=== block 1 ===
Fig. 1: block 1, local utilization
33 x 33 tiles, from black (low) to pale yellow (high), 0 to 100% covered.
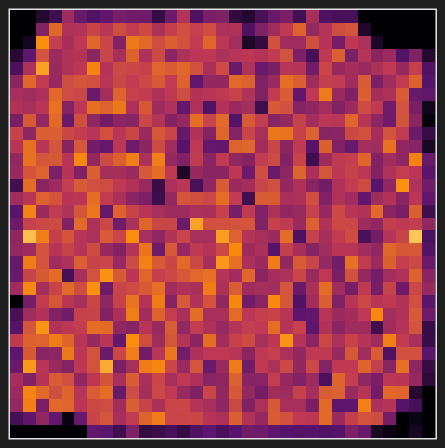

$ cat src/rtl/ooo_pkg.sv
// Shared out-of-order core types: physical tag / datapath widths, the
// source-operand record and the issue-queue entry record.
package ooo_pkg;

  localparam int unsigned TAG_W  = 6;
  localparam int unsigned XLEN   = 32;
  localparam int unsigned INST_W = 32;

  typedef struct packed {
    logic              ready;
    logic [TAG_W-1:0]  tag;
    logic [XLEN-1:0]   value;
  } src_operand_t;

  typedef struct packed {
    logic              valid;
    logic [XLEN-1:0]   pc;
    logic [INST_W-1:0] inst;
    logic [TAG_W-1:0]  rd_tag;
    src_operand_t      src1;
    src_operand_t      src2;
  } iq_entry_t;

endpackage

$ cat src/rtl/iq_operand_wakeup.sv
// Combinational CDB wakeup for one source operand.
// Ports:
//   op_i        operand as currently held
//   cdb_valid_i / cdb_tag_i / cdb_value_i  writeback broadcast
//   op_o        operand after applying a matching broadcast
module iq_operand_wakeup
  import ooo_pkg::*;
(
  input  src_operand_t     op_i,
  input  logic             cdb_valid_i,
  input  logic [TAG_W-1:0] cdb_tag_i,
  input  logic [XLEN-1:0]  cdb_value_i,
  output src_operand_t     op_o
);

  // Only a still-waiting operand may capture; a ready value is never overwritten.
  always_comb begin
    op_o = op_i;
    if (!op_i.ready && cdb_valid_i && (op_i.tag == cdb_tag_i)) begin
      op_o.ready = 1'b1;
      op_o.value = cdb_value_i;
    end
  end

endmodule

$ cat src/rtl/arith_issue_queue.sv
// Collapsing reservation station in front of the arith execution unit.
// Holds dispatched ALU ops until both operands are ready (capturing them
// from the CDB), then issues the oldest ready entry, one per cycle.
// TAG_W / XLEN come from ooo_pkg; DEPTH is a power of two >= 2.
// Optional macro ARITH_IQ_BYPASS_EN: an empty queue sends a fully-ready
// dispatch straight to the issue outputs (1-cycle latency, never stored).
// Ports:
//   clk_i, reset_i (sync, active high), flush_i
//   dispatch_*       dispatch request / operand state / dest tag, dispatch_ready_o
//   cdb_*            writeback broadcast
//   arith_request_o, pc_o, inst_o, rs1_value_o, rs2_value_o, rd_tag_o  issue
//   count_o          occupied entries
module arith_issue_queue
  import ooo_pkg::*;
#(
  parameter int unsigned DEPTH = 4
) (
  input  logic                       clk_i,
  input  logic                       reset_i,
  input  logic                       flush_i,
  input  logic                       dispatch_valid_i,
  output logic                       dispatch_ready_o,
  input  logic [XLEN-1:0]            dispatch_pc_i,
  input  logic [INST_W-1:0]          dispatch_inst_i,
  input  logic                       dispatch_rs1_ready_i,
  input  logic [TAG_W-1:0]           dispatch_rs1_tag_i,
  input  logic [XLEN-1:0]            dispatch_rs1_value_i,
  input  logic                       dispatch_rs2_ready_i,
  input  logic [TAG_W-1:0]           dispatch_rs2_tag_i,
  input  logic [XLEN-1:0]            dispatch_rs2_value_i,
  input  logic [TAG_W-1:0]           dispatch_rd_tag_i,
  input  logic                       cdb_valid_i,
  input  logic [TAG_W-1:0]           cdb_tag_i,
  input  logic [XLEN-1:0]            cdb_value_i,
  output logic                       arith_request_o,
  output logic [XLEN-1:0]            pc_o,
  output logic [INST_W-1:0]          inst_o,
  output logic [XLEN-1:0]            rs1_value_o,
  output logic [XLEN-1:0]            rs2_value_o,
  output logic [TAG_W-1:0]           rd_tag_o,
  output logic [$clog2(DEPTH):0]     count_o
);

  localparam int unsigned IW = $clog2(DEPTH);
  localparam int unsigned CW = IW + 1;

  iq_entry_t         q_q [DEPTH];
  iq_entry_t         q_d [DEPTH];
  iq_entry_t         ext [DEPTH+1];
  src_operand_t      w_src1 [DEPTH];
  src_operand_t      w_src2 [DEPTH];
  src_operand_t      disp_src1, disp_src2, disp_w1, disp_w2;

  logic [CW-1:0]     count_q, count_d;
  logic              ready_q;
  logic              sel_valid;
  logic [IW-1:0]     sel_idx;
  logic [IW-1:0]     wr_idx;
  logic              accept, bypass, store;

  logic              req_q, req_d;
  logic [XLEN-1:0]   pc_q, pc_d, rs1_q, rs1_d, rs2_q, rs2_d;
  logic [INST_W-1:0] inst_q, inst_d;
  logic [TAG_W-1:0]  rd_q, rd_d;

  // Wakeup for every stored operand and for both dispatch operands.
  for (genvar g = 0; g < DEPTH; g++) begin : g_wake
    iq_operand_wakeup u_src1 (
      .op_i(q_q[g].src1), .cdb_valid_i(cdb_valid_i), .cdb_tag_i(cdb_tag_i),
      .cdb_value_i(cdb_value_i), .op_o(w_src1[g]));
    iq_operand_wakeup u_src2 (
      .op_i(q_q[g].src2), .cdb_valid_i(cdb_valid_i), .cdb_tag_i(cdb_tag_i),
      .cdb_value_i(cdb_value_i), .op_o(w_src2[g]));
  end

  assign disp_src1 = {dispatch_rs1_ready_i, dispatch_rs1_tag_i, dispatch_rs1_value_i};
  assign disp_src2 = {dispatch_rs2_ready_i, dispatch_rs2_tag_i, dispatch_rs2_value_i};

  iq_operand_wakeup u_disp1 (
    .op_i(disp_src1), .cdb_valid_i(cdb_valid_i), .cdb_tag_i(cdb_tag_i),
    .cdb_value_i(cdb_value_i), .op_o(disp_w1));
  iq_operand_wakeup u_disp2 (
    .op_i(disp_src2), .cdb_valid_i(cdb_valid_i), .cdb_tag_i(cdb_tag_i),
    .cdb_value_i(cdb_value_i), .op_o(disp_w2));

  assign accept = dispatch_valid_i && ready_q;

`ifdef ARITH_IQ_BYPASS_EN
  assign bypass = accept && (count_q == '0) && disp_w1.ready && disp_w2.ready;
`else
  assign bypass = 1'b0;
`endif

  assign store = accept && !bypass;

  // Oldest-ready select uses registered ready flags only (same-edge wakeups wait).
  always_comb begin
    sel_valid = 1'b0;
    sel_idx   = '0;
    for (int i = DEPTH - 1; i >= 0; i--) begin
      if (q_q[i].valid && q_q[i].src1.ready && q_q[i].src2.ready) begin
        sel_valid = 1'b1;
        sel_idx   = IW'(i);
      end
    end
  end

  // Apply wakeups, collapse over the issued slot, then append the new dispatch.
  always_comb begin
    for (int i = 0; i < DEPTH; i++) begin
      ext[i]      = q_q[i];
      ext[i].src1 = w_src1[i];
      ext[i].src2 = w_src2[i];
    end
    ext[DEPTH] = '0;
    for (int i = 0; i < DEPTH; i++) begin
      q_d[i] = (sel_valid && (IW'(i) >= sel_idx)) ? ext[i+1] : ext[i];
    end
    wr_idx = IW'(count_q - CW'(sel_valid));
    if (store) begin
      q_d[wr_idx].valid  = 1'b1;
      q_d[wr_idx].pc     = dispatch_pc_i;
      q_d[wr_idx].inst   = dispatch_inst_i;
      q_d[wr_idx].rd_tag = dispatch_rd_tag_i;
      q_d[wr_idx].src1   = disp_w1;
      q_d[wr_idx].src2   = disp_w2;
    end
    count_d = count_q + CW'(store) - CW'(sel_valid);
  end

  // Issue output next-state; data holds when nothing issues.
  always_comb begin
    req_d  = 1'b0;
    pc_d   = pc_q;
    inst_d = inst_q;
    rs1_d  = rs1_q;
    rs2_d  = rs2_q;
    rd_d   = rd_q;
    if (bypass) begin
      req_d  = 1'b1;
      pc_d   = dispatch_pc_i;
      inst_d = dispatch_inst_i;
      rs1_d  = disp_w1.value;
      rs2_d  = disp_w2.value;
      rd_d   = dispatch_rd_tag_i;
    end else if (sel_valid) begin
      req_d  = 1'b1;
      pc_d   = q_q[sel_idx].pc;
      inst_d = q_q[sel_idx].inst;
      rs1_d  = q_q[sel_idx].src1.value;
      rs2_d  = q_q[sel_idx].src2.value;
      rd_d   = q_q[sel_idx].rd_tag;
    end
  end

  always_ff @(posedge clk_i) begin
    if (reset_i) begin
      q_q     <= '{default: '0};
      count_q <= '0;
      ready_q <= 1'b1;
      req_q   <= 1'b0;
      pc_q    <= '0;
      inst_q  <= '0;
      rs1_q   <= '0;
      rs2_q   <= '0;
      rd_q    <= '0;
    end else if (flush_i) begin
      q_q     <= '{default: '0};
      count_q <= '0;
      ready_q <= 1'b1;
      req_q   <= 1'b0;
    end else begin
      q_q     <= q_d;
      count_q <= count_d;
      ready_q <= (count_d < CW'(DEPTH));
      req_q   <= req_d;
      pc_q    <= pc_d;
      inst_q  <= inst_d;
      rs1_q   <= rs1_d;
      rs2_q   <= rs2_d;
      rd_q    <= rd_d;
    end
  end

  assign dispatch_ready_o = ready_q;
  assign count_o          = count_q;
  assign arith_request_o  = req_q;
  assign pc_o             = pc_q;
  assign inst_o           = inst_q;
  assign rs1_value_o      = rs1_q;
  assign rs2_value_o      = rs2_q;
  assign rd_tag_o         = rd_q;

endmodule

$ cat config.mk
export PLATFORM = sky130hd
export DESIGN_NAME = arith_issue_queue
export DESIGN_NICKNAME = d
export VERILOG_FILES = /design/src/rtl/ooo_pkg.sv /design/src/rtl/iq_operand_wakeup.sv /design/src/rtl/arith_issue_queue.sv
export SDC_FILE = /design/constraint.sdc
export NUM_CORES = 2
export LEC_CHECK = 0
export ABC_AREA = 1
export CAP_MARGIN = 20
export CELL_PAD_IN_SITES_DETAIL_PLACEMENT = 0
export CELL_PAD_IN_SITES_GLOBAL_PLACEMENT = 1
export CORE_AREA = 3 3 326 328
export CTS_BUF_LIST = sky130_fd_sc_hd__clkbuf_2 sky130_fd_sc_hd__clkbuf_4 sky130_fd_sc_hd__clkbuf_8
export DETAILED_ROUTE_END_ITERATION = 10
export DIE_AREA = 0 0 329 331
export MAX_ROUTING_LAYER = met4
export PLACE_DENSITY_LB_ADDON = 0.1
export SLEW_MARGIN = 10
export SYNTH_ARGS = -nofsm -noshare
export SYNTH_HDL_FRONTEND = slang
export SYNTH_SLANG_ARGS = --single-unit
export TNS_END_PERCENT = 5
$ cat constraint.sdc
create_clock -name clk_i -period 3.65 [get_ports clk_i]
set_input_delay 0.5475 -clock clk_i [delete_from_list [all_inputs] [get_ports clk_i]]
set_output_delay 0.5475 -clock clk_i [all_outputs]
set_load 0.005 [all_outputs]
=== block 2 ===
==> src/rtl/uart_pkg.sv <==
// Definitions shared by the UART transmitter and receiver: frame state encoding,
// default frame geometry, parity-type encoding and small bit-level helpers.
package uart_pkg;

  localparam int DEF_DATA_LEN = 8;
  localparam int DEF_OVS      = 8;

  // PAR_TYP encoding, identical on the TX and RX sides.
  localparam logic PAR_TYP_EVEN = 1'b0;
  localparam logic PAR_TYP_ODD  = 1'b1;

  typedef enum logic [2:0] {
    IDLE   = 3'd0,
    START  = 3'd1,
    DATA   = 3'd2,
    PARITY = 3'd3,
    STOP   = 3'd4
  } uart_state_e;

  function automatic logic majority3(input logic a, input logic b, input logic c);
    return (a & b) | (a & c) | (b & c);
  endfunction

  // Expected parity bit from the XOR-reduction of the data word; this mirrors the
  // transmitter's par_bit, so "odd" selects the plain XOR of the data.
  function automatic logic parity_bit(input logic data_xor, input logic par_typ);
    return (par_typ == PAR_TYP_ODD) ? data_xor : ~data_xor;
  endfunction

endpackage

==> src/rtl/uart_rx_data_sampling.sv <==
// Three-sample majority vote around the middle of each bit period; the voted bit
// and its one-cycle strobe are registered so both are valid at edge_cnt = OVS/2+2.
module data_sampling
  import uart_pkg::*;
#(
  parameter int OVS = DEF_OVS,
  parameter int EW  = $clog2(OVS)
) (
  input  logic          CLK,
  input  logic          RST,
  input  logic          rx_sync,
  input  logic [EW-1:0] edge_cnt,
  input  logic          sample_en,
  output logic          sampled_bit,
  output logic          vote_valid
);

  localparam logic [EW-1:0] SMP_FIRST = EW'(OVS / 2 - 1);
  localparam logic [EW-1:0] SMP_MID   = EW'(OVS / 2);
  localparam logic [EW-1:0] SMP_LAST  = EW'(OVS / 2 + 1);

  logic [1:0] early_smp;

  always_ff @(posedge CLK or posedge RST) begin
    if (RST) begin
      early_smp   <= 2'b11;
      sampled_bit <= 1'b1;
      vote_valid  <= 1'b0;
    end else begin
      vote_valid <= 1'b0;
      if (sample_en) begin
        if (edge_cnt == SMP_FIRST) early_smp[0] <= rx_sync;
        if (edge_cnt == SMP_MID)   early_smp[1] <= rx_sync;
        // The third sample is taken live, so the vote lands one cycle later.
        if (edge_cnt == SMP_LAST) begin
          sampled_bit <= majority3(early_smp[0], early_smp[1], rx_sync);
          vote_valid  <= 1'b1;
        end
      end
    end
  end

endmodule

==> src/rtl/uart_rx.sv <==
// UART receiver: synchronized line, oversampled start detection, voted data bits,
// optional parity and an early stop-bit decision that frees the line for the next frame.
module uart_rx
  import uart_pkg::*;
#(
  parameter int Data_Len = DEF_DATA_LEN,
  parameter int OVS      = DEF_OVS
) (
  input  logic                CLK,
  input  logic                RST,
  input  logic                RX_IN,
  input  logic                PAR_EN,
  input  logic                PAR_TYP,
  output logic [Data_Len-1:0] P_DATA,
  output logic                Data_Valid,
  output logic                par_err,
  output logic                stp_err,
  output uart_state_e         dbg_state
);

  // Output protocol: Data_Valid, par_err and stp_err are single-cycle pulses with no
  // back-pressure; P_DATA changes only in the cycle Data_Valid is high and holds otherwise.

  localparam int EW = $clog2(OVS);
  localparam int BW = (Data_Len > 1) ? $clog2(Data_Len) : 1;
  localparam logic [EW-1:0] EDGE_LAST = EW'(OVS - 1);
  localparam logic [BW-1:0] BIT_LAST  = BW'(Data_Len - 1);

  logic                rx_meta;
  logic                rx_sync;
  logic [1:0]          flush;
  logic                armed;
  uart_state_e         state;
  logic [EW-1:0]       edge_cnt;
  logic [BW-1:0]       bit_cnt;
  logic [Data_Len-1:0] shift_reg;
  logic                par_en_q;
  logic                par_typ_q;
  logic                par_pend;
  logic                sampled_bit;
  logic                vote_valid;
  logic                edge_wrap;
  logic                sample_en;

  assign edge_wrap = (edge_cnt == EDGE_LAST);
  assign sample_en = (state != IDLE);
  assign dbg_state = state;

  // Start detection is held off until the synchronizer has flushed its reset value
  // and the real line has been seen high, so a line already low at reset release
  // is not mistaken for a start edge.
  always_ff @(posedge CLK or posedge RST) begin
    if (RST) begin
      rx_meta <= 1'b1;
      rx_sync <= 1'b1;
      flush   <= 2'b00;
      armed   <= 1'b0;
    end else begin
      rx_meta <= RX_IN;
      rx_sync <= rx_meta;
      flush   <= {flush[0], 1'b1};
      if (flush[1] && rx_sync) armed <= 1'b1;
    end
  end

  data_sampling #(
    .OVS (OVS),
    .EW  (EW)
  ) u_sampling (
    .CLK         (CLK),
    .RST         (RST),
    .rx_sync     (rx_sync),
    .edge_cnt    (edge_cnt),
    .sample_en   (sample_en),
    .sampled_bit (sampled_bit),
    .vote_valid  (vote_valid)
  );

  always_ff @(posedge CLK or posedge RST) begin
    if (RST) begin
      state      <= IDLE;
      edge_cnt   <= '0;
      bit_cnt    <= '0;
      shift_reg  <= '0;
      par_en_q   <= 1'b0;
      par_typ_q  <= 1'b0;
      par_pend   <= 1'b0;
      P_DATA     <= '0;
      Data_Valid <= 1'b0;
      par_err    <= 1'b0;
      stp_err    <= 1'b0;
    end else begin
      Data_Valid <= 1'b0;
      par_err    <= 1'b0;
      stp_err    <= 1'b0;
      if (state != IDLE) edge_cnt <= edge_wrap ? '0 : edge_cnt + EW'(1);

      case (state)
        IDLE: begin
          edge_cnt <= '0;
          bit_cnt  <= '0;
          par_pend <= 1'b0;
          if (armed && !rx_sync) begin
            state     <= START;
            par_en_q  <= PAR_EN;
            par_typ_q <= PAR_TYP;
          end
        end

        START: begin
          if (vote_valid && sampled_bit) state <= IDLE;
          else if (edge_wrap)            state <= DATA;
        end

        DATA: begin
          if (vote_valid) shift_reg[bit_cnt] <= sampled_bit;
          if (edge_wrap) begin
            if (bit_cnt == BIT_LAST) begin
              bit_cnt <= '0;
              state   <= par_en_q ? PARITY : STOP;
            end else begin
              bit_cnt <= bit_cnt + BW'(1);
            end
          end
        end

        PARITY: begin
          if (vote_valid) par_pend <= (sampled_bit != parity_bit(^shift_reg, par_typ_q));
          if (edge_wrap)  state    <= STOP;
        end

        // Decide at vote-valid and return to IDLE at once so a start bit that
        // follows the stop bit's centre is not missed.
        STOP: begin
          if (vote_valid) begin
            state   <= IDLE;
            stp_err <= ~sampled_bit;
            par_err <= par_pend;
            if (sampled_bit && !par_pend) begin
              P_DATA     <= shift_reg;
              Data_Valid <= 1'b1;
            end
          end
        end

        default: state <= IDLE;
      endcase
    end
  end

endmodule

==> config.mk <==
export PLATFORM = sky130hd
export DESIGN_NAME = uart_rx
export DESIGN_NICKNAME = d
export VERILOG_FILES = /design/src/rtl/uart_pkg.sv /design/src/rtl/uart_rx_data_sampling.sv /design/src/rtl/uart_rx.sv
export SDC_FILE = /design/constraint.sdc
export NUM_CORES = 1
export LEC_CHECK = 0
export CAP_MARGIN = 20
export CORE_UTILIZATION = 50
export DETAILED_ROUTE_END_ITERATION = 12
export PLACE_DENSITY = 0.72
export SLEW_MARGIN = 20
export SYNTH_ARGS = -nofsm -noshare
export SYNTH_HDL_FRONTEND = slang
export SYNTH_HIERARCHICAL = 1
export SYNTH_SLANG_ARGS = --single-unit
==> constraint.sdc <==
create_clock -name CLK -period 3.47 [get_ports CLK]
set_clock_uncertainty 0.2 [all_clocks]
set_input_delay 0.347 -clock CLK [delete_from_list [all_inputs] [get_ports CLK]]
set_output_delay 0.347 -clock CLK [all_outputs]
set_load 0.01 [all_outputs]
=== block 3 ===
`config.mk`:
```
export PLATFORM = sky130hd
export DESIGN_NAME = gate_ctrl_multi_flat
export DESIGN_NICKNAME = d
export VERILOG_FILES = /design/src/rtl/gate_ctrl_multi_if.sv /design/src/rtl/gate_ctrl_multi.sv /design/src/flat_wrapper.sv
export SDC_FILE = /design/constraint.sdc
export NUM_CORES = 1
export LEC_CHECK = 0
export CORE_MARGIN = 2
export CORE_UTILIZATION = 45
export CTS_CLUSTER_DIAMETER = 150
export CTS_CLUSTER_SIZE = 10
export DETAILED_ROUTE_END_ITERATION = 6
export HOLD_SLACK_MARGIN = 0.08
export PLACE_DENSITY = 0.7
export SETUP_SLACK_MARGIN = 0.1
export SLEW_MARGIN = 10
export SYNTH_ARGS = -nofsm -noshare
export SYNTH_HDL_FRONTEND = slang
export SYNTH_SLANG_ARGS = --single-unit
export TNS_END_PERCENT = 20
```
`constraint.sdc`:
```
create_clock -name clk -period 2.1 [get_ports clk]
set_clock_uncertainty 0.2 [all_clocks]
set_input_delay 0.63 -clock clk [delete_from_list [all_inputs] [get_ports clk]]
set_output_delay 0.63 -clock clk [all_outputs]
set_load 0.01 [all_outputs]
```
`src/rtl/gate_ctrl_multi_if.sv`:
```
// Signal bundle between a gate controller and its environment.
// The lock line exists only when GATE_LOCK_EN is defined.
interface gate_ctrl_multi_if #(
    parameter int NUM_SENSORS   = 4,
    parameter int TRAVEL_CYCLES = 10
);
    localparam int PW = $clog2(TRAVEL_CYCLES + 1);

    logic [NUM_SENSORS-1:0] sensor;
`ifdef GATE_LOCK_EN
    logic                   lock;
`endif
    logic                   green_led;
    logic                   blue_led;
    logic                   red_led;
    logic                   gate_closed;
    logic [PW-1:0]          position;

`ifdef GATE_LOCK_EN
    modport master (
        output sensor, lock,
        input  green_led, blue_led, red_led, gate_closed, position
    );
    modport slave (
        input  sensor, lock,
        output green_led, blue_led, red_led, gate_closed, position
    );
`else
    modport master (
        output sensor,
        input  green_led, blue_led, red_led, gate_closed, position
    );
    modport slave (
        input  sensor,
        output green_led, blue_led, red_led, gate_closed, position
    );
`endif
endinterface

```
`src/rtl/gate_ctrl_multi.sv`:
```
// Multi-sensor automatic gate controller with position counter,
// retriggerable hold-open timer and reversal on obstruction while closing.
// Optional feature macro: GATE_LOCK_EN (adds a force-closed lock input).
//
// state   | meaning
// --------+------------------------------------------------------
// CLOSED  | gate shut, pos = 0, waiting for presence
// OPENING | travelling open, pos counts up, sensors ignored
// OPEN    | fully open, hold timer counts down, reloaded by presence
// CLOSING | travelling shut, pos counts down, presence reverses
module gate_ctrl_multi #(
    parameter int NUM_SENSORS   = 4,
    parameter int TRAVEL_CYCLES = 10,
    parameter int HOLD_CYCLES   = 20
) (
    input logic               clk,
    input logic               reset,
    gate_ctrl_multi_if.slave  gif
);
    localparam int PW = $clog2(TRAVEL_CYCLES + 1);
    localparam int HW = $clog2(HOLD_CYCLES + 1);
    localparam logic [PW-1:0] POS_MAX  = PW'(TRAVEL_CYCLES);
    localparam logic [HW-1:0] HOLD_MAX = HW'(HOLD_CYCLES);

    typedef enum logic [1:0] {
        CLOSED  = 2'd0,
        OPENING = 2'd1,
        OPEN    = 2'd2,
        CLOSING = 2'd3
    } state_t;

    state_t                 state;
    logic [PW-1:0]          pos;
    logic [HW-1:0]          hold;
    logic [NUM_SENSORS-1:0] sens_s1;
    logic [NUM_SENSORS-1:0] sens_s2;
    logic                   active;
    logic                   lk;

    // Two-flop synchronizer per raw sensor bit.
    always_ff @(posedge clk or posedge reset) begin
        if (reset) begin
            sens_s1 <= '0;
            sens_s2 <= '0;
        end else begin
            sens_s1 <= gif.sensor;
            sens_s2 <= sens_s1;
        end
    end

    assign active = |sens_s2;

`ifdef GATE_LOCK_EN
    logic lock_s1;
    logic lock_s2;

    // Two-flop synchronizer for the lock request.
    always_ff @(posedge clk or posedge reset) begin
        if (reset) begin
            lock_s1 <= 1'b0;
            lock_s2 <= 1'b0;
        end else begin
            lock_s1 <= gif.lock;
            lock_s2 <= lock_s1;
        end
    end

    assign lk = lock_s2;
`else
    assign lk = 1'b0;
`endif

    // Gate sequencing FSM with travel position and hold timer.
    always_ff @(posedge clk or posedge reset) begin
        if (reset) begin
            state <= CLOSED;
            pos   <= '0;
            hold  <= '0;
        end else begin
            case (state)
                CLOSED: begin
                    pos <= '0;
                    if (active && !lk)
                        state <= OPENING;
                end
                OPENING: begin
                    if (lk) begin
                        state <= CLOSING;
                    end else if (pos == POS_MAX) begin
                        state <= OPEN;
                        hold  <= HOLD_MAX;
                    end else begin
                        pos <= pos + 1'b1;
                    end
                end
                OPEN: begin
                    if (lk)
                        state <= CLOSING;
                    else if (active)
                        hold <= HOLD_MAX;
                    else if (hold == '0)
                        state <= CLOSING;
                    else
                        hold <= hold - 1'b1;
                end
                CLOSING: begin
                    // Reversal keeps pos so reopening covers only the distance closed.
                    if (active && !lk)
                        state <= OPENING;
                    else if (pos == '0)
                        state <= CLOSED;
                    else
                        pos <= pos - 1'b1;
                end
                default: begin
                    state <= CLOSED;
                    pos   <= '0;
                    hold  <= '0;
                end
            endcase
        end
    end

    // Status outputs decoded purely from registered state.
    assign gif.green_led   = (state == OPENING);
    assign gif.blue_led    = (state == OPEN);
    assign gif.red_led     = (state == CLOSING);
    assign gif.gate_closed = (state == CLOSED);
    assign gif.position    = pos;

endmodule

```
`src/flat_wrapper.sv`:
```
// flat-port wrapper written by rule: the top's interface ports become plain ports
module gate_ctrl_multi_flat 
#(
    parameter int NUM_SENSORS   = 4,
    parameter int TRAVEL_CYCLES = 10,
    parameter int HOLD_CYCLES   = 20
)
  (clk, reset, gif_sensor, gif_green_led, gif_blue_led, gif_red_led, gif_gate_closed, gif_position);
  gate_ctrl_multi_if #(.NUM_SENSORS(NUM_SENSORS), .TRAVEL_CYCLES(TRAVEL_CYCLES)) gif_i ();
  input logic clk;
  input logic reset;
  input wire logic [$bits(gif_i.sensor)-1:0] gif_sensor;
  output wire logic [$bits(gif_i.green_led)-1:0] gif_green_led;
  output wire logic [$bits(gif_i.blue_led)-1:0] gif_blue_led;
  output wire logic [$bits(gif_i.red_led)-1:0] gif_red_led;
  output wire logic [$bits(gif_i.gate_closed)-1:0] gif_gate_closed;
  output wire logic [$bits(gif_i.position)-1:0] gif_position;
  assign gif_i.sensor = gif_sensor;
  assign gif_green_led = gif_i.green_led;
  assign gif_blue_led = gif_i.blue_led;
  assign gif_red_led = gif_i.red_led;
  assign gif_gate_closed = gif_i.gate_closed;
  assign gif_position = gif_i.position;
  gate_ctrl_multi #(.NUM_SENSORS(NUM_SENSORS), .TRAVEL_CYCLES(TRAVEL_CYCLES), .HOLD_CYCLES(HOLD_CYCLES)) u_core (.clk(clk), .reset(reset), .gif(gif_i));
endmodule
```
=== block 4 ===
==> src/rtl/alu_arb_pkg.sv <==
// Shared constants for the ALU share arbiter: FSM state codes and default widths.
package alu_arb_pkg;

   localparam logic [1:0] S_IDLE = 2'd0;
   localparam logic [1:0] S_EXEC = 2'd1;
   localparam logic [1:0] S_RESP = 2'd2;

   localparam int NREQ_DEF = 4;
   localparam int DW_DEF   = 4;
   localparam int OPW_DEF  = 3;
   localparam int RW_DEF   = 8;

endpackage

==> src/rtl/rr_picker.sv <==
// Combinational round-robin picker: first set request scanning upward from last+1, wrapping.
module rr_picker #(
   parameter int NREQ = 4,
   parameter int IW   = $clog2(NREQ)
) (
   input  logic [NREQ-1:0] req,
   input  logic [IW-1:0]   last,
   output logic [NREQ-1:0] grant,
   output logic [IW-1:0]   idx,
   output logic            any
);

   always_comb begin
      logic          found;
      logic [IW-1:0] j;
      grant = '0;
      idx   = '0;
      found = 1'b0;
      j     = '0;
      for (int unsigned off = 1; off <= NREQ; off++) begin
         j = IW'((32'(last) + off) % NREQ);
         if (!found && req[j]) begin
            found    = 1'b1;
            grant[j] = 1'b1;
            idx      = j;
         end
      end
   end

   assign any = |req;

endmodule

==> src/rtl/alu_share_arbiter.sv <==
// Shares one combinational ALU among NREQ requesters with round-robin arbitration.
// Optional macro ALU_ARB_PRIO0_EN: requester 0 has absolute priority over the round-robin pool.
module alu_share_arbiter
   import alu_arb_pkg::*;
#(
   parameter int NREQ = NREQ_DEF,
   parameter int DW   = DW_DEF,
   parameter int OPW  = OPW_DEF,
   parameter int RW   = RW_DEF,
   parameter int IW   = $clog2(NREQ)
) (
   input  logic              clk,
   input  logic              rst,
   input  logic [NREQ-1:0]   req_valid,
   output logic [NREQ-1:0]   req_ready,
   input  logic [NREQ*DW-1:0]  req_a,
   input  logic [NREQ*DW-1:0]  req_b,
   input  logic [NREQ*OPW-1:0] req_op,
   output logic [DW-1:0]     alu_a,
   output logic [DW-1:0]     alu_b,
   output logic [OPW-1:0]    alu_opcode,
   output logic              alu_enable,
   input  logic [RW-1:0]     alu_result,
   output logic              rsp_valid,
   input  logic              rsp_ready,
   output logic [IW-1:0]     rsp_id,
   output logic [RW-1:0]     rsp_result,
   output logic              busy
);

   logic [1:0]      state;
   logic [IW-1:0]   last_grant;
   logic [NREQ-1:0] pick_req;
   logic [NREQ-1:0] pick_grant;
   logic [IW-1:0]   pick_idx;
   logic            pick_any;
   logic [NREQ-1:0] sel_grant;
   logic [IW-1:0]   sel_id;
   logic            sel_any;
   logic            xfer;
   logic [DW-1:0]   a_q;
   logic [DW-1:0]   b_q;
   logic [OPW-1:0]  op_q;
   logic [IW-1:0]   id_q;
   logic [IW-1:0]   rsp_id_q;
   logic [RW-1:0]   rsp_result_q;

   rr_picker #(
      .NREQ (NREQ),
      .IW   (IW)
   ) u_picker (
      .req   (pick_req),
      .last  (last_grant),
      .grant (pick_grant),
      .idx   (pick_idx),
      .any   (pick_any)
   );

`ifdef ALU_ARB_PRIO0_EN
   // Requester 0 is excluded from the rotating pool and overrides it when valid.
   assign pick_req = req_valid & ~NREQ'(1);

   always_comb begin
      sel_grant = pick_grant;
      sel_id    = pick_idx;
      sel_any   = pick_any;
      if (req_valid[0]) begin
         sel_grant = NREQ'(1);
         sel_id    = '0;
         sel_any   = 1'b1;
      end
   end
`else
   assign pick_req  = req_valid;
   assign sel_grant = pick_grant;
   assign sel_id    = pick_idx;
   assign sel_any   = pick_any;
`endif

   assign req_ready  = (state == S_IDLE) ? sel_grant : '0;
   assign xfer       = (state == S_IDLE) && sel_any;
   assign alu_enable = (state == S_EXEC);
   assign alu_a      = a_q;
   assign alu_b      = b_q;
   assign alu_opcode = op_q;
   assign rsp_valid  = (state == S_RESP);
   assign rsp_id     = rsp_id_q;
   assign rsp_result = rsp_result_q;
   assign busy       = (state != S_IDLE);

   always_ff @(posedge clk or posedge rst) begin
      if (rst) begin
         state        <= S_IDLE;
         last_grant   <= IW'(NREQ - 1);
         a_q          <= '0;
         b_q          <= '0;
         op_q         <= '0;
         id_q         <= '0;
         rsp_id_q     <= '0;
         rsp_result_q <= '0;
      end else begin
         case (state)
            S_IDLE: begin
               if (xfer) begin
                  a_q   <= req_a[int'(sel_id)*DW +: DW];
                  b_q   <= req_b[int'(sel_id)*DW +: DW];
                  op_q  <= req_op[int'(sel_id)*OPW +: OPW];
                  id_q  <= sel_id;
`ifdef ALU_ARB_PRIO0_EN
                  if (!req_valid[0]) last_grant <= sel_id;
`else
                  last_grant <= sel_id;
`endif
                  state <= S_EXEC;
               end
            end
            S_EXEC: begin
               rsp_result_q <= alu_result;
               rsp_id_q     <= id_q;
               state        <= S_RESP;
            end
            S_RESP: begin
               if (rsp_ready) state <= S_IDLE;
            end
            default: state <= S_IDLE;
         endcase
      end
   end

endmodule
==> config.mk <==
export PLATFORM = sky130hd
export DESIGN_NAME = alu_share_arbiter
export DESIGN_NICKNAME = d
export VERILOG_FILES = /design/src/rtl/alu_arb_pkg.sv /design/src/rtl/rr_picker.sv /design/src/rtl/alu_share_arbiter.sv
export SDC_FILE = /design/constraint.sdc
export NUM_CORES = 1
export LEC_CHECK = 0
export CORE_AREA = 2 2 92 67
export DETAILED_ROUTE_END_ITERATION = 16
export DIE_AREA = 0 0 94 69
export PLACE_DENSITY = 0.68
export REMOVE_ABC_BUFFERS = 1
export SLEW_MARGIN = 40
export SYNTH_ARGS = -nofsm -noshare
export SYNTH_HDL_FRONTEND = slang
export SYNTH_SLANG_ARGS = --single-unit
==> constraint.sdc <==
create_clock -name clk -period 3.6 [get_ports clk]
set_input_delay 0.72 -clock clk [delete_from_list [all_inputs] [get_ports clk]]
set_output_delay 0.72 -clock clk [all_outputs]
set_load 0.1 [all_outputs]
Fig. 2: block 4, routing congestion
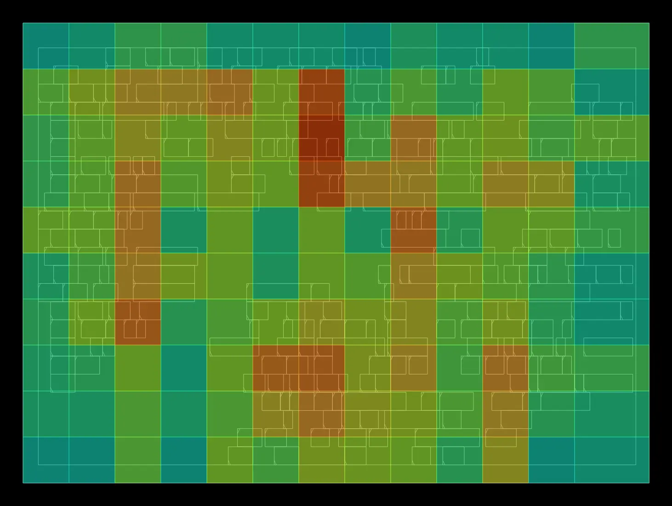
gr busiest metal: met2
GR Util met3: 4.37%
met1 GRT Util: 20.8%
overall global routing resource usage: 14.8%
DR WL/cell: 13.8 um

==> GITHUB_STEP_SUMMARY, block 4 <==
### Metrics collected by this job

| Metric | Value |
|---|---|
| PnR worst setup slack | between 0.1 and 0.15 ns |
| Mux area share | between 20% and 30% |
| CP Launch Point | req_valid[3] |
| Hpwl dp | ~3600 um |
| Async SR Flop Fraction | 100% |
| Placed cell count | roughly 330 |
| Highest-count logic cell in the final layout | clkdlybuf4s50_1 |
| Placer Congestion | approximately 0.85 |
| Synth logic family | multiplexers |
| Max_slew headroom | 62.8% |
| Slowest CP cell | clkdlybuf4s50_1 |
| CTS tree | built |
| Yosys top cell by area | dfrtp_1 |
| Post-CTS Resized | 0 |
| Max-Cap Viols | 0 |
| Status | complete, no violations |
| Clock-cell share | approximately 1.7% |
| WHS Path Cells | 2 |
| Clock slew at the register clock pins of the worst setup and hold paths | 0.10 ns |
| Initial antenna violation count | 0 |
| Worst Hold Class | flip-flop to flip-flop |
| Flop share of the area | 23.7% |
| Reg2Reg Capture Point | alu_a[2] |
| Floorplan utilization | 34.1% |
| CTS root buf | clkbuf_8 |
| Tightest Pin Transition | 0.558 ns |
| Largest net degree at the start of global routing | 28 |
| Vias in the first global route | about 1600 |
| Post-route cell area | about 2900 sq um |
| Drt pass-1 iters | 4 |
| # setup viols final | 0 |
| Fraction of layout cells with a size suffix above 1 | ~27% |
| Setup bufs post-CTS | 0 |
| Post-synth EDFFs | 0 |
==> block 4: metal layers <==
metal | GRT usage (%) | vias to the layer above | routed length, um
met2 | 23.7 | 80 | 2140
met1 | 20.8 | 819 | 2190
met4 | 0.966 | 0 | 0
met3 | 4.37 | 0 | 391
li1 | - | 848 | -
met5 | 0 | - | 0
Fig. 3: block 1, placed cells, one color a class
Bar = 100 um. Fill, decap, tap and diode cells in gray.
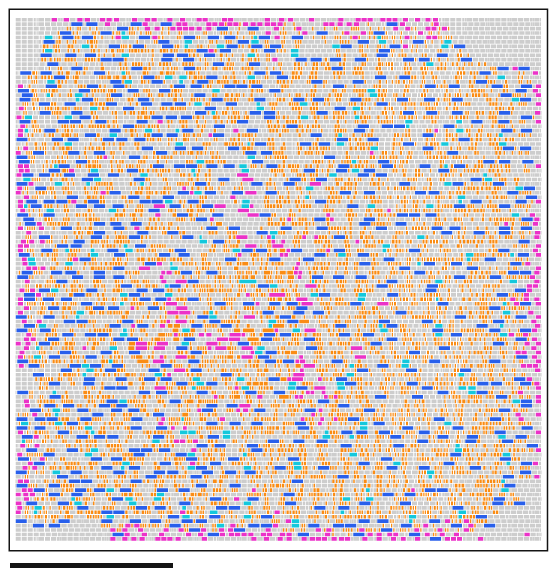
[flip-flops] blue | cells: 735 | share of their area: 30%
[clock drivers and dummy loads] cyan | cells: 253 | share of their area: 6.2%
[all other logic] orange | cells: 6000 | share of their area: 54%
[other buffers and delay cells] magenta | cells: 448 | share of their area: 9.8%
num rows: 118
post-route cell area: 50800 sq um
flop share of the area: 29.0%
utilization after layout: 49.1%
core area: 103000 sq um

Notes on Fig. 1 above:
tiles over 75% full: 1.5%
fullest tile: 87%
nearly empty tiles: 3.1%
mean over tiles: 45%

==> GITHUB_STEP_SUMMARY, block 1 <==
### Metrics collected by this job

| Metric | Value |
|---|---|
| Total grt overflow | 0 |
| CTS max path bufs | 3 |
| Setup bufs post-CTS | 0 |
| WHS Path Cells | 4 |
| Register area share after synthesis | 33.8% |
| DRT met1 WL | 75200 um |
| Floorplan utilization | 42.1% |
| Req. time, crit path | 4.43 ns |
| Gr busiest metal | met2 |
| Max_slew headroom | approximately 20% |
| Non-CTS buffers | roughly 450 |
| Synthesized net count | ~7500 |
| Async SR Flop Fraction | 0% |
| Status | complete, no violations |
| Top Metal Used | met4 |
| Combinational Gates | around 5000 |
| Commonest cells post-synth | 2184 x nand2_1, 1420 x nand3_1, 961 x inv_1, 735 x dfxtp_1, 386 x a21oi_1 |
| Ao+oa area frac | 11.1% |
| CP Data Arrival Time | between 3 and 4 ns |
| Max-slew violation count | 0 |
| Max-Cap Viols | 0 |
| CP endpoint kind | flip-flop |
| CTS H-tree lvls | 4 |
| Synth logic family | simple AND/OR/NAND/NOR gates |
| Post-Syn Area | about 44000 sq um |
| Met1 GRT Util | between 40% and 50% |
| Crit-path leading delay family | buffers and inverters |
| Layout Cells excl Fill | a little under 9000 |
| Worst Hold Class | input port to flip-flop |
| Avg Vias per Cell | between 5 and 6 |
| Tool Warnings | ~44 |
| FF-to-FF path depth | 8 |
| Port Buf Inserts | 329 |
| Residual DRC count | 0 |
| Vias in the first global route | ~45000 |
| Met3 WL | around 13000 um |
| # clk buffers | between 200 and 250 |
| GR Util met3 | 4.40% |
| Post-CTS Resized | 0 |
| Hpwl dp | approximately 100000 um |
| FF+latch count | 735 |
| Worst hold start | reset_i |
| YS chip area | 43500 sq um |
-- block 1: logic make-up (layout without fill, tap and decap cells) --
group	count (synthesis)	in the layout
other cells	0	12
buf+inv	1539	1687
fa+ha+maj	3	3
xor+xnor	10	10
compound gates	898	898
flops	735	735
simple gates	4103	4103
-- block 1: flip-flops by register name, indices dropped and copies added (netlist names) --
signal,flops
rd_tag_o,6
rs2_value_o,32
inst_o,32
dispatch_ready_o,1
rs1_value_o,32
count_o,3
q_q,312
ext,284
arith_request_o,1
pc_o,32
-- block 1: tightest hold or removal path, delay by kind of cell --
kind          cells  cell delay [ns]
buf+inv           2             0.20
simple gates      2             0.17
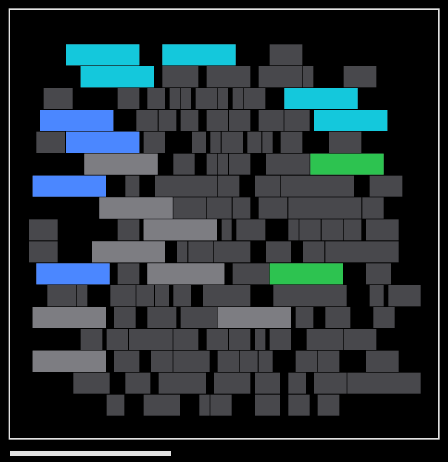
Fig. 4. Register map, names as in the netlist (block 3).
Bar = 20 um. Other sequential cells in the stronger gray, the rest of the logic in the fainter gray.
[`u_core.hold`] cyan | flops: 5
[`u_core.sens_s1`] blue | flops: 4
[`u_core.state`] green | flops: 2
flop share of the area: 30.3%
utilization after layout: 69.8%
register area: 477 sq um

Fig. 5: block 3, local utilization
11 x 11 tiles, from black (low) to pale yellow (high), 0 to 100% covered.
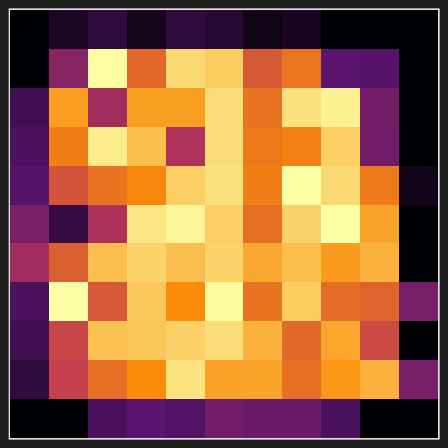
nearly empty tiles: 12%
mean over tiles: 55%
densest ninth of the die: center
floorplan utilization: 48.2%
core area: 2250 sq um

==> GITHUB_STEP_SUMMARY, block 3 <==
### Metrics collected by this job

| Metric | Value |
|---|---|
| Clock sinks | 19 |
| CTS root buf | clkbuf_4 |
| Yosys top cell by area | dfrtp_1 |
| Clock slew at the register clock pins of the worst setup and hold paths | between 0.1 and 0.15 ns |
| Num rows | 17 |
| Top Layout Cells | 18 x dfrtp_1, 16 x buf_4, 9 x buf_6 |
| Mapped Cells | ~100 |
| Crit-path leading delay family | AND-OR/OR-AND gates |
| Adder Share, Synth | a little under a tenth |
| Clk Latency, worst-skew pair | around 0.29 ns |
| Max-Cap Viols | 0 |
| Non-clk invs | 8 |
| Cells in synth_stat.txt | around 100 |
| Failing checks | negative setup slack |
| PnR worst setup slack | -0.0459 ns |
| # setup viols final | 1 |
| Ao+oa area frac | about 20% |
| Status | complete, but fails checks |
| WHS Path Cells | 0 |
## block 3: registers in the layout, summed over array words and instances, names as in the netlist
register             count
u_core.gif.position      4
u_core.sens_s1           4
u_core.sens_s2           4
u_core.state             2
u_core.hold              5
## block 3: worst reg2reg max path, stage by stage, from the launching register on
cell and delay [ns]:
dfrtp_1 0.46, buf_6 0.16, buf_6 0.12, ha_4 0.18, a211o_1 0.22, and3_1 0.17, o311ai_1 0.39, o2bb2ai_1 0.17
## block 3: timing repair
item                                    4_1_cts  5_1_grt
pin swaps                                     4        9
hold buffers                                  0        0
setup buffers                                 8        4
resized                                      26       30
endpoints found under the setup margin       15       17
Fig. 6: block 2, routing congestion
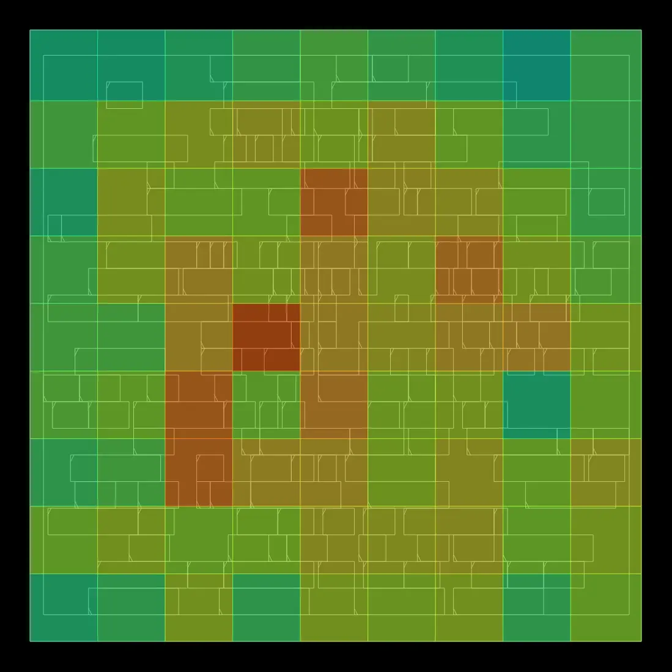
grt met2 use: 27.2%
utilization after layout: 62.0%
DR WL/cell: 14.6 um

==> GITHUB_STEP_SUMMARY, block 2 <==
### Metrics collected by this job

| Metric | Value |
|---|---|
| Status | complete, no violations |
| TritonCTS Buffers | 5 |
| Req. time, crit path | ~2.9 ns |
| CTS H-tree lvls | 2 |
| WHS Path Cells | 0 |
| Most frequent cell after synthesis | dfrtp_1 |
| Area fraction in xor and xnor cells | 4.59% |
| Critical path's largest stage delay | 0.69 ns |
| Final min period | ~2.2 ns |
| Commonest cells post-synth | 35 x dfrtp_1, 20 x mux2_2, 9 x inv_1, 7 x nand3_1, 7 x xnor2_1 |
| Mapped Cells | 144 |
| Tightest Pin Transition | between 0.6 and 0.7 ns |
| Tool Warnings | 26 |
| Critical path fanouts, max | 19 |
| Mux area share | between 10% and 20% |
| Cell Type Count | 38 |
| CTS max path bufs | 2 |
| Total grt overflow | 0 |
| CP endpoint kind | output pin |
| Initial DRC Count | roughly 90 |
| Max-Cap Viols | 0 |
| Syn avg cell area | around 13 sq um |
| Synth-to-Final Area Change | 16.0% |
[block 2: final cells by class]
class | count | share of cell area [%]
flip-flops and latches | 40 | 47.6
multi-input cells | 91 | 36.0
repair buffers | 20 | 9.34
clock buffers | 8 | 2.78
well taps | 46 | 2.72
inverters | 9 | 1.60
[block 2: layer usage]
layer	vias to the layer above	share of wire, %	GRT usage, %
li1	557	-	-
met1	571	47	24.6
met2	28	47	27.2
met3	7	4.3	4.20
met4	0	2.2	8.72
met5	-	0	0
[block 2: what timing repair did]
item	in CTS	in global routing
gates resized	0	0
hold buffers	1	0
buffers inserted	0	0
endpoints found under the hold margin	1	0

=== block 5 ===
Fig. 7: block 5, register map, names as in the netlist
Bar = 100 um. Other sequential cells in the stronger gray, the rest of the logic in the fainter gray.
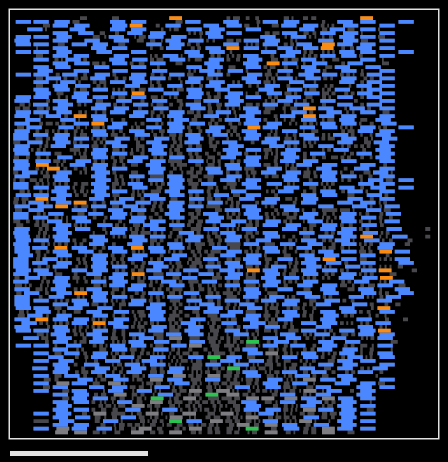

### src/rtl/dm_responder.sv
// Big-endian byte-addressed data memory answering the CU's nRD/nWR strobes.
// A request completes with a one-cycle Ready (plus Err on bad requests) after WAIT_STATES+1 edges.
module dm_responder #(
  parameter int DEPTH_BYTES = 128,
  parameter int WAIT_STATES = 1
) (
  input  logic        CLK,
  input  logic        nRST,
  input  logic        nRD,
  input  logic        nWR,
  input  logic [31:0] DAddr,
  input  logic [31:0] DataIn,
  output logic [31:0] DataOut,
  output logic        Ready,
  output logic        Err,
  output logic        Busy
);
  localparam int AW = $clog2(DEPTH_BYTES);

  typedef enum logic [1:0] {IDLE, WAIT, DONE, HOLD} state_e;

  state_e        state_q;
  logic [3:0]    cnt_q;
  logic [AW-1:0] addr_q;
  logic [31:0]   wdata_q;
  logic          rd_q;
  logic          wr_q;
  logic [31:0]   dout_q;
  logic          ready_q;
  logic          err_q;
  logic [7:0]    mem_q [DEPTH_BYTES];

  logic          req;
  logic          start;
  logic          enter_done;
  logic [AW-1:0] acc_addr;
  logic [31:0]   acc_data;
  logic          acc_rd;
  logic          acc_wr;
  logic          acc_err;
  logic          acc_ok;
  logic [AW-1:0] b0, b1, b2, b3;
  logic          unused_addr;

  assign req        = ~nRD | ~nWR;
  assign start      = (state_q == IDLE) & req;
  assign enter_done = (start & (WAIT_STATES == 0)) | ((state_q == WAIT) & (cnt_q == 4'd1));

  // With zero wait states the access happens on the capture edge, so it uses the live inputs.
  assign acc_addr = (state_q == IDLE) ? DAddr[AW-1:0] : addr_q;
  assign acc_data = (state_q == IDLE) ? DataIn : wdata_q;
  assign acc_rd   = (state_q == IDLE) ? ~nRD : rd_q;
  assign acc_wr   = (state_q == IDLE) ? ~nWR : wr_q;
  assign acc_err  = (acc_rd & acc_wr) | (acc_addr[1:0] != 2'b00);
  assign acc_ok   = nRST & enter_done & ~acc_err;

  assign b0 = {acc_addr[AW-1:2], 2'd0};
  assign b1 = {acc_addr[AW-1:2], 2'd1};
  assign b2 = {acc_addr[AW-1:2], 2'd2};
  assign b3 = {acc_addr[AW-1:2], 2'd3};

  assign unused_addr = ^DAddr[31:AW];

  // Storage deliberately has no reset; contents survive nRST.
  always_ff @(posedge CLK) begin
    if (acc_ok & acc_wr) begin
      mem_q[b0] <= acc_data[31:24];
      mem_q[b1] <= acc_data[23:16];
      mem_q[b2] <= acc_data[15:8];
      mem_q[b3] <= acc_data[7:0];
    end
  end

  always_ff @(posedge CLK or negedge nRST) begin
    if (!nRST) begin
      state_q <= IDLE;
      cnt_q   <= '0;
      addr_q  <= '0;
      wdata_q <= '0;
      rd_q    <= 1'b0;
      wr_q    <= 1'b0;
      dout_q  <= '0;
      ready_q <= 1'b0;
      err_q   <= 1'b0;
    end else begin
      ready_q <= 1'b0;
      err_q   <= 1'b0;
      if (enter_done) begin
        ready_q <= 1'b1;
        err_q   <= acc_err;
        if (acc_rd & ~acc_err) begin
          dout_q <= {mem_q[b0], mem_q[b1], mem_q[b2], mem_q[b3]};
        end
      end
      unique case (state_q)
        IDLE: if (req) begin
          addr_q  <= DAddr[AW-1:0];
          wdata_q <= DataIn;
          rd_q    <= ~nRD;
          wr_q    <= ~nWR;
          cnt_q   <= 4'(WAIT_STATES);
          state_q <= (WAIT_STATES == 0) ? DONE : WAIT;
        end
        WAIT: begin
          cnt_q <= cnt_q - 4'd1;
          if (cnt_q == 4'd1) state_q <= DONE;
        end
        // A strobe still low after completion parks us in HOLD so it cannot retrigger.
        DONE:    state_q <= req ? HOLD : IDLE;
        HOLD:    if (!req) state_q <= IDLE;
        default: state_q <= IDLE;
      endcase
    end
  end

  assign DataOut = dout_q;
  assign Ready   = ready_q;
  assign Err     = err_q;
  assign Busy    = (state_q != IDLE);

endmodule

### config.mk
export PLATFORM = sky130hd
export DESIGN_NAME = dm_responder
export DESIGN_NICKNAME = d
export VERILOG_FILES = /design/src/rtl/dm_responder.sv
export SDC_FILE = /design/constraint.sdc
export NUM_CORES = 1
export LEC_CHECK = 0
export CAP_MARGIN = 10
export CELL_PAD_IN_SITES_DETAIL_PLACEMENT = 2
export CELL_PAD_IN_SITES_GLOBAL_PLACEMENT = 2
export CORE_MARGIN = 2
export CORE_UTILIZATION = 44
export CTS_BUF_LIST = sky130_fd_sc_hd__clkbuf_8
export DETAILED_ROUTE_END_ITERATION = 7
export PLACE_DENSITY = 0.87
export SETUP_SLACK_MARGIN = 0.02
export SYNTH_ARGS = -nofsm -noshare
export SYNTH_HDL_FRONTEND = slang
export SYNTH_SLANG_ARGS = --single-unit
### constraint.sdc
create_clock -name CLK -period 3.3 [get_ports CLK]
set_clock_uncertainty 0.15 [all_clocks]
set_input_delay 0.33 -clock CLK [delete_from_list [all_inputs] [get_ports CLK]]
set_output_delay 0.33 -clock CLK [all_outputs]
set_load 0.02 [all_outputs]
=== block 6 ===
**src/rtl/pixel_fb_writer.sv**
```systemverilog
// pixel_fb_writer: consumes rasterizer fragments, clips them to the screen,
// depth-tests against the Z buffer and writes color/depth to the frame and
// Z memories over a shared address. Also runs a full-screen clear sweep.
module pixel_fb_writer #(
  parameter int          FB_WIDTH    = 320,
  parameter int          FB_HEIGHT   = 240,
  parameter int          ADDR_W      = 17,
  parameter logic [15:0] CLEAR_COLOR = 16'h0000,
  parameter logic [1:0]  DEPTH_FAR   = 2'd3
) (
  input  logic              clock,
  input  logic              reset_n,
  input  logic              in_frag_valid,
  output logic              out_frag_ready,
  input  logic [15:0]       in_pixel_x,
  input  logic [15:0]       in_pixel_y,
  input  logic [1:0]        in_pixel_depth,
  input  logic [15:0]       in_pixel_color,
  input  logic              in_sig_clear,
  output logic              out_sig_clear_busy,
  output logic [ADDR_W-1:0] out_mem_addr,
  output logic              out_z_re,
  input  logic [1:0]        in_z_rdata,
  output logic              out_z_we,
  output logic [1:0]        out_z_wdata,
  output logic              out_fb_we,
  output logic [15:0]       out_fb_wdata,
  output logic [15:0]       out_pix_written,
  output logic [15:0]       out_pix_rejected
);

  localparam logic [31:0]       WIDTH_U   = 32'(FB_WIDTH);
  localparam logic [31:0]       HEIGHT_U  = 32'(FB_HEIGHT);
  localparam logic [ADDR_W-1:0] LAST_ADDR = ADDR_W'(FB_WIDTH * FB_HEIGHT - 1);

  typedef enum logic [2:0] {
    IDLE  = 3'd0,
    ZREAD = 3'd1,
    ZCMP  = 3'd2,
    WRITE = 3'd3,
    CLEAR = 3'd4
  } state_t;

  state_t             state, state_nxt;
  logic               clear_pending;
  logic [ADDR_W-1:0]  addr;
  logic [1:0]         frag_depth;
  logic [15:0]        frag_color;
  logic [15:0]        written, rejected;

  logic               accept, in_range, rej_inc, wr_inc, clear_start;
  logic [31:0]        frag_addr_full;
  logic [ADDR_W-1:0]  frag_addr;

  // Counters stick at all-ones instead of wrapping.
  function automatic logic [15:0] sat_inc(input logic [15:0] v);
    return (v == 16'hFFFF) ? v : v + 16'd1;
  endfunction

  assign in_range       = ({16'd0, in_pixel_x} < WIDTH_U) && ({16'd0, in_pixel_y} < HEIGHT_U);
  assign frag_addr_full = {16'd0, in_pixel_y} * WIDTH_U + {16'd0, in_pixel_x};
  assign frag_addr      = frag_addr_full[ADDR_W-1:0];

  // A pending or fresh clear blocks fragment acceptance in IDLE.
  assign out_frag_ready = (state == IDLE) & ~in_sig_clear & ~clear_pending;

  // Next-state and per-cycle control decode.
  always_comb begin
    state_nxt   = state;
    accept      = 1'b0;
    rej_inc     = 1'b0;
    wr_inc      = 1'b0;
    clear_start = 1'b0;
    case (state)
      IDLE: begin
        if (clear_pending || in_sig_clear) begin
          state_nxt   = CLEAR;
          clear_start = 1'b1;
        end else if (in_frag_valid) begin
          accept = 1'b1;
          if (in_range) state_nxt = ZREAD;
          else          rej_inc   = 1'b1;
        end
      end
      ZREAD: state_nxt = ZCMP;
      ZCMP: begin
        if (frag_depth < in_z_rdata) begin
          state_nxt = WRITE;
        end else begin
          rej_inc   = 1'b1;
          state_nxt = IDLE;
        end
      end
      WRITE: begin
        wr_inc    = 1'b1;
        state_nxt = IDLE;
      end
      CLEAR: if (addr == LAST_ADDR) state_nxt = IDLE;
      default: state_nxt = IDLE;
    endcase
  end

  // State register.
  always_ff @(posedge clock or negedge reset_n) begin
    if (!reset_n) state <= IDLE;
    else          state <= state_nxt;
  end

  // Clear request latched while a fragment is in flight; dropped when the sweep ends.
  always_ff @(posedge clock or negedge reset_n) begin
    if (!reset_n)                                     clear_pending <= 1'b0;
    else if (state == CLEAR && state_nxt == IDLE)     clear_pending <= 1'b0;
    else if (in_sig_clear && state != IDLE && state != CLEAR) clear_pending <= 1'b1;
  end

  // Shared address: fragment address on accept, sweep counter during CLEAR.
  always_ff @(posedge clock or negedge reset_n) begin
    if (!reset_n)                                addr <= '0;
    else if (clear_start)                        addr <= '0;
    else if (accept && in_range)                 addr <= frag_addr;
    else if (state == CLEAR && addr != LAST_ADDR) addr <= addr + ADDR_W'(1);
  end

  // Fragment payload captured on the accepting edge only.
  always_ff @(posedge clock) begin
    if (accept) begin
      frag_depth <= in_pixel_depth;
      frag_color <= in_pixel_color;
    end
  end

  // Written / rejected statistics, zeroed when a clear sweep begins.
  always_ff @(posedge clock or negedge reset_n) begin
    if (!reset_n) begin
      written  <= 16'd0;
      rejected <= 16'd0;
    end else if (clear_start) begin
      written  <= 16'd0;
      rejected <= 16'd0;
    end else begin
      if (rej_inc) rejected <= sat_inc(rejected);
      if (wr_inc)  written  <= sat_inc(written);
    end
  end

  // Memory-side outputs decode only the registered state, so reset kills them at once.
  assign out_z_re           = (state == ZREAD);
  assign out_fb_we          = (state == WRITE) || (state == CLEAR);
  assign out_z_we           = out_fb_we;
  assign out_mem_addr       = (state == IDLE) ? '0 : addr;
  assign out_fb_wdata       = (state == WRITE) ? frag_color :
                              (state == CLEAR) ? CLEAR_COLOR : 16'd0;
  assign out_z_wdata        = (state == WRITE) ? frag_depth :
                              (state == CLEAR) ? DEPTH_FAR : 2'd0;
  assign out_sig_clear_busy = (state == CLEAR);
  assign out_pix_written    = written;
  assign out_pix_rejected   = rejected;

endmodule

```
**config.mk**
```make
export PLATFORM = sky130hd
export DESIGN_NAME = pixel_fb_writer
export DESIGN_NICKNAME = d
export VERILOG_FILES = /design/src/rtl/pixel_fb_writer.sv
export SDC_FILE = /design/constraint.sdc
export NUM_CORES = 1
export LEC_CHECK = 0
export CAP_MARGIN = 10
export CORE_UTILIZATION = 30
export CTS_CLUSTER_SIZE = 10
export DETAILED_ROUTE_END_ITERATION = 6
export GPL_TIMING_DRIVEN = 0
export HOLD_SLACK_MARGIN = 0.03
export PLACE_DENSITY = 0.59
export RECOVER_POWER = 25
export SYNTH_ARGS = -nofsm -noshare
export SYNTH_HDL_FRONTEND = slang
export SYNTH_SLANG_ARGS = --single-unit
```
**constraint.sdc**
```tcl
create_clock -name clock -period 2.31 [get_ports clock]
set_input_delay 0.5775 -clock clock [delete_from_list [all_inputs] [get_ports clock]]
set_output_delay 0.5775 -clock clock [all_outputs]
set_load 0.02 [all_outputs]
```
=== block 7 ===
===== config.mk =====
export PLATFORM = sky130hd
export DESIGN_NAME = bw_clk_cken_seq
export DESIGN_NICKNAME = d
export VERILOG_FILES = /design/src/rtl/bw_clk_seq_pkg.sv /design/src/rtl/bw_clk_seq_cnt.sv /design/src/rtl/bw_clk_cken_seq.sv
export SDC_FILE = /design/constraint.sdc
export NUM_CORES = 1
export LEC_CHECK = 0
export CORE_ASPECT_RATIO = 2
export CORE_UTILIZATION = 45
export DETAILED_ROUTE_END_ITERATION = 10
export PLACE_DENSITY = 0.8
export SYNTH_ARGS = -nofsm -noshare
export SYNTH_HDL_FRONTEND = slang
export SYNTH_SLANG_ARGS = --single-unit

===== constraint.sdc =====
create_clock -name gclk -period 2 [get_ports gclk]
set_input_delay 0.4 -clock gclk [delete_from_list [all_inputs] [get_ports gclk]]
set_output_delay 0.4 -clock gclk [all_outputs]
set_load 0.01 [all_outputs]

===== src/rtl/bw_clk_seq_pkg.sv =====
// Shared types and helpers for the gclk-domain cluster clock-enable sequencer.
package bw_clk_seq_pkg;

    localparam logic [2:0] ENC_IDLE      = 3'd0;
    localparam logic [2:0] ENC_RAMP      = 3'd1;
    localparam logic [2:0] ENC_RST_WAIT  = 3'd2;
    localparam logic [2:0] ENC_DBG_WAIT  = 3'd3;
    localparam logic [2:0] ENC_RUN       = 3'd4;
    localparam logic [2:0] ENC_DBG_PULSE = 3'd5;

    typedef enum logic [2:0] {
        ST_IDLE      = ENC_IDLE,
        ST_RAMP      = ENC_RAMP,
        ST_RST_WAIT  = ENC_RST_WAIT,
        ST_DBG_WAIT  = ENC_DBG_WAIT,
        ST_RUN       = ENC_RUN,
        ST_DBG_PULSE = ENC_DBG_PULSE
    } cken_seq_state_t;

    function automatic int cnt_width(input int a, input int b, input int c, input int d);
        int m;
        m = a;
        if (b > m) m = b;
        if (c > m) m = c;
        if (d > m) m = d;
        return $clog2(m + 1);
    endfunction

endpackage


===== src/rtl/bw_clk_seq_cnt.sv =====
// Loadable up-counter with synchronous clear; tc_o flags cnt == term_i while enabled.
// Clear wins over load, load wins over increment; all changes on the rising edge.
module bw_clk_seq_cnt #(
    parameter int W = 4
) (
    input  logic         clk_i,
    input  logic         rst_ni,
    input  logic         clr_i,
    input  logic         load_i,
    input  logic [W-1:0] load_val_i,
    input  logic         en_i,
    input  logic [W-1:0] term_i,
    output logic         tc_o
);

    logic [W-1:0] cnt_q, cnt_d;

    always_comb begin
        cnt_d = cnt_q;
        if (clr_i)       cnt_d = '0;
        else if (load_i) cnt_d = load_val_i;
        else if (en_i)   cnt_d = cnt_q + 1'b1;
    end

    always_ff @(posedge clk_i) begin
        if (!rst_ni) cnt_q <= '0;
        else         cnt_q <= cnt_d;
    end

    assign tc_o = en_i && (cnt_q == term_i);

endmodule


===== src/rtl/bw_clk_cken_seq.sv =====
// Staggered cluster clock-enable ramp, then grst_l/gdbginit_l release and rate-limited mask tracking in RUN.
// All outputs registered; debug-init sequencing (DBG_WAIT, DBG_PULSE, dbg_req) only with BW_CKEN_SEQ_DBGINIT_EN.
module bw_clk_cken_seq
    import bw_clk_seq_pkg::*;
#(
    parameter int NUM_CLUSTERS = 8,
    parameter int STAGGER      = 4,
    parameter int RST_DLY      = 16,
    parameter int DBG_DLY      = 8,
    parameter int DBG_PULSE    = 4
) (
    input  logic                    gclk,
    input  logic                    rst_l,
    input  logic [NUM_CLUSTERS-1:0] cken_mask,
    input  logic                    warm_rst_req,
    input  logic                    dbg_req,
    output logic [NUM_CLUSTERS-1:0] cluster_cken,
    output logic                    grst_l,
    output logic                    gdbginit_l,
    output logic                    seq_done,
    output logic                    busy
);

    localparam int CW = cnt_width(STAGGER, RST_DLY, DBG_DLY, DBG_PULSE);

    cken_seq_state_t         state_q, state_d;
    logic [NUM_CLUSTERS-1:0] cken_q, cken_d;
    logic                    grst_q, grst_d, gdbg_q, gdbg_d;
    logic                    done_q, done_d, busy_q, busy_d;
    logic                    stg_clr, stg_tc, dly_clr, dly_tc;
    logic [CW-1:0]           dly_term;
    logic [NUM_CLUSTERS-1:0] ramp_diff, ramp_pick, run_diff, run_pick;

    // x & -x isolates the lowest set bit, giving lowest-index-first priority
    assign ramp_diff = cken_mask & ~cken_q;
    assign ramp_pick = ramp_diff & (-ramp_diff);
    assign run_diff  = cken_mask ^ cken_q;
    assign run_pick  = run_diff & (-run_diff);

`ifndef BW_CKEN_SEQ_DBGINIT_EN
    logic unused_dbg_req;
    assign unused_dbg_req = dbg_req;
`endif

    always_comb begin
        state_d = state_q;
        cken_d  = cken_q;
        grst_d  = grst_q;
        gdbg_d  = gdbg_q;
        case (state_q)
            ST_IDLE: state_d = ST_RAMP;
            ST_RAMP: begin
                if (stg_tc) begin
                    if (|ramp_diff) cken_d  = cken_q | ramp_pick;
                    else            state_d = ST_RST_WAIT;
                end
            end
            ST_RST_WAIT: begin
                if (dly_tc) begin
                    grst_d = 1'b1;
`ifdef BW_CKEN_SEQ_DBGINIT_EN
                    state_d = ST_DBG_WAIT;
`else
                    state_d = ST_RUN;
`endif
                end
            end
`ifdef BW_CKEN_SEQ_DBGINIT_EN
            ST_DBG_WAIT: begin
                if (dly_tc) begin
                    gdbg_d  = 1'b1;
                    state_d = ST_RUN;
                end
            end
            ST_DBG_PULSE: begin
                if (stg_tc) cken_d = cken_q ^ run_pick;
                if (dly_tc) begin
                    gdbg_d  = 1'b1;
                    state_d = ST_RUN;
                end
            end
`endif
            ST_RUN: begin
                if (stg_tc) cken_d = cken_q ^ run_pick;
`ifdef BW_CKEN_SEQ_DBGINIT_EN
                if (dbg_req) begin
                    gdbg_d  = 1'b0;
                    state_d = ST_DBG_PULSE;
                end
`endif
            end
            default: state_d = ST_IDLE;
        endcase
        // Warm reset overrides any tracking step or debug request on the same edge
        if (warm_rst_req && (state_q == ST_RUN || state_q == ST_DBG_PULSE)) begin
            state_d = ST_RST_WAIT;
            cken_d  = cken_q;
            grst_d  = 1'b0;
            gdbg_d  = 1'b0;
        end
`ifndef BW_CKEN_SEQ_DBGINIT_EN
        gdbg_d = grst_d;
`endif
        done_d = (state_d == ST_RUN);
        busy_d = !done_d;
    end

    always_comb begin
        dly_term = CW'(RST_DLY - 1);
        case (state_q)
            ST_DBG_WAIT:  dly_term = CW'(DBG_DLY - 1);
            ST_DBG_PULSE: dly_term = CW'(DBG_PULSE - 1);
            default:      dly_term = CW'(RST_DLY - 1);
        endcase
    end

    assign stg_clr = stg_tc || !(state_q inside {ST_RAMP, ST_RUN, ST_DBG_PULSE});
    assign dly_clr = (state_d != state_q) || !(state_q inside {ST_RST_WAIT, ST_DBG_WAIT, ST_DBG_PULSE});

    bw_clk_seq_cnt #(.W(CW)) u_stg_cnt (
        .clk_i      (gclk),
        .rst_ni     (rst_l),
        .clr_i      (stg_clr),
        .load_i     (1'b0),
        .load_val_i ('0),
        .en_i       (1'b1),
        .term_i     (CW'(STAGGER - 1)),
        .tc_o       (stg_tc)
    );

    bw_clk_seq_cnt #(.W(CW)) u_dly_cnt (
        .clk_i      (gclk),
        .rst_ni     (rst_l),
        .clr_i      (dly_clr),
        .load_i     (1'b0),
        .load_val_i ('0),
        .en_i       (1'b1),
        .term_i     (dly_term),
        .tc_o       (dly_tc)
    );

    always_ff @(posedge gclk) begin
        if (!rst_l) begin
            state_q <= ST_IDLE;
            cken_q  <= '0;
            grst_q  <= 1'b0;
            gdbg_q  <= 1'b0;
            done_q  <= 1'b0;
            busy_q  <= 1'b1;
        end else begin
            state_q <= state_d;
            cken_q  <= cken_d;
            grst_q  <= grst_d;
            gdbg_q  <= gdbg_d;
            done_q  <= done_d;
            busy_q  <= busy_d;
        end
    end

    assign cluster_cken = cken_q;
    assign grst_l       = grst_q;
    assign gdbginit_l   = gdbg_q;
    assign seq_done     = done_q;
    assign busy         = busy_q;

endmodule


Fig. 8: block 7, placed cells, one color a class
Bar = 10 um. Fill, decap, tap and diode cells in gray.
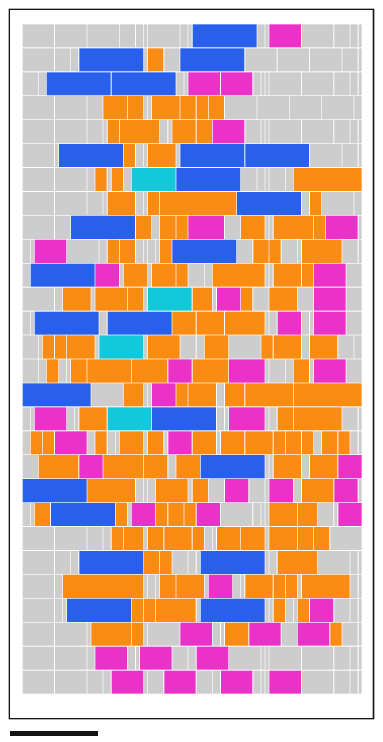
[flip-flops] blue | cells: 24 | share of their area: 26%
[all other logic] orange | cells: 129 | share of their area: 51%
[clock drivers and dummy loads] cyan | cells: 4 | share of their area: 3.0%
[other buffers and delay cells] magenta | cells: 41 | share of their area: 20%
flop share of the area: 25.4%
utilization after layout: 64.4%
num rows: 28

==> GITHUB_STEP_SUMMARY, block 7 <==
### Metrics collected by this job

| Metric | Value |
|---|---|
| FF-to-FF path depth | 6 |
| Pwr dens | a little under 500 nW/um^2 |
| P_clk | ~330 uW |
| Max_slew headroom | between 60% and 70% |
| Final TNS setup | 0 ns |
| Worst hold start | u_stg_cnt.cnt_q[0] |
| Buffer share of cell area | approximately a fifth |
| Most common reg cell | dfxtp_1 |
| Max-slew violation count | 0 |
| TritonCTS Buffers | 3 |
| Initial DRC Count | 36 |
| Port Buf Inserts | 22 |
| R2R Setup Slk | around 0.14 ns |
| Die height | a little over 80 um |
| FILL cells | 250 |
| Tightest Pin Transition | approximately 0.58 ns |
| Top power group | registers |
| Status | complete, no violations |
| FF+latch count | 24 |
block 7: critical path, stage by stage:
cell and delay (ns):
clkdlybuf4s50_1 0.44, ha_1 0.24, nor3_1 0.18, buf_4 0.17
o2111ai_2 0.14, o221a_1 0.28, o221a_2 0.24
block 7: metal layers:
| layer | share of wire (%) | up-vias | GRT usage (%) |
|---|---|---|---|
| met3 | 2.0 | 6 | 3.87 |
| met4 | 1.7 | 0 | 9.03 |
| met2 | 58 | 24 | 40.9 |
| met1 | 38 | 629 | 28.8 |
| met5 | 0 | - | 0 |
| li1 | - | 658 | - |
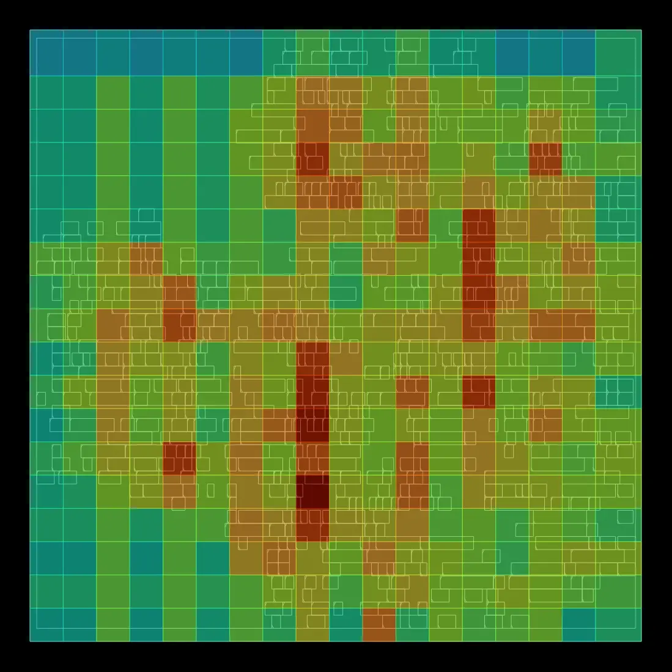
Fig. 9. Routing congestion (block 6).
met1 GRT Util: 20.9%
GR Util met3: 2.66%
overall global routing resource usage: 16.0%
DR WL/cell: 15.3 um

==> GITHUB_STEP_SUMMARY, block 6 <==
### Metrics collected by this job

| Metric | Value |
|---|---|
| Status | complete, but fails checks |
| Failing checks | negative setup slack |
| Critical path type | input port to flip-flop |
| Initial DRC Count | about 210 |
| Mux area share | approximately 2.2% |
| Area fraction in xor and xnor cells | under 10% |
| Post-route cell area | roughly 6800 sq um |
| PnR worst setup slack | -0.472 ns |
| Reg2Reg Capture Point | addr[10] |
| Grt met2 use | roughly 28% |
| Io pins | roughly 130 |
| Vias in the first global route | 4213 |
| Post-Syn Area | 4670 sq um |
| Layout Cells excl Fill | roughly 850 |
| Chip footprint | approximately 16000 sq um |
| Top Layout Cells | 66 x clkdlybuf4s50_1, 51 x dfrtp_1, 47 x nor2_1 |
| Critical path fanouts, max | 3 |
| # setup viols final | 5 |
| Final TNS setup | -1.67 ns |
[block 6: timing repair]
item / in CTS / in global routing
gates resized: 115 / 49
pin swaps: 31 / 20
endpoints found under the setup margin: 73 / 56
setup buffers: 10 / 7
gates cloned: 0 / 1
[block 6: state kept, by name, indices dropped and copies added (netlist names)]
signal,count
out_pix_written,16
addr,17
frag_color,16
out_pix_rejected,16
state,3
clear_pending,1
frag_depth,2
[block 6: per-layer routing]
metal,part of all wire (%),vias to the layer above
met4,1.2,0
li1,-,2128
met2,48,122
met1,46,2072
met3,5.4,11
met5,0,-
Fig. 10: block 5, placed cells, one color a class
Bar = 100 um. Fill, decap, tap and diode cells in gray.
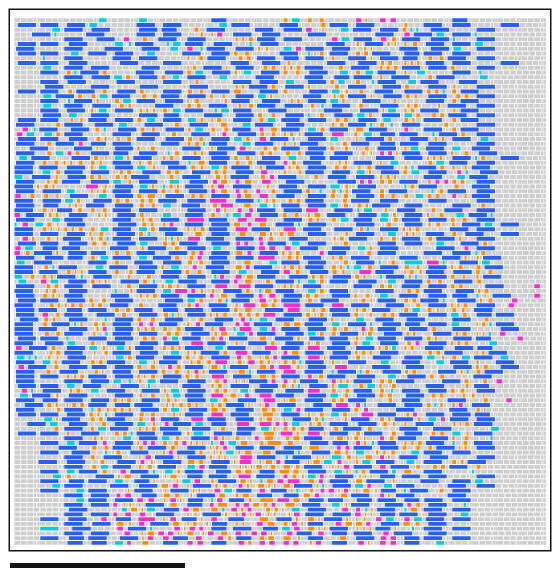
[all other logic] orange | cells: 1159 | share of their area: 16%
[clock drivers and dummy loads] cyan | cells: 332 | share of their area: 7.4%
[other buffers and delay cells] magenta | cells: 282 | share of their area: 6.6%
[flip-flops] blue | cells: 1105 | share of their area: 70%
flop share of the area: 67.4%
core area: 91900 sq um
num rows: 111

Fig. 11: block 5, local utilization
31 x 31 tiles, from black (low) to pale yellow (high), 0 to 100% covered.
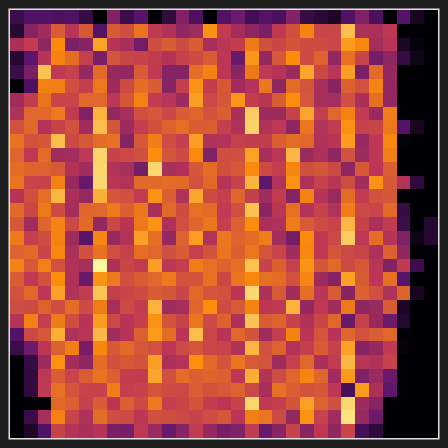
tiles over 75% full: 8.0%
nearly empty tiles: 8.8%
fullest tile: 98%
mean over tiles: 49%
floorplan utilization: 44.6%
utilization after layout: 52.9%

Notes on Fig. 7 above:
[`DataOut`] orange | flops: 32 | where: widely spread
[`mem_q`] blue | flops: 1024 | where: widely spread
[`addr_q`] green | flops: 7 | where: bottom center
not colored: 42

==> GITHUB_STEP_SUMMARY, block 5 <==
### Metrics collected by this job

| Metric | Value |
|---|---|
| Status | complete, but fails checks |
| Failing checks | negative setup slack |
| CP cell instances | nor2_4, buf_6, mux2_2, nand3_2, buf_12, a21oi_1, nor4_1, a31oi_1 |
| Post-CTS Hold Fix Bufs | 20 |
| Max-Cap Viols | 0 |
| TritonCTS Buffers | ~180 |
| Comb area | 7670 sq um |
| Layout Cells excl Fill | 4123 |
| Largest area class, layout | flip-flops and latches |
| Die height | slightly above 300 um |
| CP endpoint kind | flip-flop |
| Met2 WL | approximately 88000 um |
| P_clk | roughly 13000 uW |
| Sw Ratio | 40.5% |
| Hold path endpoint | wdata_q[14] |
| CP Launch Point | state_q[1] |
| Post-Syn Area | between 40000 and 50000 sq um |
| Nets | 2796 |
| Cells in synth_stat.txt | around 2400 |
| P_int | roughly 30000 uW |
| Cell Type Count | 39 |
| Overall global routing resource usage | 38.0% |
| # clk buffers | between 200 and 250 |
| Chip footprint | around 96000 sq um |
| Critical path's largest stage delay | ~0.67 ns |
| # setup viols final | 2 |
| PnR worst setup slack | -0.0115 ns |
| #FFs+latches synth | 1105 |
| Seq pwr share | 38.6% |
| Port Buf Inserts | between 70 and 80 |
| Max_slew headroom | roughly a fifth |
| Die extent in x | 309 um |
| Simple share | 3.20% |
| Peak supply drop | approximately 0.56 mV |
==> block 5: cells in the final DEF, fill, tap and decap left out, types with 7 or more instances in the layout <==
cell,count
buf_4,117
nor3_1,33
nand2_1,105
nor2_4,33
dlygate4sd3_1,20
a31oi_1,33
clkdlybuf4s50_1,76
o21ai_0,7
inv_1,57
nor2_1,64
nand3_2,7
nor4_1,27
mux2_2,42
clkinv_1,30
clkbuf_8,206
a21oi_1,256
clkinv_2,28
dfrtp_1,79
buf_6,16
buf_12,45
a22oi_1,512
edfxtp_1,1024

=== block 8 ===
### src/rtl/shift_issue_pkg.sv
// Shared command type and direction/fill encodings for the shift issue stage.
// Latency: n/a (types only). Backpressure: n/a.
// Optional stats build: SHIFT_ISSUE_STATS_EN.
package shift_issue_pkg;

  typedef struct packed {
    logic [7:0] din;
    logic [2:0] shamt;
    logic       lr;
    logic       al;
  } shift_cmd_t;

  localparam logic DIR_RIGHT  = 1'b0;
  localparam logic DIR_LEFT   = 1'b1;
  localparam logic FILL_LOGIC = 1'b0;
  localparam logic FILL_ARITH = 1'b1;

  // Driven onto the shifter whenever no command is queued.
  localparam shift_cmd_t IDLE_CMD = '{din: 8'h00, shamt: 3'd0, lr: DIR_RIGHT, al: FILL_LOGIC};

endpackage

### src/rtl/shift_cmd_fifo.sv
// Circular command FIFO, DEPTH entries, pointers carry an extra wrap bit.
// Latency: a push is visible at head the cycle after it is written (no bypass).
// Backpressure: push ignored while full, pop ignored while empty.
module shift_cmd_fifo
  import shift_issue_pkg::*;
#(
  parameter int DEPTH = 4
) (
  input  logic       clk,
  input  logic       rst_n,
  input  logic       push,
  input  shift_cmd_t push_dat,
  input  logic       pop,
  output shift_cmd_t head,
  output logic       full,
  output logic       empty
);

  localparam int AW = $clog2(DEPTH);

  logic [AW:0] r_wr_ptr;
  logic [AW:0] r_rd_ptr;
  shift_cmd_t  r_mem [DEPTH];
  logic        w_push;
  logic        w_pop;

  assign w_push = push && !full;
  assign w_pop  = pop && !empty;

  always_ff @(posedge clk or negedge rst_n) begin
    if (!rst_n) begin
      r_wr_ptr <= '0;
      r_rd_ptr <= '0;
    end else begin
      if (w_push) r_wr_ptr <= r_wr_ptr + (AW+1)'(1);
      if (w_pop)  r_rd_ptr <= r_rd_ptr + (AW+1)'(1);
    end
  end

  // Storage needs no reset: nothing reads an entry before it is written.
  always_ff @(posedge clk) begin
    if (w_push) r_mem[r_wr_ptr[AW-1:0]] <= push_dat;
  end

  assign head  = r_mem[r_rd_ptr[AW-1:0]];
  assign empty = (r_wr_ptr == r_rd_ptr);
  assign full  = (r_wr_ptr[AW] != r_rd_ptr[AW]) && (r_wr_ptr[AW-1:0] == r_rd_ptr[AW-1:0]);

endmodule

### src/rtl/shift_issue_stage.sv
// Command FIFO + result register around an external combinational barrel shifter.
// Latency: 2 cycles from command acceptance to res_valid; 1 result/cycle while res_ready=1.
// Backpressure: res_ready=0 holds the result and lets the FIFO fill; in_ready = !full. Stats: SHIFT_ISSUE_STATS_EN.
module shift_issue_stage
  import shift_issue_pkg::*;
#(
  parameter int DEPTH = 4
`ifdef SHIFT_ISSUE_STATS_EN
  , parameter int CNT_W = 16
`endif
) (
  input  logic       clk,
  input  logic       rst_n,
  input  logic       in_valid,
  output logic       in_ready,
  input  logic [7:0] in_din,
  input  logic [2:0] in_shamt,
  input  logic       in_lr,
  input  logic       in_al,
  output logic [7:0] sh_din,
  output logic [2:0] sh_shamt,
  output logic       sh_lr,
  output logic       sh_al,
  input  logic [7:0] sh_dout,
  output logic       res_valid,
  input  logic       res_ready,
  output logic [7:0] res_data
`ifdef SHIFT_ISSUE_STATS_EN
  , output logic [CNT_W-1:0] issue_cnt
`endif
);

  shift_cmd_t w_push_cmd;
  shift_cmd_t w_head;
  shift_cmd_t w_sh_cmd;
  logic       w_full;
  logic       w_empty;
  logic       w_issue;
  logic       r_res_valid;
  logic [7:0] r_res_data;

  assign w_push_cmd = '{din: in_din, shamt: in_shamt, lr: in_lr, al: in_al};
  assign in_ready   = !w_full;

  shift_cmd_fifo #(.DEPTH(DEPTH)) u_fifo (
    .clk      (clk),
    .rst_n    (rst_n),
    .push     (in_valid),
    .push_dat (w_push_cmd),
    .pop      (w_issue),
    .head     (w_head),
    .full     (w_full),
    .empty    (w_empty)
  );

  assign w_sh_cmd = w_empty ? IDLE_CMD : w_head;
  assign sh_din   = w_sh_cmd.din;
  assign sh_shamt = w_sh_cmd.shamt;
  assign sh_lr    = w_sh_cmd.lr;
  assign sh_al    = w_sh_cmd.al;

  // Issue whenever the result register is free or being drained this cycle.
  assign w_issue = !w_empty && (!r_res_valid || res_ready);

  always_ff @(posedge clk or negedge rst_n) begin
    if (!rst_n) begin
      r_res_valid <= 1'b0;
      r_res_data  <= 8'h00;
    end else if (w_issue) begin
      r_res_valid <= 1'b1;
      r_res_data  <= sh_dout;
    end else if (res_ready) begin
      r_res_valid <= 1'b0;
    end
  end

  assign res_valid = r_res_valid;
  assign res_data  = r_res_data;

`ifdef SHIFT_ISSUE_STATS_EN
  logic [CNT_W-1:0] r_issue_cnt;

  always_ff @(posedge clk or negedge rst_n) begin
    if (!rst_n)       r_issue_cnt <= '0;
    else if (w_issue) r_issue_cnt <= r_issue_cnt + CNT_W'(1);
  end

  assign issue_cnt = r_issue_cnt;
`else
  // Stats counter not built.
`endif

endmodule
### config.mk
export PLATFORM = sky130hd
export DESIGN_NAME = shift_issue_stage
export DESIGN_NICKNAME = d
export VERILOG_FILES = /design/src/rtl/shift_issue_pkg.sv /design/src/rtl/shift_cmd_fifo.sv /design/src/rtl/shift_issue_stage.sv
export SDC_FILE = /design/constraint.sdc
export NUM_CORES = 1
export LEC_CHECK = 0
export CORE_AREA = 2 2 106 57
export CTS_CLUSTER_SIZE = 14
export DETAILED_ROUTE_END_ITERATION = 8
export DIE_AREA = 0 0 108 59
export PLACE_DENSITY = 0.86
export SYNTH_ARGS = -nofsm -noshare
export SYNTH_HDL_FRONTEND = slang
export SYNTH_SLANG_ARGS = --single-unit
### constraint.sdc
create_clock -name clk -period 2.1 [get_ports clk]
set_input_delay 0.21 -clock clk [delete_from_list [all_inputs] [get_ports clk]]
set_output_delay 0.21 -clock clk [all_outputs]
set_load 0.02 [all_outputs]
=== block 9 ===
--- src/rtl/uart_tx_arbiter.sv ---
// ============================================================================
// Module   : uart_tx_arbiter
// Purpose  : Round-robin, burst-locked sharing of one UART transmitter among
//            NUM_REQ byte-stream requesters. Optional watchdog: UART_ARB_WDOG_EN.
// Revision : 1.0 - initial release
// ============================================================================
`default_nettype none

module uart_tx_arbiter #(
    parameter int NUM_REQ     = 4,
    parameter int DATA_WIDTH  = 8,
    parameter int MAX_BURST   = 16,
    parameter int WDOG_CYCLES = 32
) (
    input  logic                          clk,
    input  logic                          rst,
    input  logic [NUM_REQ-1:0]            i_req,
    input  logic [NUM_REQ*DATA_WIDTH-1:0] i_data,
    input  logic [NUM_REQ-1:0]            i_last,
    output logic [NUM_REQ-1:0]            o_ack,
    output logic [NUM_REQ-1:0]            o_grant,
    output logic [DATA_WIDTH-1:0]         o_txdata,
    output logic                          o_tx_enable,
    input  logic                          i_tx_busy,
    output logic                          o_wdog_err
);

    localparam int IDX_W   = $clog2(NUM_REQ);
    localparam int BURST_W = $clog2(MAX_BURST + 1);

    localparam logic [1:0] S_IDLE      = 2'd0;
    localparam logic [1:0] S_ISSUE     = 2'd1;
    localparam logic [1:0] S_WAIT_BUSY = 2'd2;
    localparam logic [1:0] S_WAIT_DONE = 2'd3;

    logic [1:0]         r_state;
    logic [IDX_W-1:0]   r_ptr;
    logic [IDX_W-1:0]   r_g;
    logic [BURST_W-1:0] r_burst;
    logic               r_last;

    logic               w_found;
    logic [IDX_W-1:0]   w_sel;
    logic [IDX_W:0]     w_cand;
    logic [IDX_W-1:0]   w_ptr_next;
    logic [DATA_WIDTH-1:0] w_data;

    // Scan upward from the pointer, wrapping modulo NUM_REQ; first hit wins.
    always_comb begin
        w_found = 1'b0;
        w_sel   = '0;
        w_cand  = '0;
        for (int i = 0; i < NUM_REQ; i++) begin
            w_cand = {1'b0, r_ptr} + (IDX_W+1)'(i);
            if (w_cand >= (IDX_W+1)'(NUM_REQ)) begin
                w_cand = w_cand - (IDX_W+1)'(NUM_REQ);
            end
            if (!w_found && i_req[w_cand[IDX_W-1:0]]) begin
                w_found = 1'b1;
                w_sel   = w_cand[IDX_W-1:0];
            end
        end
    end

    always_comb begin
        w_data = '0;
        for (int r = 0; r < NUM_REQ; r++) begin
            if (r_g == IDX_W'(r)) begin
                w_data = i_data[r*DATA_WIDTH +: DATA_WIDTH];
            end
        end
    end

    assign w_ptr_next = (r_g == IDX_W'(NUM_REQ - 1)) ? '0 : r_g + 1'b1;

`ifdef UART_ARB_WDOG_EN
    localparam int WDOG_W = $clog2(WDOG_CYCLES + 1);

    logic [WDOG_W-1:0] r_wdog;
    logic              w_wait;
    logic              w_wait_exit;
    logic              w_wdog_abort;

    assign w_wait       = (r_state == S_WAIT_BUSY) || (r_state == S_WAIT_DONE);
    assign w_wait_exit  = ((r_state == S_WAIT_BUSY) &&  i_tx_busy) ||
                          ((r_state == S_WAIT_DONE) && !i_tx_busy);
    // A normal exit takes priority over an abort landing on the same cycle.
    assign w_wdog_abort = w_wait && !w_wait_exit &&
                          (r_wdog == WDOG_W'(WDOG_CYCLES - 1));

    always_ff @(posedge clk) begin
        if (rst) begin
            r_wdog     <= '0;
            o_wdog_err <= 1'b0;
        end else begin
            o_wdog_err <= w_wdog_abort;
            if (!w_wait || w_wait_exit || w_wdog_abort) begin
                r_wdog <= '0;
            end else begin
                r_wdog <= r_wdog + 1'b1;
            end
        end
    end
`else
    assign o_wdog_err = 1'b0;
`endif

    always_ff @(posedge clk) begin
        if (rst) begin
            r_state     <= S_IDLE;
            r_ptr       <= '0;
            r_g         <= '0;
            r_burst     <= '0;
            r_last      <= 1'b0;
            o_ack       <= '0;
            o_grant     <= '0;
            o_txdata    <= '0;
            o_tx_enable <= 1'b0;
        end else begin
            o_ack       <= '0;
            o_tx_enable <= 1'b0;
            case (r_state)
                S_IDLE: begin
                    if (w_found) begin
                        r_g     <= w_sel;
                        o_grant <= NUM_REQ'(1) << w_sel;
                        r_burst <= '0;
                        r_state <= S_ISSUE;
                    end
                end
                S_ISSUE: begin
                    if (i_req[r_g]) begin
                        o_txdata    <= w_data;
                        o_tx_enable <= 1'b1;
                        o_ack       <= NUM_REQ'(1) << r_g;
                        r_last      <= i_last[r_g];
                        r_burst     <= r_burst + 1'b1;
                        r_state     <= S_WAIT_BUSY;
                    end else begin
                        o_grant <= '0;
                        r_ptr   <= w_ptr_next;
                        r_state <= S_IDLE;
                    end
                end
                S_WAIT_BUSY: begin
                    if (i_tx_busy) begin
                        r_state <= S_WAIT_DONE;
                    end
                end
                S_WAIT_DONE: begin
                    if (!i_tx_busy) begin
                        if (r_last || (r_burst == BURST_W'(MAX_BURST))) begin
                            o_grant <= '0;
                            r_ptr   <= w_ptr_next;
                            r_state <= S_IDLE;
                        end else begin
                            r_state <= S_ISSUE;
                        end
                    end
                end
                default: r_state <= S_IDLE;
            endcase
`ifdef UART_ARB_WDOG_EN
            if (w_wdog_abort) begin
                o_grant <= '0;
                r_ptr   <= w_ptr_next;
                r_state <= S_IDLE;
            end
`endif
        end
    end

endmodule

`default_nettype wire

--- config.mk ---
export PLATFORM = sky130hd
export DESIGN_NAME = uart_tx_arbiter
export DESIGN_NICKNAME = d
export VERILOG_FILES = /design/src/rtl/uart_tx_arbiter.sv
export SDC_FILE = /design/constraint.sdc
export NUM_CORES = 1
export LEC_CHECK = 0
export CORE_MARGIN = 5
export CORE_UTILIZATION = 33
export CTS_CLUSTER_DIAMETER = 50
export CTS_CLUSTER_SIZE = 20
export DETAILED_ROUTE_END_ITERATION = 16
export GPL_ROUTABILITY_DRIVEN = 0
export HOLD_SLACK_MARGIN = 0.15
export PLACE_DENSITY = 0.65
export SYNTH_ARGS = -nofsm -noshare
export SYNTH_HDL_FRONTEND = slang
export SYNTH_SLANG_ARGS = --single-unit
--- constraint.sdc ---
create_clock -name clk -period 1.8 [get_ports clk]
set_input_delay 0.45 -clock clk [delete_from_list [all_inputs] [get_ports clk]]
set_output_delay 0.45 -clock clk [all_outputs]
set_load 0.05 [all_outputs]
=== block 10 ===
File: config.mk
export PLATFORM = sky130hd
export DESIGN_NAME = mmv_input_packer
export DESIGN_NICKNAME = d
export VERILOG_FILES = /design/src/rtl/mmv_pkg.sv /design/src/rtl/mmv_lane_collector.sv /design/src/rtl/mmv_input_packer.sv
export SDC_FILE = /design/constraint.sdc
export NUM_CORES = 1
export LEC_CHECK = 0
export CORE_MARGIN = 2
export CORE_UTILIZATION = 55
export DETAILED_ROUTE_END_ITERATION = 8
export PLACE_DENSITY = 0.83
export SYNTH_ARGS = -nofsm -noshare
export SYNTH_HDL_FRONTEND = slang
export SYNTH_SLANG_ARGS = --single-unit
File: constraint.sdc
create_clock -name clk -period 4.2 [get_ports clk]
set_input_delay 0.42 -clock clk [delete_from_list [all_inputs] [get_ports clk]]
set_output_delay 0.42 -clock clk [all_outputs]
set_load 0.02 [all_outputs]
File: src/rtl/mmv_pkg.sv
// Helper functions shared by the MMV input path: the packer here and the sliding-window unit.
package mmv_pkg;

  function automatic int clog2_min1(input int n);
    int r;
    r = $clog2(n);
    return (r < 1) ? 1 : r;
  endfunction

  function automatic int frame_beats(input int h, input int w, input int c, input int simd);
    return h * w * (c / simd);
  endfunction

  function automatic int ceil_div(input int a, input int b);
    return (a + b - 1) / b;
  endfunction

endpackage

File: src/rtl/mmv_lane_collector.sv
// Holds the partial lanes of the word being assembled and builds the zero-filled packed word
// from the stored lanes plus the beat currently on the input.
module mmv_lane_collector
  import mmv_pkg::*;
#(
  parameter int SIMD         = 1,
  parameter int IP_PRECISION = 8,
  parameter int MMV          = 2,
  localparam int LW          = SIMD * IP_PRECISION,
  localparam int LIW         = clog2_min1(MMV)
) (
  input  logic              clk,
  input  logic              resetn,
  input  logic              in_fire,
  input  logic              complete,
  input  logic [LW-1:0]     in_data,
  output logic [LIW-1:0]    lane_idx,
  output logic [MMV*LW-1:0] packed_word
);

  localparam int LANE_REGS = (MMV > 1) ? MMV - 1 : 1;

  logic [LW-1:0] lane_reg [LANE_REGS];

  // The completing beat bypasses the lane registers, so only lanes 0..MMV-2 are ever stored.
  always_ff @(posedge clk) begin
    if (!resetn) begin
      lane_idx <= '0;
      for (int i = 0; i < LANE_REGS; i++) lane_reg[i] <= '0;
    end else if (in_fire) begin
      if (complete) begin
        lane_idx <= '0;
      end else begin
        for (int i = 0; i < MMV - 1; i++) begin
          if (lane_idx == LIW'(i)) lane_reg[i] <= in_data;
        end
        lane_idx <= (MMV == 1) ? '0 : lane_idx + LIW'(1);
      end
    end
  end

  always_comb begin
    packed_word = '0;
    for (int i = 0; i < MMV - 1; i++) begin
      if (LIW'(i) < lane_idx) packed_word[i*LW +: LW] = lane_reg[i];
    end
    for (int i = 0; i < MMV; i++) begin
      if (LIW'(i) == lane_idx) packed_word[i*LW +: LW] = in_data;
    end
  end

endmodule

File: src/rtl/mmv_input_packer.sv
// Packs MMV consecutive SIMD-wide IFM beats into one SWU write word, flushing a zero-filled
// word at the end of each frame and pulsing frame_done when the frame's last word is taken.
module mmv_input_packer
  import mmv_pkg::*;
#(
  parameter int SIMD         = 1,
  parameter int IP_PRECISION = 8,
  parameter int MMV          = 2,
  parameter int IFMChannels  = 2,
  parameter int IFMWidth     = 8,
  parameter int IFMHeight    = 8
) (
  input  logic                             clk,
  input  logic                             resetn,
  input  logic [SIMD*IP_PRECISION-1:0]     ip_axis_tdata,
  input  logic                             ip_axis_tvalid,
  output logic                             ip_axis_tready,
  output logic [MMV*SIMD*IP_PRECISION-1:0] op_axis_tdata,
  output logic                             op_axis_tvalid,
  input  logic                             op_axis_tready,
  output logic                             frame_done
);

  localparam int LW          = SIMD * IP_PRECISION;
  localparam int FRAME_BEATS = frame_beats(IFMHeight, IFMWidth, IFMChannels, SIMD);
  localparam int FRAME_WORDS = ceil_div(FRAME_BEATS, MMV);
  localparam int BW          = clog2_min1(FRAME_BEATS);
  localparam int WW          = clog2_min1(FRAME_WORDS);
  localparam int LIW         = clog2_min1(MMV);

  logic [LIW-1:0]    lane_idx;
  logic [MMV*LW-1:0] packed_word;
  logic [BW-1:0]     beat_cnt;
  logic [WW-1:0]     word_cnt;
  logic              last_beat;
  logic              completing_lane;
  logic              out_free;
  logic              in_fire;
  logic              complete;
  logic              out_fire;

  // Partial lanes are always accepted; only a completing beat has to wait for the output slot.
  always_comb begin
    last_beat       = (beat_cnt == BW'(FRAME_BEATS - 1));
    completing_lane = (lane_idx == LIW'(MMV - 1)) || last_beat;
    out_free        = !op_axis_tvalid || op_axis_tready;
    ip_axis_tready  = out_free || !completing_lane;
    in_fire         = ip_axis_tvalid && ip_axis_tready;
    complete        = in_fire && completing_lane;
    out_fire        = op_axis_tvalid && op_axis_tready;
  end

  mmv_lane_collector #(
    .SIMD         (SIMD),
    .IP_PRECISION (IP_PRECISION),
    .MMV          (MMV)
  ) u_collector (
    .clk         (clk),
    .resetn      (resetn),
    .in_fire     (in_fire),
    .complete    (complete),
    .in_data     (ip_axis_tdata),
    .lane_idx    (lane_idx),
    .packed_word (packed_word)
  );

  // A new word may replace the one being drained in the same cycle, keeping full throughput.
  always_ff @(posedge clk) begin
    if (!resetn) begin
      beat_cnt       <= '0;
      word_cnt       <= '0;
      op_axis_tdata  <= '0;
      op_axis_tvalid <= 1'b0;
      frame_done     <= 1'b0;
    end else begin
      frame_done <= 1'b0;
      if (in_fire) beat_cnt <= last_beat ? '0 : beat_cnt + BW'(1);
      if (complete) begin
        op_axis_tdata  <= packed_word;
        op_axis_tvalid <= 1'b1;
      end else if (out_fire) begin
        op_axis_tvalid <= 1'b0;
      end
      if (out_fire) begin
        if (word_cnt == WW'(FRAME_WORDS - 1)) begin
          word_cnt   <= '0;
          frame_done <= 1'b1;
        end else begin
          word_cnt <= word_cnt + WW'(1);
        end
      end
    end
  end

endmodule
=== block 11 ===
File: src/rtl/uart_cmd_pkg.sv
// Shared definitions for the UART command decoder: FSM encoding, command bytes, ack codes.
package uart_cmd_pkg;

  typedef enum logic [1:0] {StIdle, StGotB, StGotS, StGotSIdx} state_e;

  localparam logic [7:0] CmdRight = 8'h72;
  localparam logic [7:0] CmdLeft  = 8'h6C;
  localparam logic [7:0] CmdUp    = 8'h75;
  localparam logic [7:0] CmdDown  = 8'h64;
  localparam logic [7:0] CmdBtn   = 8'h42;
  localparam logic [7:0] CmdSw    = 8'h53;
  localparam logic [7:0] CmdZero  = 8'h30;
  localparam logic [7:0] AckOk    = 8'h4B;
  localparam logic [7:0] AckErr   = 8'h3F;

  // ASCII '0'..'7'
  function automatic logic is_digit(logic [7:0] b);
    return b[7:3] == 5'b00110;
  endfunction

endpackage

File: src/rtl/uart_cmd_decoder_if.sv
// Receive-byte strobe and ack handshake between the UART front end and the decoder.
interface uart_cmd_decoder_if;
  logic [7:0] rx_data;
  logic       rx_done;
  logic [7:0] ack_data;
  logic       ack_valid;
  logic       ack_ready;

  modport master (output rx_data, rx_done, ack_ready, input ack_data, ack_valid);
  modport slave  (input rx_data, rx_done, ack_ready, output ack_data, ack_valid);
endinterface

File: src/rtl/pulse_stretcher.sv
// Stretches a single-cycle trigger into a PULSE_LEN-cycle pulse; retrigger restarts the count.
module pulse_stretcher #(
  parameter int unsigned PULSE_LEN = 1
) (
  input  logic clk,
  input  logic rst,
  input  logic trig,
  output logic pulse
);
  localparam int unsigned CntW = $clog2(PULSE_LEN + 1);

  logic [CntW-1:0] cnt_q, cnt_d;

  always_comb begin
    cnt_d = cnt_q;
    if (trig) cnt_d = CntW'(PULSE_LEN);
    else if (cnt_q != '0) cnt_d = cnt_q - CntW'(1);
  end

  always_ff @(posedge clk or posedge rst) begin
    if (rst) cnt_q <= '0;
    else     cnt_q <= cnt_d;
  end

  assign pulse = cnt_q != '0;
endmodule

File: src/rtl/uart_cmd_decoder.sv
// Decodes ASCII command bytes into button pulses and switch levels, acking each command.
module uart_cmd_decoder
  import uart_cmd_pkg::*;
#(
  parameter int unsigned NUM_BTN     = 4,
  parameter int unsigned NUM_SW      = 3,
  parameter int unsigned PULSE_LEN   = 1,
  parameter int unsigned TIMEOUT_CYC = 1_000_000
) (
  input  logic               clk,
  input  logic               rst,
  uart_cmd_decoder_if.slave  bus,
  output logic [NUM_BTN-1:0] btn_pulse,
  output logic [NUM_SW-1:0]  sw_state,
  output logic               ack_ovf,
  output logic [7:0]         err_cnt
);
  localparam int unsigned ToW = $clog2(TIMEOUT_CYC);
  localparam logic [3:0] NumBtnL = 4'(NUM_BTN);
  localparam logic [3:0] NumSwL  = 4'(NUM_SW);

  state_e state_q, state_d;
  logic [2:0] idx_q, idx_d;
  logic [NUM_SW-1:0] sw_q, sw_d;
  logic [ToW-1:0] to_q, to_d;
  logic ack_valid_q, ack_ovf_q;
  logic [7:0] ack_data_q, err_q;

  logic [7:0] rx;
  logic [2:0] dig;
  logic dig_ok, legacy, btn_go, accept, reject, hs;
  logic [2:0] legacy_idx, btn_idx;
  logic [NUM_BTN-1:0] btn_trig;

  assign rx     = bus.rx_data;
  assign dig    = rx[2:0];
  assign dig_ok = is_digit(rx);

  always_comb begin
    legacy     = 1'b1;
    legacy_idx = 3'd0;
    case (rx)
      CmdRight: legacy_idx = 3'd0;
      CmdLeft:  legacy_idx = 3'd1;
      CmdUp:    legacy_idx = 3'd2;
      CmdDown:  legacy_idx = 3'd3;
      default:  legacy = 1'b0;
    endcase
  end

  always_comb begin
    state_d = state_q;
    idx_d   = idx_q;
    sw_d    = sw_q;
    btn_go  = 1'b0;
    btn_idx = 3'd0;
    accept  = 1'b0;
    reject  = 1'b0;
    if (bus.rx_done) begin
      unique case (state_q)
        StIdle: begin
          if (rx == CmdBtn) begin
            state_d = StGotB;
          end else if (rx == CmdSw) begin
            state_d = StGotS;
          end else if (legacy) begin
            btn_idx = legacy_idx;
            if ({1'b0, legacy_idx} < NumBtnL) begin
              btn_go = 1'b1;
              accept = 1'b1;
            end else begin
              reject = 1'b1;
            end
          end else if (dig_ok && ({1'b0, dig} < NumSwL)) begin
            for (int i = 0; i < NUM_SW; i++) if (dig == 3'(i)) sw_d[i] = ~sw_q[i];
            accept = 1'b1;
          end else begin
            reject = 1'b1;
          end
        end
        StGotB: begin
          state_d = StIdle;
          btn_idx = dig;
          if (dig_ok && ({1'b0, dig} < NumBtnL)) begin
            btn_go = 1'b1;
            accept = 1'b1;
          end else begin
            reject = 1'b1;
          end
        end
        StGotS: begin
          if (dig_ok && ({1'b0, dig} < NumSwL)) begin
            idx_d   = dig;
            state_d = StGotSIdx;
          end else begin
            state_d = StIdle;
            reject  = 1'b1;
          end
        end
        StGotSIdx: begin
          state_d = StIdle;
          if (rx[7:1] == CmdZero[7:1]) begin
            for (int i = 0; i < NUM_SW; i++) if (idx_q == 3'(i)) sw_d[i] = rx[0];
            accept = 1'b1;
          end else begin
            reject = 1'b1;
          end
        end
      endcase
    end else if (state_q != StIdle && to_q == ToW'(TIMEOUT_CYC - 1)) begin
      // A byte arriving on the expiry cycle takes the branch above instead.
      state_d = StIdle;
      reject  = 1'b1;
    end
  end

  always_comb begin
    btn_trig = '0;
    for (int i = 0; i < NUM_BTN; i++) if (btn_go && btn_idx == 3'(i)) btn_trig[i] = 1'b1;
  end

  assign to_d = (bus.rx_done || state_q == StIdle) ? '0 : to_q + ToW'(1);
  assign hs   = ack_valid_q && bus.ack_ready;

  always_ff @(posedge clk or posedge rst) begin
    if (rst) begin
      state_q     <= StIdle;
      idx_q       <= 3'd0;
      sw_q        <= '0;
      to_q        <= '0;
      ack_valid_q <= 1'b0;
      ack_data_q  <= 8'h00;
      ack_ovf_q   <= 1'b0;
      err_q       <= 8'h00;
    end else begin
      state_q <= state_d;
      idx_q   <= idx_d;
      sw_q    <= sw_d;
      to_q    <= to_d;
      if (accept || reject) begin
        // A same-cycle handshake frees the slot for the new ack.
        if (!ack_valid_q || hs) begin
          ack_valid_q <= 1'b1;
          ack_data_q  <= accept ? AckOk : AckErr;
        end else begin
          ack_ovf_q <= 1'b1;
        end
      end else if (hs) begin
        ack_valid_q <= 1'b0;
      end
      if (reject && err_q != 8'hFF) err_q <= err_q + 8'd1;
    end
  end

  for (genvar g = 0; g < NUM_BTN; g++) begin : g_btn
    pulse_stretcher #(.PULSE_LEN(PULSE_LEN)) u_stretch (
      .clk   (clk),
      .rst   (rst),
      .trig  (btn_trig[g]),
      .pulse (btn_pulse[g])
    );
  end

  assign sw_state      = sw_q;
  assign ack_ovf       = ack_ovf_q;
  assign err_cnt       = err_q;
  assign bus.ack_data  = ack_data_q;
  assign bus.ack_valid = ack_valid_q;
endmodule

File: src/flat_wrapper.sv
// flat-port wrapper written by rule: the top's interface ports become plain ports
module uart_cmd_decoder_flat import uart_cmd_pkg::*;
#(
  parameter int unsigned NUM_BTN     = 4,
  parameter int unsigned NUM_SW      = 3,
  parameter int unsigned PULSE_LEN   = 1,
  parameter int unsigned TIMEOUT_CYC = 1_000_000
)
  (clk, rst, btn_pulse, sw_state, ack_ovf, err_cnt, bus_rx_data, bus_rx_done, bus_ack_ready, bus_ack_data, bus_ack_valid);
  uart_cmd_decoder_if bus_i ();
  input  logic clk;
  input  logic rst;
  output logic [NUM_BTN-1:0] btn_pulse;
  output logic [NUM_SW-1:0] sw_state;
  output logic ack_ovf;
  output logic [7:0] err_cnt;
  input wire logic [$bits(bus_i.rx_data)-1:0] bus_rx_data;
  input wire logic [$bits(bus_i.rx_done)-1:0] bus_rx_done;
  input wire logic [$bits(bus_i.ack_ready)-1:0] bus_ack_ready;
  output wire logic [$bits(bus_i.ack_data)-1:0] bus_ack_data;
  output wire logic [$bits(bus_i.ack_valid)-1:0] bus_ack_valid;
  assign bus_i.rx_data = bus_rx_data;
  assign bus_i.rx_done = bus_rx_done;
  assign bus_i.ack_ready = bus_ack_ready;
  assign bus_ack_data = bus_i.ack_data;
  assign bus_ack_valid = bus_i.ack_valid;
  uart_cmd_decoder #(.NUM_BTN(NUM_BTN), .NUM_SW(NUM_SW), .PULSE_LEN(PULSE_LEN), .TIMEOUT_CYC(TIMEOUT_CYC)) u_core (.clk(clk), .rst(rst), .bus(bus_i), .btn_pulse(btn_pulse), .sw_state(sw_state), .ack_ovf(ack_ovf), .err_cnt(err_cnt));
endmodule
File: config.mk
export PLATFORM = sky130hd
export DESIGN_NAME = uart_cmd_decoder_flat
export DESIGN_NICKNAME = d
export VERILOG_FILES = /design/src/rtl/uart_cmd_pkg.sv /design/src/rtl/uart_cmd_decoder_if.sv /design/src/rtl/pulse_stretcher.sv /design/src/rtl/uart_cmd_decoder.sv /design/src/flat_wrapper.sv
export SDC_FILE = /design/constraint.sdc
export NUM_CORES = 1
export LEC_CHECK = 0
export CORE_MARGIN = 10
export CORE_UTILIZATION = 45
export CTS_BUF_LIST = sky130_fd_sc_hd__clkbuf_8
export CTS_CLUSTER_DIAMETER = 30
export CTS_CLUSTER_SIZE = 12
export DETAILED_ROUTE_END_ITERATION = 8
export PLACE_DENSITY = 0.71
export RECOVER_POWER = 100
export SYNTH_ARGS = -nofsm -noshare
export SYNTH_HDL_FRONTEND = slang
export SYNTH_SLANG_ARGS = --single-unit
File: constraint.sdc
create_clock -name clk -period 1.99 [get_ports clk]
set_input_delay 0.398 -clock clk [delete_from_list [all_inputs] [get_ports clk]]
set_output_delay 0.398 -clock clk [all_outputs]
set_load 0.02 [all_outputs]

==> screenshots <==
Placed cells, one color a class.
Bar = 20 um. Fill, decap, tap and diode cells in gray.
shot_01.png
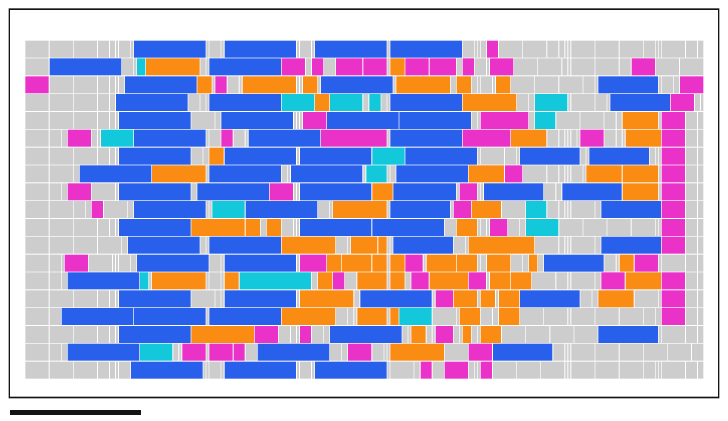
shot_02.png
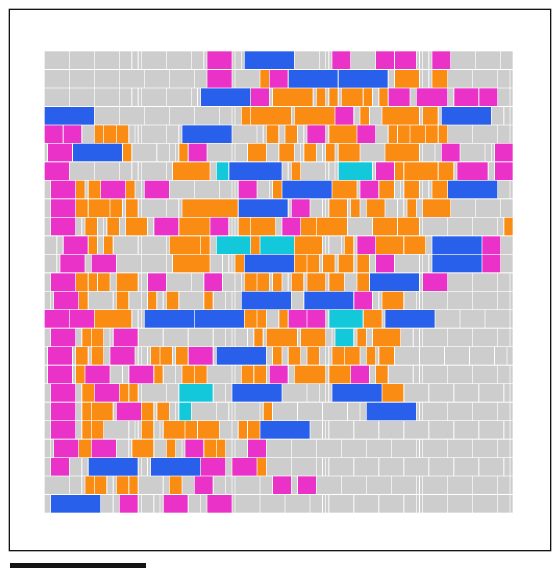
shot_03.png
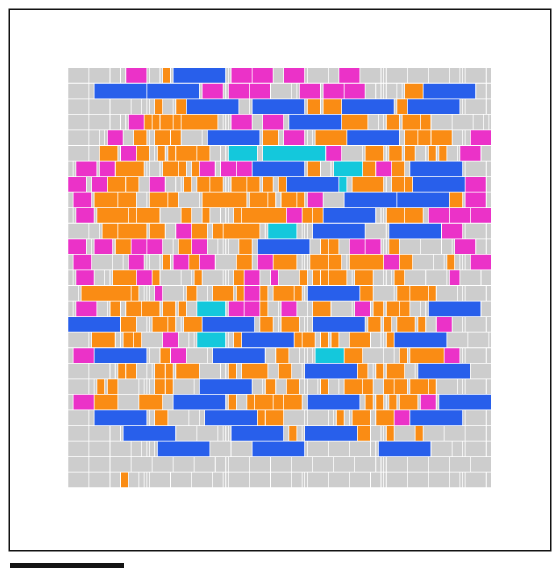
shot_04.png
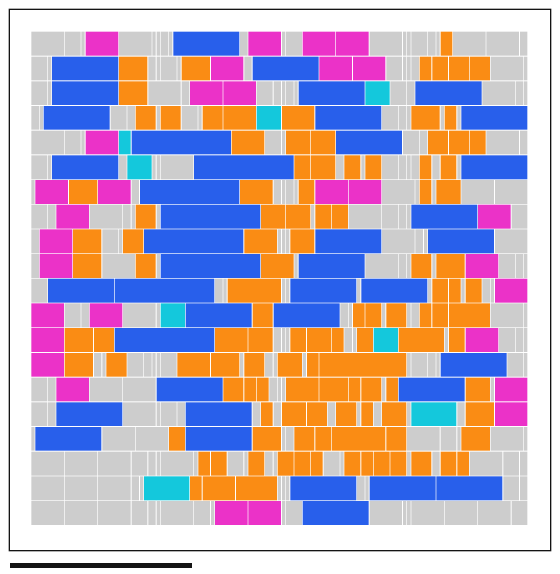
| from | picture |
|---|---|
| block 8 | shot_01.png |
| block 9 | shot_02.png |
| block 10 | shot_04.png |
| block 11 | shot_03.png |

Fig. 12: block 8, routed metal, one color a layer
Bar = 20 um. Only two layers are drawn.
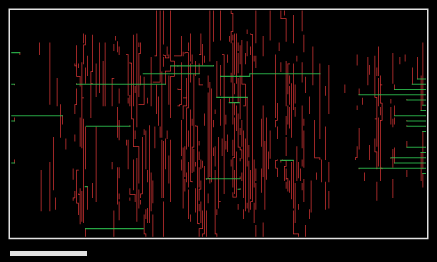
[met3] green | wire length: 237 um
[met2] red | wire length: 2450 um
overall global routing resource usage: 17.7%
DR WL/cell: 17.8 um
vias: 1451
Routed WL: 4950 um

==> GITHUB_STEP_SUMMARY, block 8 <==
### Metrics collected by this job

| Metric | Value |
|---|---|
| Status | complete, no violations |
| #FFs+latches synth | 67 |
| Worst setup SP type | flip-flop |
| Mux area share | approximately 16% |
| Avg Vias per Cell | 5.22 |
| Flop share of the area | 54.6% |
| Non-clk invs | 3 |
| Top cell area share | a little under three fifths |
| Gate power share | between 40 and 50% |
| Nets | ~230 |
| Peak supply drop | 0.640 mV |
| Combinational Gates | approximately 60 |
| Top Layout Cells | 52 x edfxtp_1, 33 x clkdlybuf4s50_1, 14 x dfrtp_1 |
| Routed Antenna Nets | 0 |
| Area fraction in xor and xnor cells | approximately 3.5% |
| Final hold vios | 0 |
| Die extent in x | between 100 and 150 um |
| Most common reg cell | edfxtp_1 |
| P_int | about 3800 uW |
| Largest net degree at the start of global routing | 16 |
| Drt pass-1 iters | 4 |
| CTS max path bufs | 2 |
| Combinational gate power | between 2000 and 3000 uW |
| Critical path type | flip-flop to output pin |
| Buffer share of cell area | roughly 16% |
| Cells in synth_stat.txt | roughly 140 |
| # clk buffers | 10 |
| Register area | a little under 2000 sq um |
| Commonest cells post-synth | 52 x edfxtp_1, 15 x dfrtp_1, 13 x nor2b_1, 12 x mux4_2, 9 x mux2_4 |
| Initial antenna violation count | 0 |
==> block 8: through the flow <==
stage / setup slack, ns / utilization (%) / power, uW / instance area (sq um)
final: 0.0473 / 66.4 / 5880 / 3550
after global routing: -0.00156 / 66.4 / 6190 / 3550
after CTS: 0.00211 / 66.9 / 5970 / 3580
after detailed placement: 0.0387 / 62.7 / 4960 / 3350
after global placement: 0.0822 / 62.7 / 4880 / 3350
after floorplan: 0.365 / - / 3790 / 2750
Fig. 13: block 10, routed metal, one color a layer
Bar = 20 um. Only two layers are drawn.
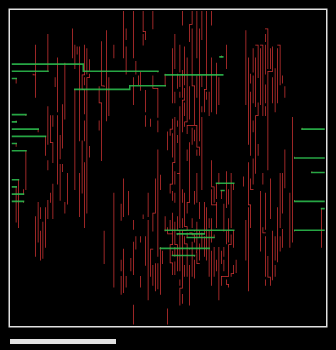
[met2] red | wire length: 1560 um
[met3] green | wire length: 151 um

==> GITHUB_STEP_SUMMARY, block 10 <==
### Metrics collected by this job

| Metric | Value |
|---|---|
| Status | complete, no violations |
| Req. time, crit path | 3.78 ns |
| Avg Vias per Cell | ~5.8 |
| First-pass GRT wire length | roughly 5300 um |
| Tap Count | 33 |
| Fraction of layout cells with a size suffix above 1 | around 7.3% |
| Tightest Pin Transition | between 0.5 and 0.6 ns |
| Yosys top cell by area | dfxtp_1 |
| Sw Ratio | between 20% and 30% |
| CTS tree | built |
| Chip footprint | 3540 sq um |
| TritonCTS Buffers | 5 |
| Clock slew at the register clock pins of the worst setup and hold paths | approximately 0.11 ns |
| Die extent in x | around 59 um |
| Peak supply drop | 0.237 mV |
| Max_slew headroom | between 60% and 70% |
| Clock sinks | approximately 40 |
| Top power group | registers |
| Post-CTS Resized | 0 |
| Clock-cell share | around 3.3% |
| Post-route cell area | a little over 2000 sq um |
| Non-clk invs | 3 |
| P_int | ~560 uW |
| Num rows | 20 |
| Hold path endpoint | op_axis_tdata[13] |
| Hpwl dp | 2420 um |
| Synthesized net count | between 150 and 200 |
| Combinational Gates | between 100 and 150 |
| Worst Hold Class | flip-flop to flip-flop |
| Comb area share | 37.1% |
| Diode count | 0 |
| Max-Cap Viols | 0 |
## block 10: synthesized netlist by cell type, types with 3 or more instances
cell type / number
dfxtp_1: 32
a21oi_1: 16
nand2_1: 12
and2_1: 9
mux2i_1: 9
a211oi_1: 8
a22o_1: 8
edfxtp_1: 8
nand3_1: 7
nor2_1: 6
or3_1: 5
and3_1: 4
buf_2: 4
xor2_1: 3
## block 10: layer usage
layer | global-route usage [%] | routed length, um
met1 | 26.2 | 1470
met2 | 31.6 | 1560
met3 | 8.30 | 151
met4 | 4.87 | 25
met5 | 0 | 0
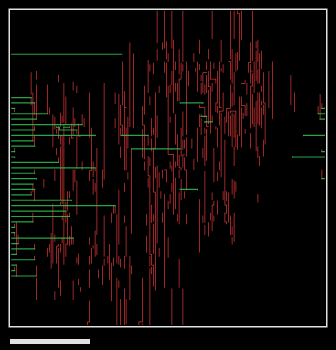
Fig. 14. Routed metal, one color a layer (block 9).
Bar = 20 um. Only two layers are drawn.
[met3] green | wire length: 342 um
[met2] red | wire length: 1990 um
overall global routing resource usage: 14.7%
Routed WL: 4500 um
DR WL/cell: 13.5 um
vias: 1705

==> GITHUB_STEP_SUMMARY, block 9 <==
### Metrics collected by this job

| Metric | Value |
|---|---|
| Sw Ratio | between 30% and 40% |
| Most common reg cell | dfxtp_1 |
| DP Worst Slack | -0.392 ns |
| Adder Share, Synth | between 4 and 5% |
| CTS max path bufs | 2 |
| Syn avg cell area | a little under 8 sq um |
| Gate power share | between 30% and 40% |
| Fin crit share | a little over nine tenths |
| Core area | 4690 sq um |
| Mapped Cells | about 200 |
| Clock sinks | 29 |
| Crit-path leading delay family | simple AND/OR/NAND/NOR gates |
| FILL cells | around 450 |
| Async SR Flop Fraction | 0% |
| FF+latch count | 29 |
| Cells in synth_stat.txt | just over 200 |
| Post-CTS Hold Fix Bufs | 0 |
| Floorplan utilization | roughly a third |
| Setup bufs post-CTS | 0 |
| Worst setup SP type | flip-flop |
| Die extent in x | slightly below 80 um |
| Most frequent cell after synthesis | dfxtp_1 |
| Avg Vias per Cell | between 5 and 6 |
| DRT met1 WL | around 2100 um |
| Switching power | 743 uW |
| TritonCTS Buffers | 5 |
| Status | complete, no violations |
| Syn. warnings | 0 |
| WHS Path Cells | 2 |
| CP endpoint kind | flip-flop |
| CTS tree | built |
| Layout Skew | between 0.01 and 0.015 ns |
| Pwr dens | approximately 830 nW/um^2 |
| Worst hold start | o_grant[0] |
| Max-slew violation count | 0 |
| Met1 GRT Util | 18.5% |
| Register area | around 580 sq um |
| Highest-count logic cell in the final layout | buf_4 |
## block 9: power by group through the flow
stage	clock network [uW]	registers, uW	logic (uW)
floorplan	0	895	310
global placement	0	762	747
detailed placement	0	762	747
CTS	547	748	762
global route	593	759	852
finish	529	750	786
## block 9: state kept, by name, summed over array words and instances, names as in the netlist, named ones only
| signal | flops |
|---|---|
| o_ack | 4 |
| r_burst | 5 |
| r_ptr | 2 |
| o_tx_enable | 1 |
| r_g | 2 |
| o_grant | 4 |
| o_txdata | 8 |
| r_state | 1 |
| r_last | 1 |
Fig. 15: block 11, local utilization
9 x 9 tiles, from black (low) to pale yellow (high), 0 to 100% covered.
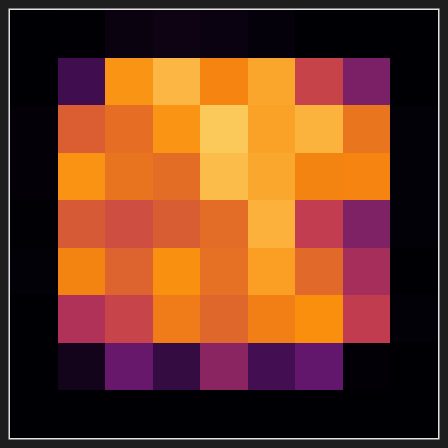
densest ninth of the die: center
nearly empty tiles: 37%
emptiest ninth of the die: lower left
mean over tiles: 36%
tiles over 75% full: 17%
fullest tile: 88%

==> GITHUB_STEP_SUMMARY, block 11 <==
### Metrics collected by this job

| Metric | Value |
|---|---|
| Status | complete, no violations |
| Max-Cap Viols | 0 |
| Worst hold start | u_core.sw_state[1] |
| Chip footprint | roughly 9000 sq um |
| TritonCTS Buffers | 5 |
| Final hold vios | 0 |
| Grt met2 use | ~22% |
| Highest-count logic cell in the final layout | dfrtp_1 |
| Hold path endpoint | u_core.sw_state[1] |
| Setup crit end | u_core.err_cnt[1] |
| Most frequent cell after synthesis | dfrtp_1 |
| Vias | approximately 2100 |
| First-pass GRT wire length | between 9000 and 10000 um |
| Placed Area | between 3000 and 4000 sq um |
| Clock sinks | around 45 |
| Simple share | between 20% and 30% |
| Diode count | 0 |
| Syn avg cell area | between 9 and 10 sq um |
| Final min period | 1.95 ns |
| R2R Setup Slk | roughly 0.070 ns |
| Mux area share | between 2 and 3% |
| Clock slew at the register clock pins of the worst setup and hold paths | 0.08 ns |
-- block 11: final cells by class --
class                           instances  area share, %
Tap cell                               72           2.72
Clock inverter                          2           1.02
Sequential cell                        45           34.1
Timing Repair Buffer                   75           19.1
Multi-Input combinational cell        195           40.1
Inverter                                4          0.454
Clock buffer                            6           2.50
-- block 11: power breakdown --
| group | switching [uW] | total [uW] | leakage [uW] | internal (uW) |
|---|---|---|---|---|
| Sequential | 88.6 | 1090 | 0.000595 | 997 |
| Combinational | 283 | 560 | 0.000786 | 276 |
| Clock | 294 | 699 | 0.0000626 | 404 |


==> screenshots <==
Local utilization.
picture 1
12 x 12 tiles, from black (low) to pale yellow (high), 0 to 100% covered.
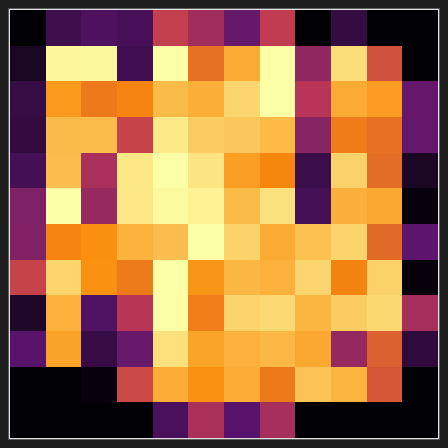
picture 2
9 x 7 tiles, from black (low) to pale yellow (high), 0 to 100% covered.
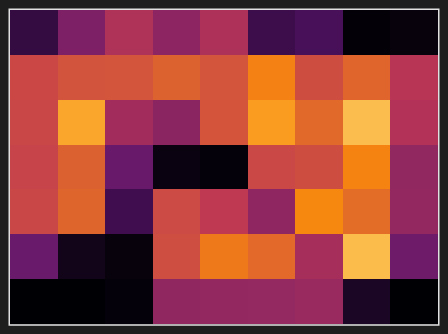
picture 3
13 x 13 tiles, from black (low) to pale yellow (high), 0 to 100% covered.
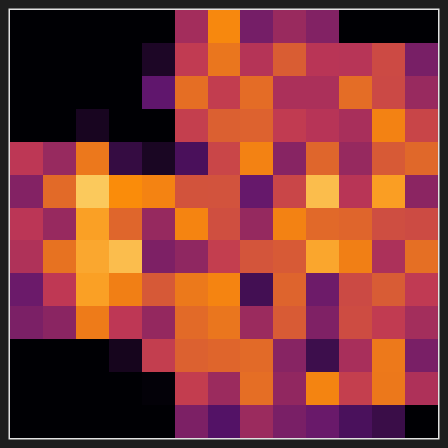
picture 4
11 x 6 tiles, from black (low) to pale yellow (high), 0 to 100% covered.
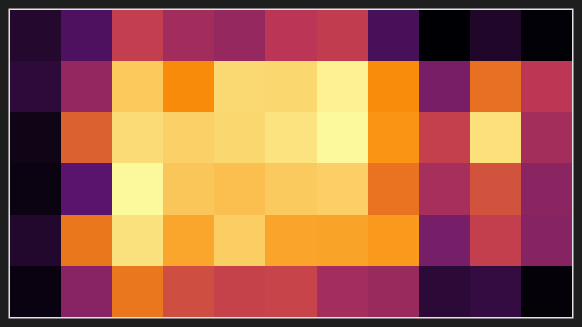
picture 5
6 x 6 tiles, from black (low) to pale yellow (high), 0 to 100% covered.
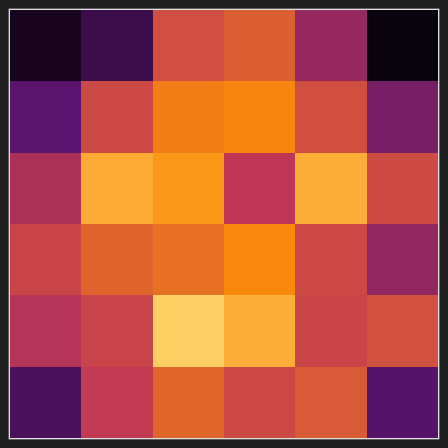
picture 6
8 x 8 tiles, from black (low) to pale yellow (high), 0 to 100% covered.
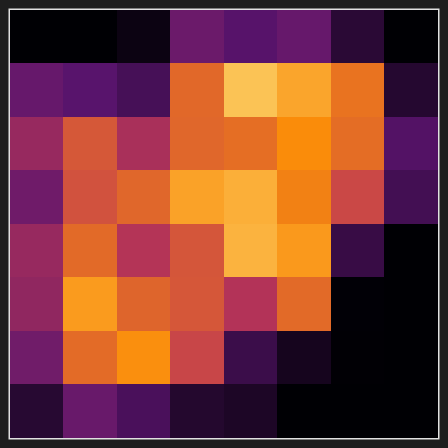
block 10: picture 1
block 6: picture 3
block 2: picture 5
block 8: picture 4
block 9: picture 6
block 4: picture 2

Key to picture 2:
densest ninth of the die: middle right
tiles over 75% full: 6.3%
fullest tile: 86%
emptiest ninth of the die: lower left


## Gallery

Register map, names as in the netlist.
(a)
Bar = 100 um. Other sequential cells in the stronger gray, the rest of the logic in the fainter gray.
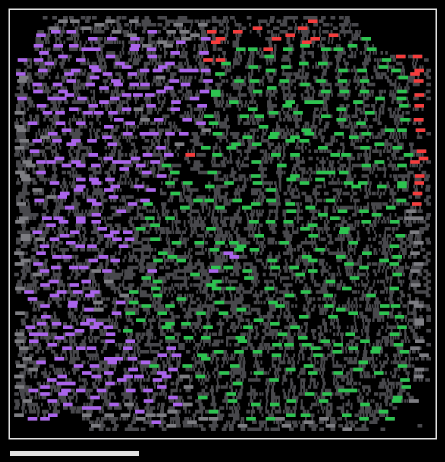
(b)
Bar = 20 um. Other sequential cells in the stronger gray, the rest of the logic in the fainter gray.
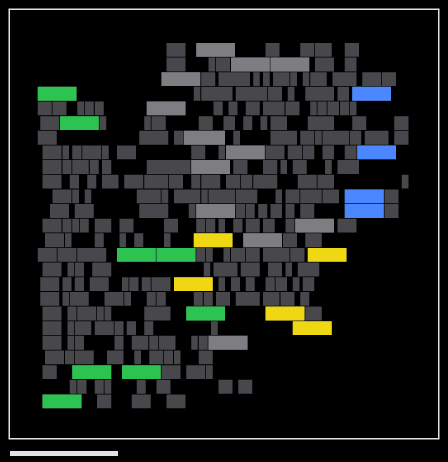
(c)
Bar = 20 um. Other sequential cells in the stronger gray, the rest of the logic in the fainter gray.
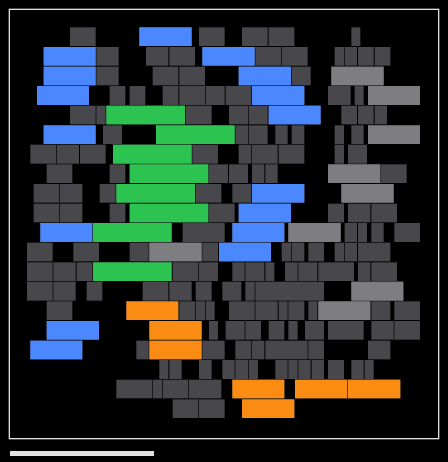
(d)
Bar = 50 um. Other sequential cells in the stronger gray, the rest of the logic in the fainter gray.
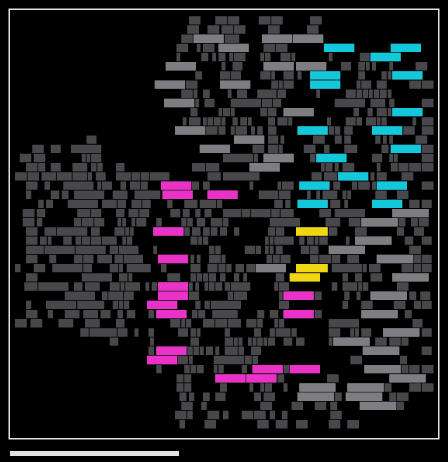
(e)
Bar = 20 um. Other sequential cells in the stronger gray, the rest of the logic in the fainter gray.
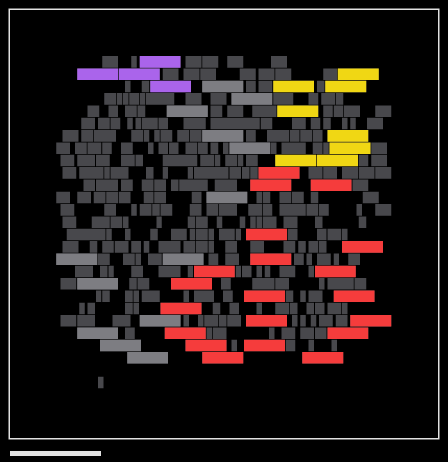
(f)
Bar = 20 um. Other sequential cells in the stronger gray, the rest of the logic in the fainter gray.
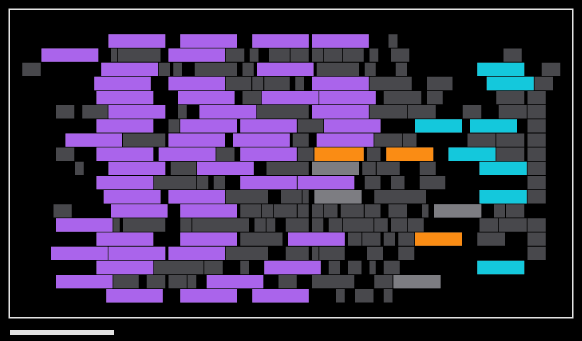
(c): block 10
(e): block 11
(b): block 9
(d): block 6
(a): block 1
(f): block 8
- fewest sequential cells: (b)
- most sequential cells: (a)

Key to (e):
[`u_core.to_q`] red | flops: 20
[`u_core.err_cnt`] yellow | flops: 8 | where: upper right
[`u_core.g_btn.u_stretch.pulse`] purple | flops: 4
not colored: 13

No activity file was given, so power comes from the tool's default toggle rates.
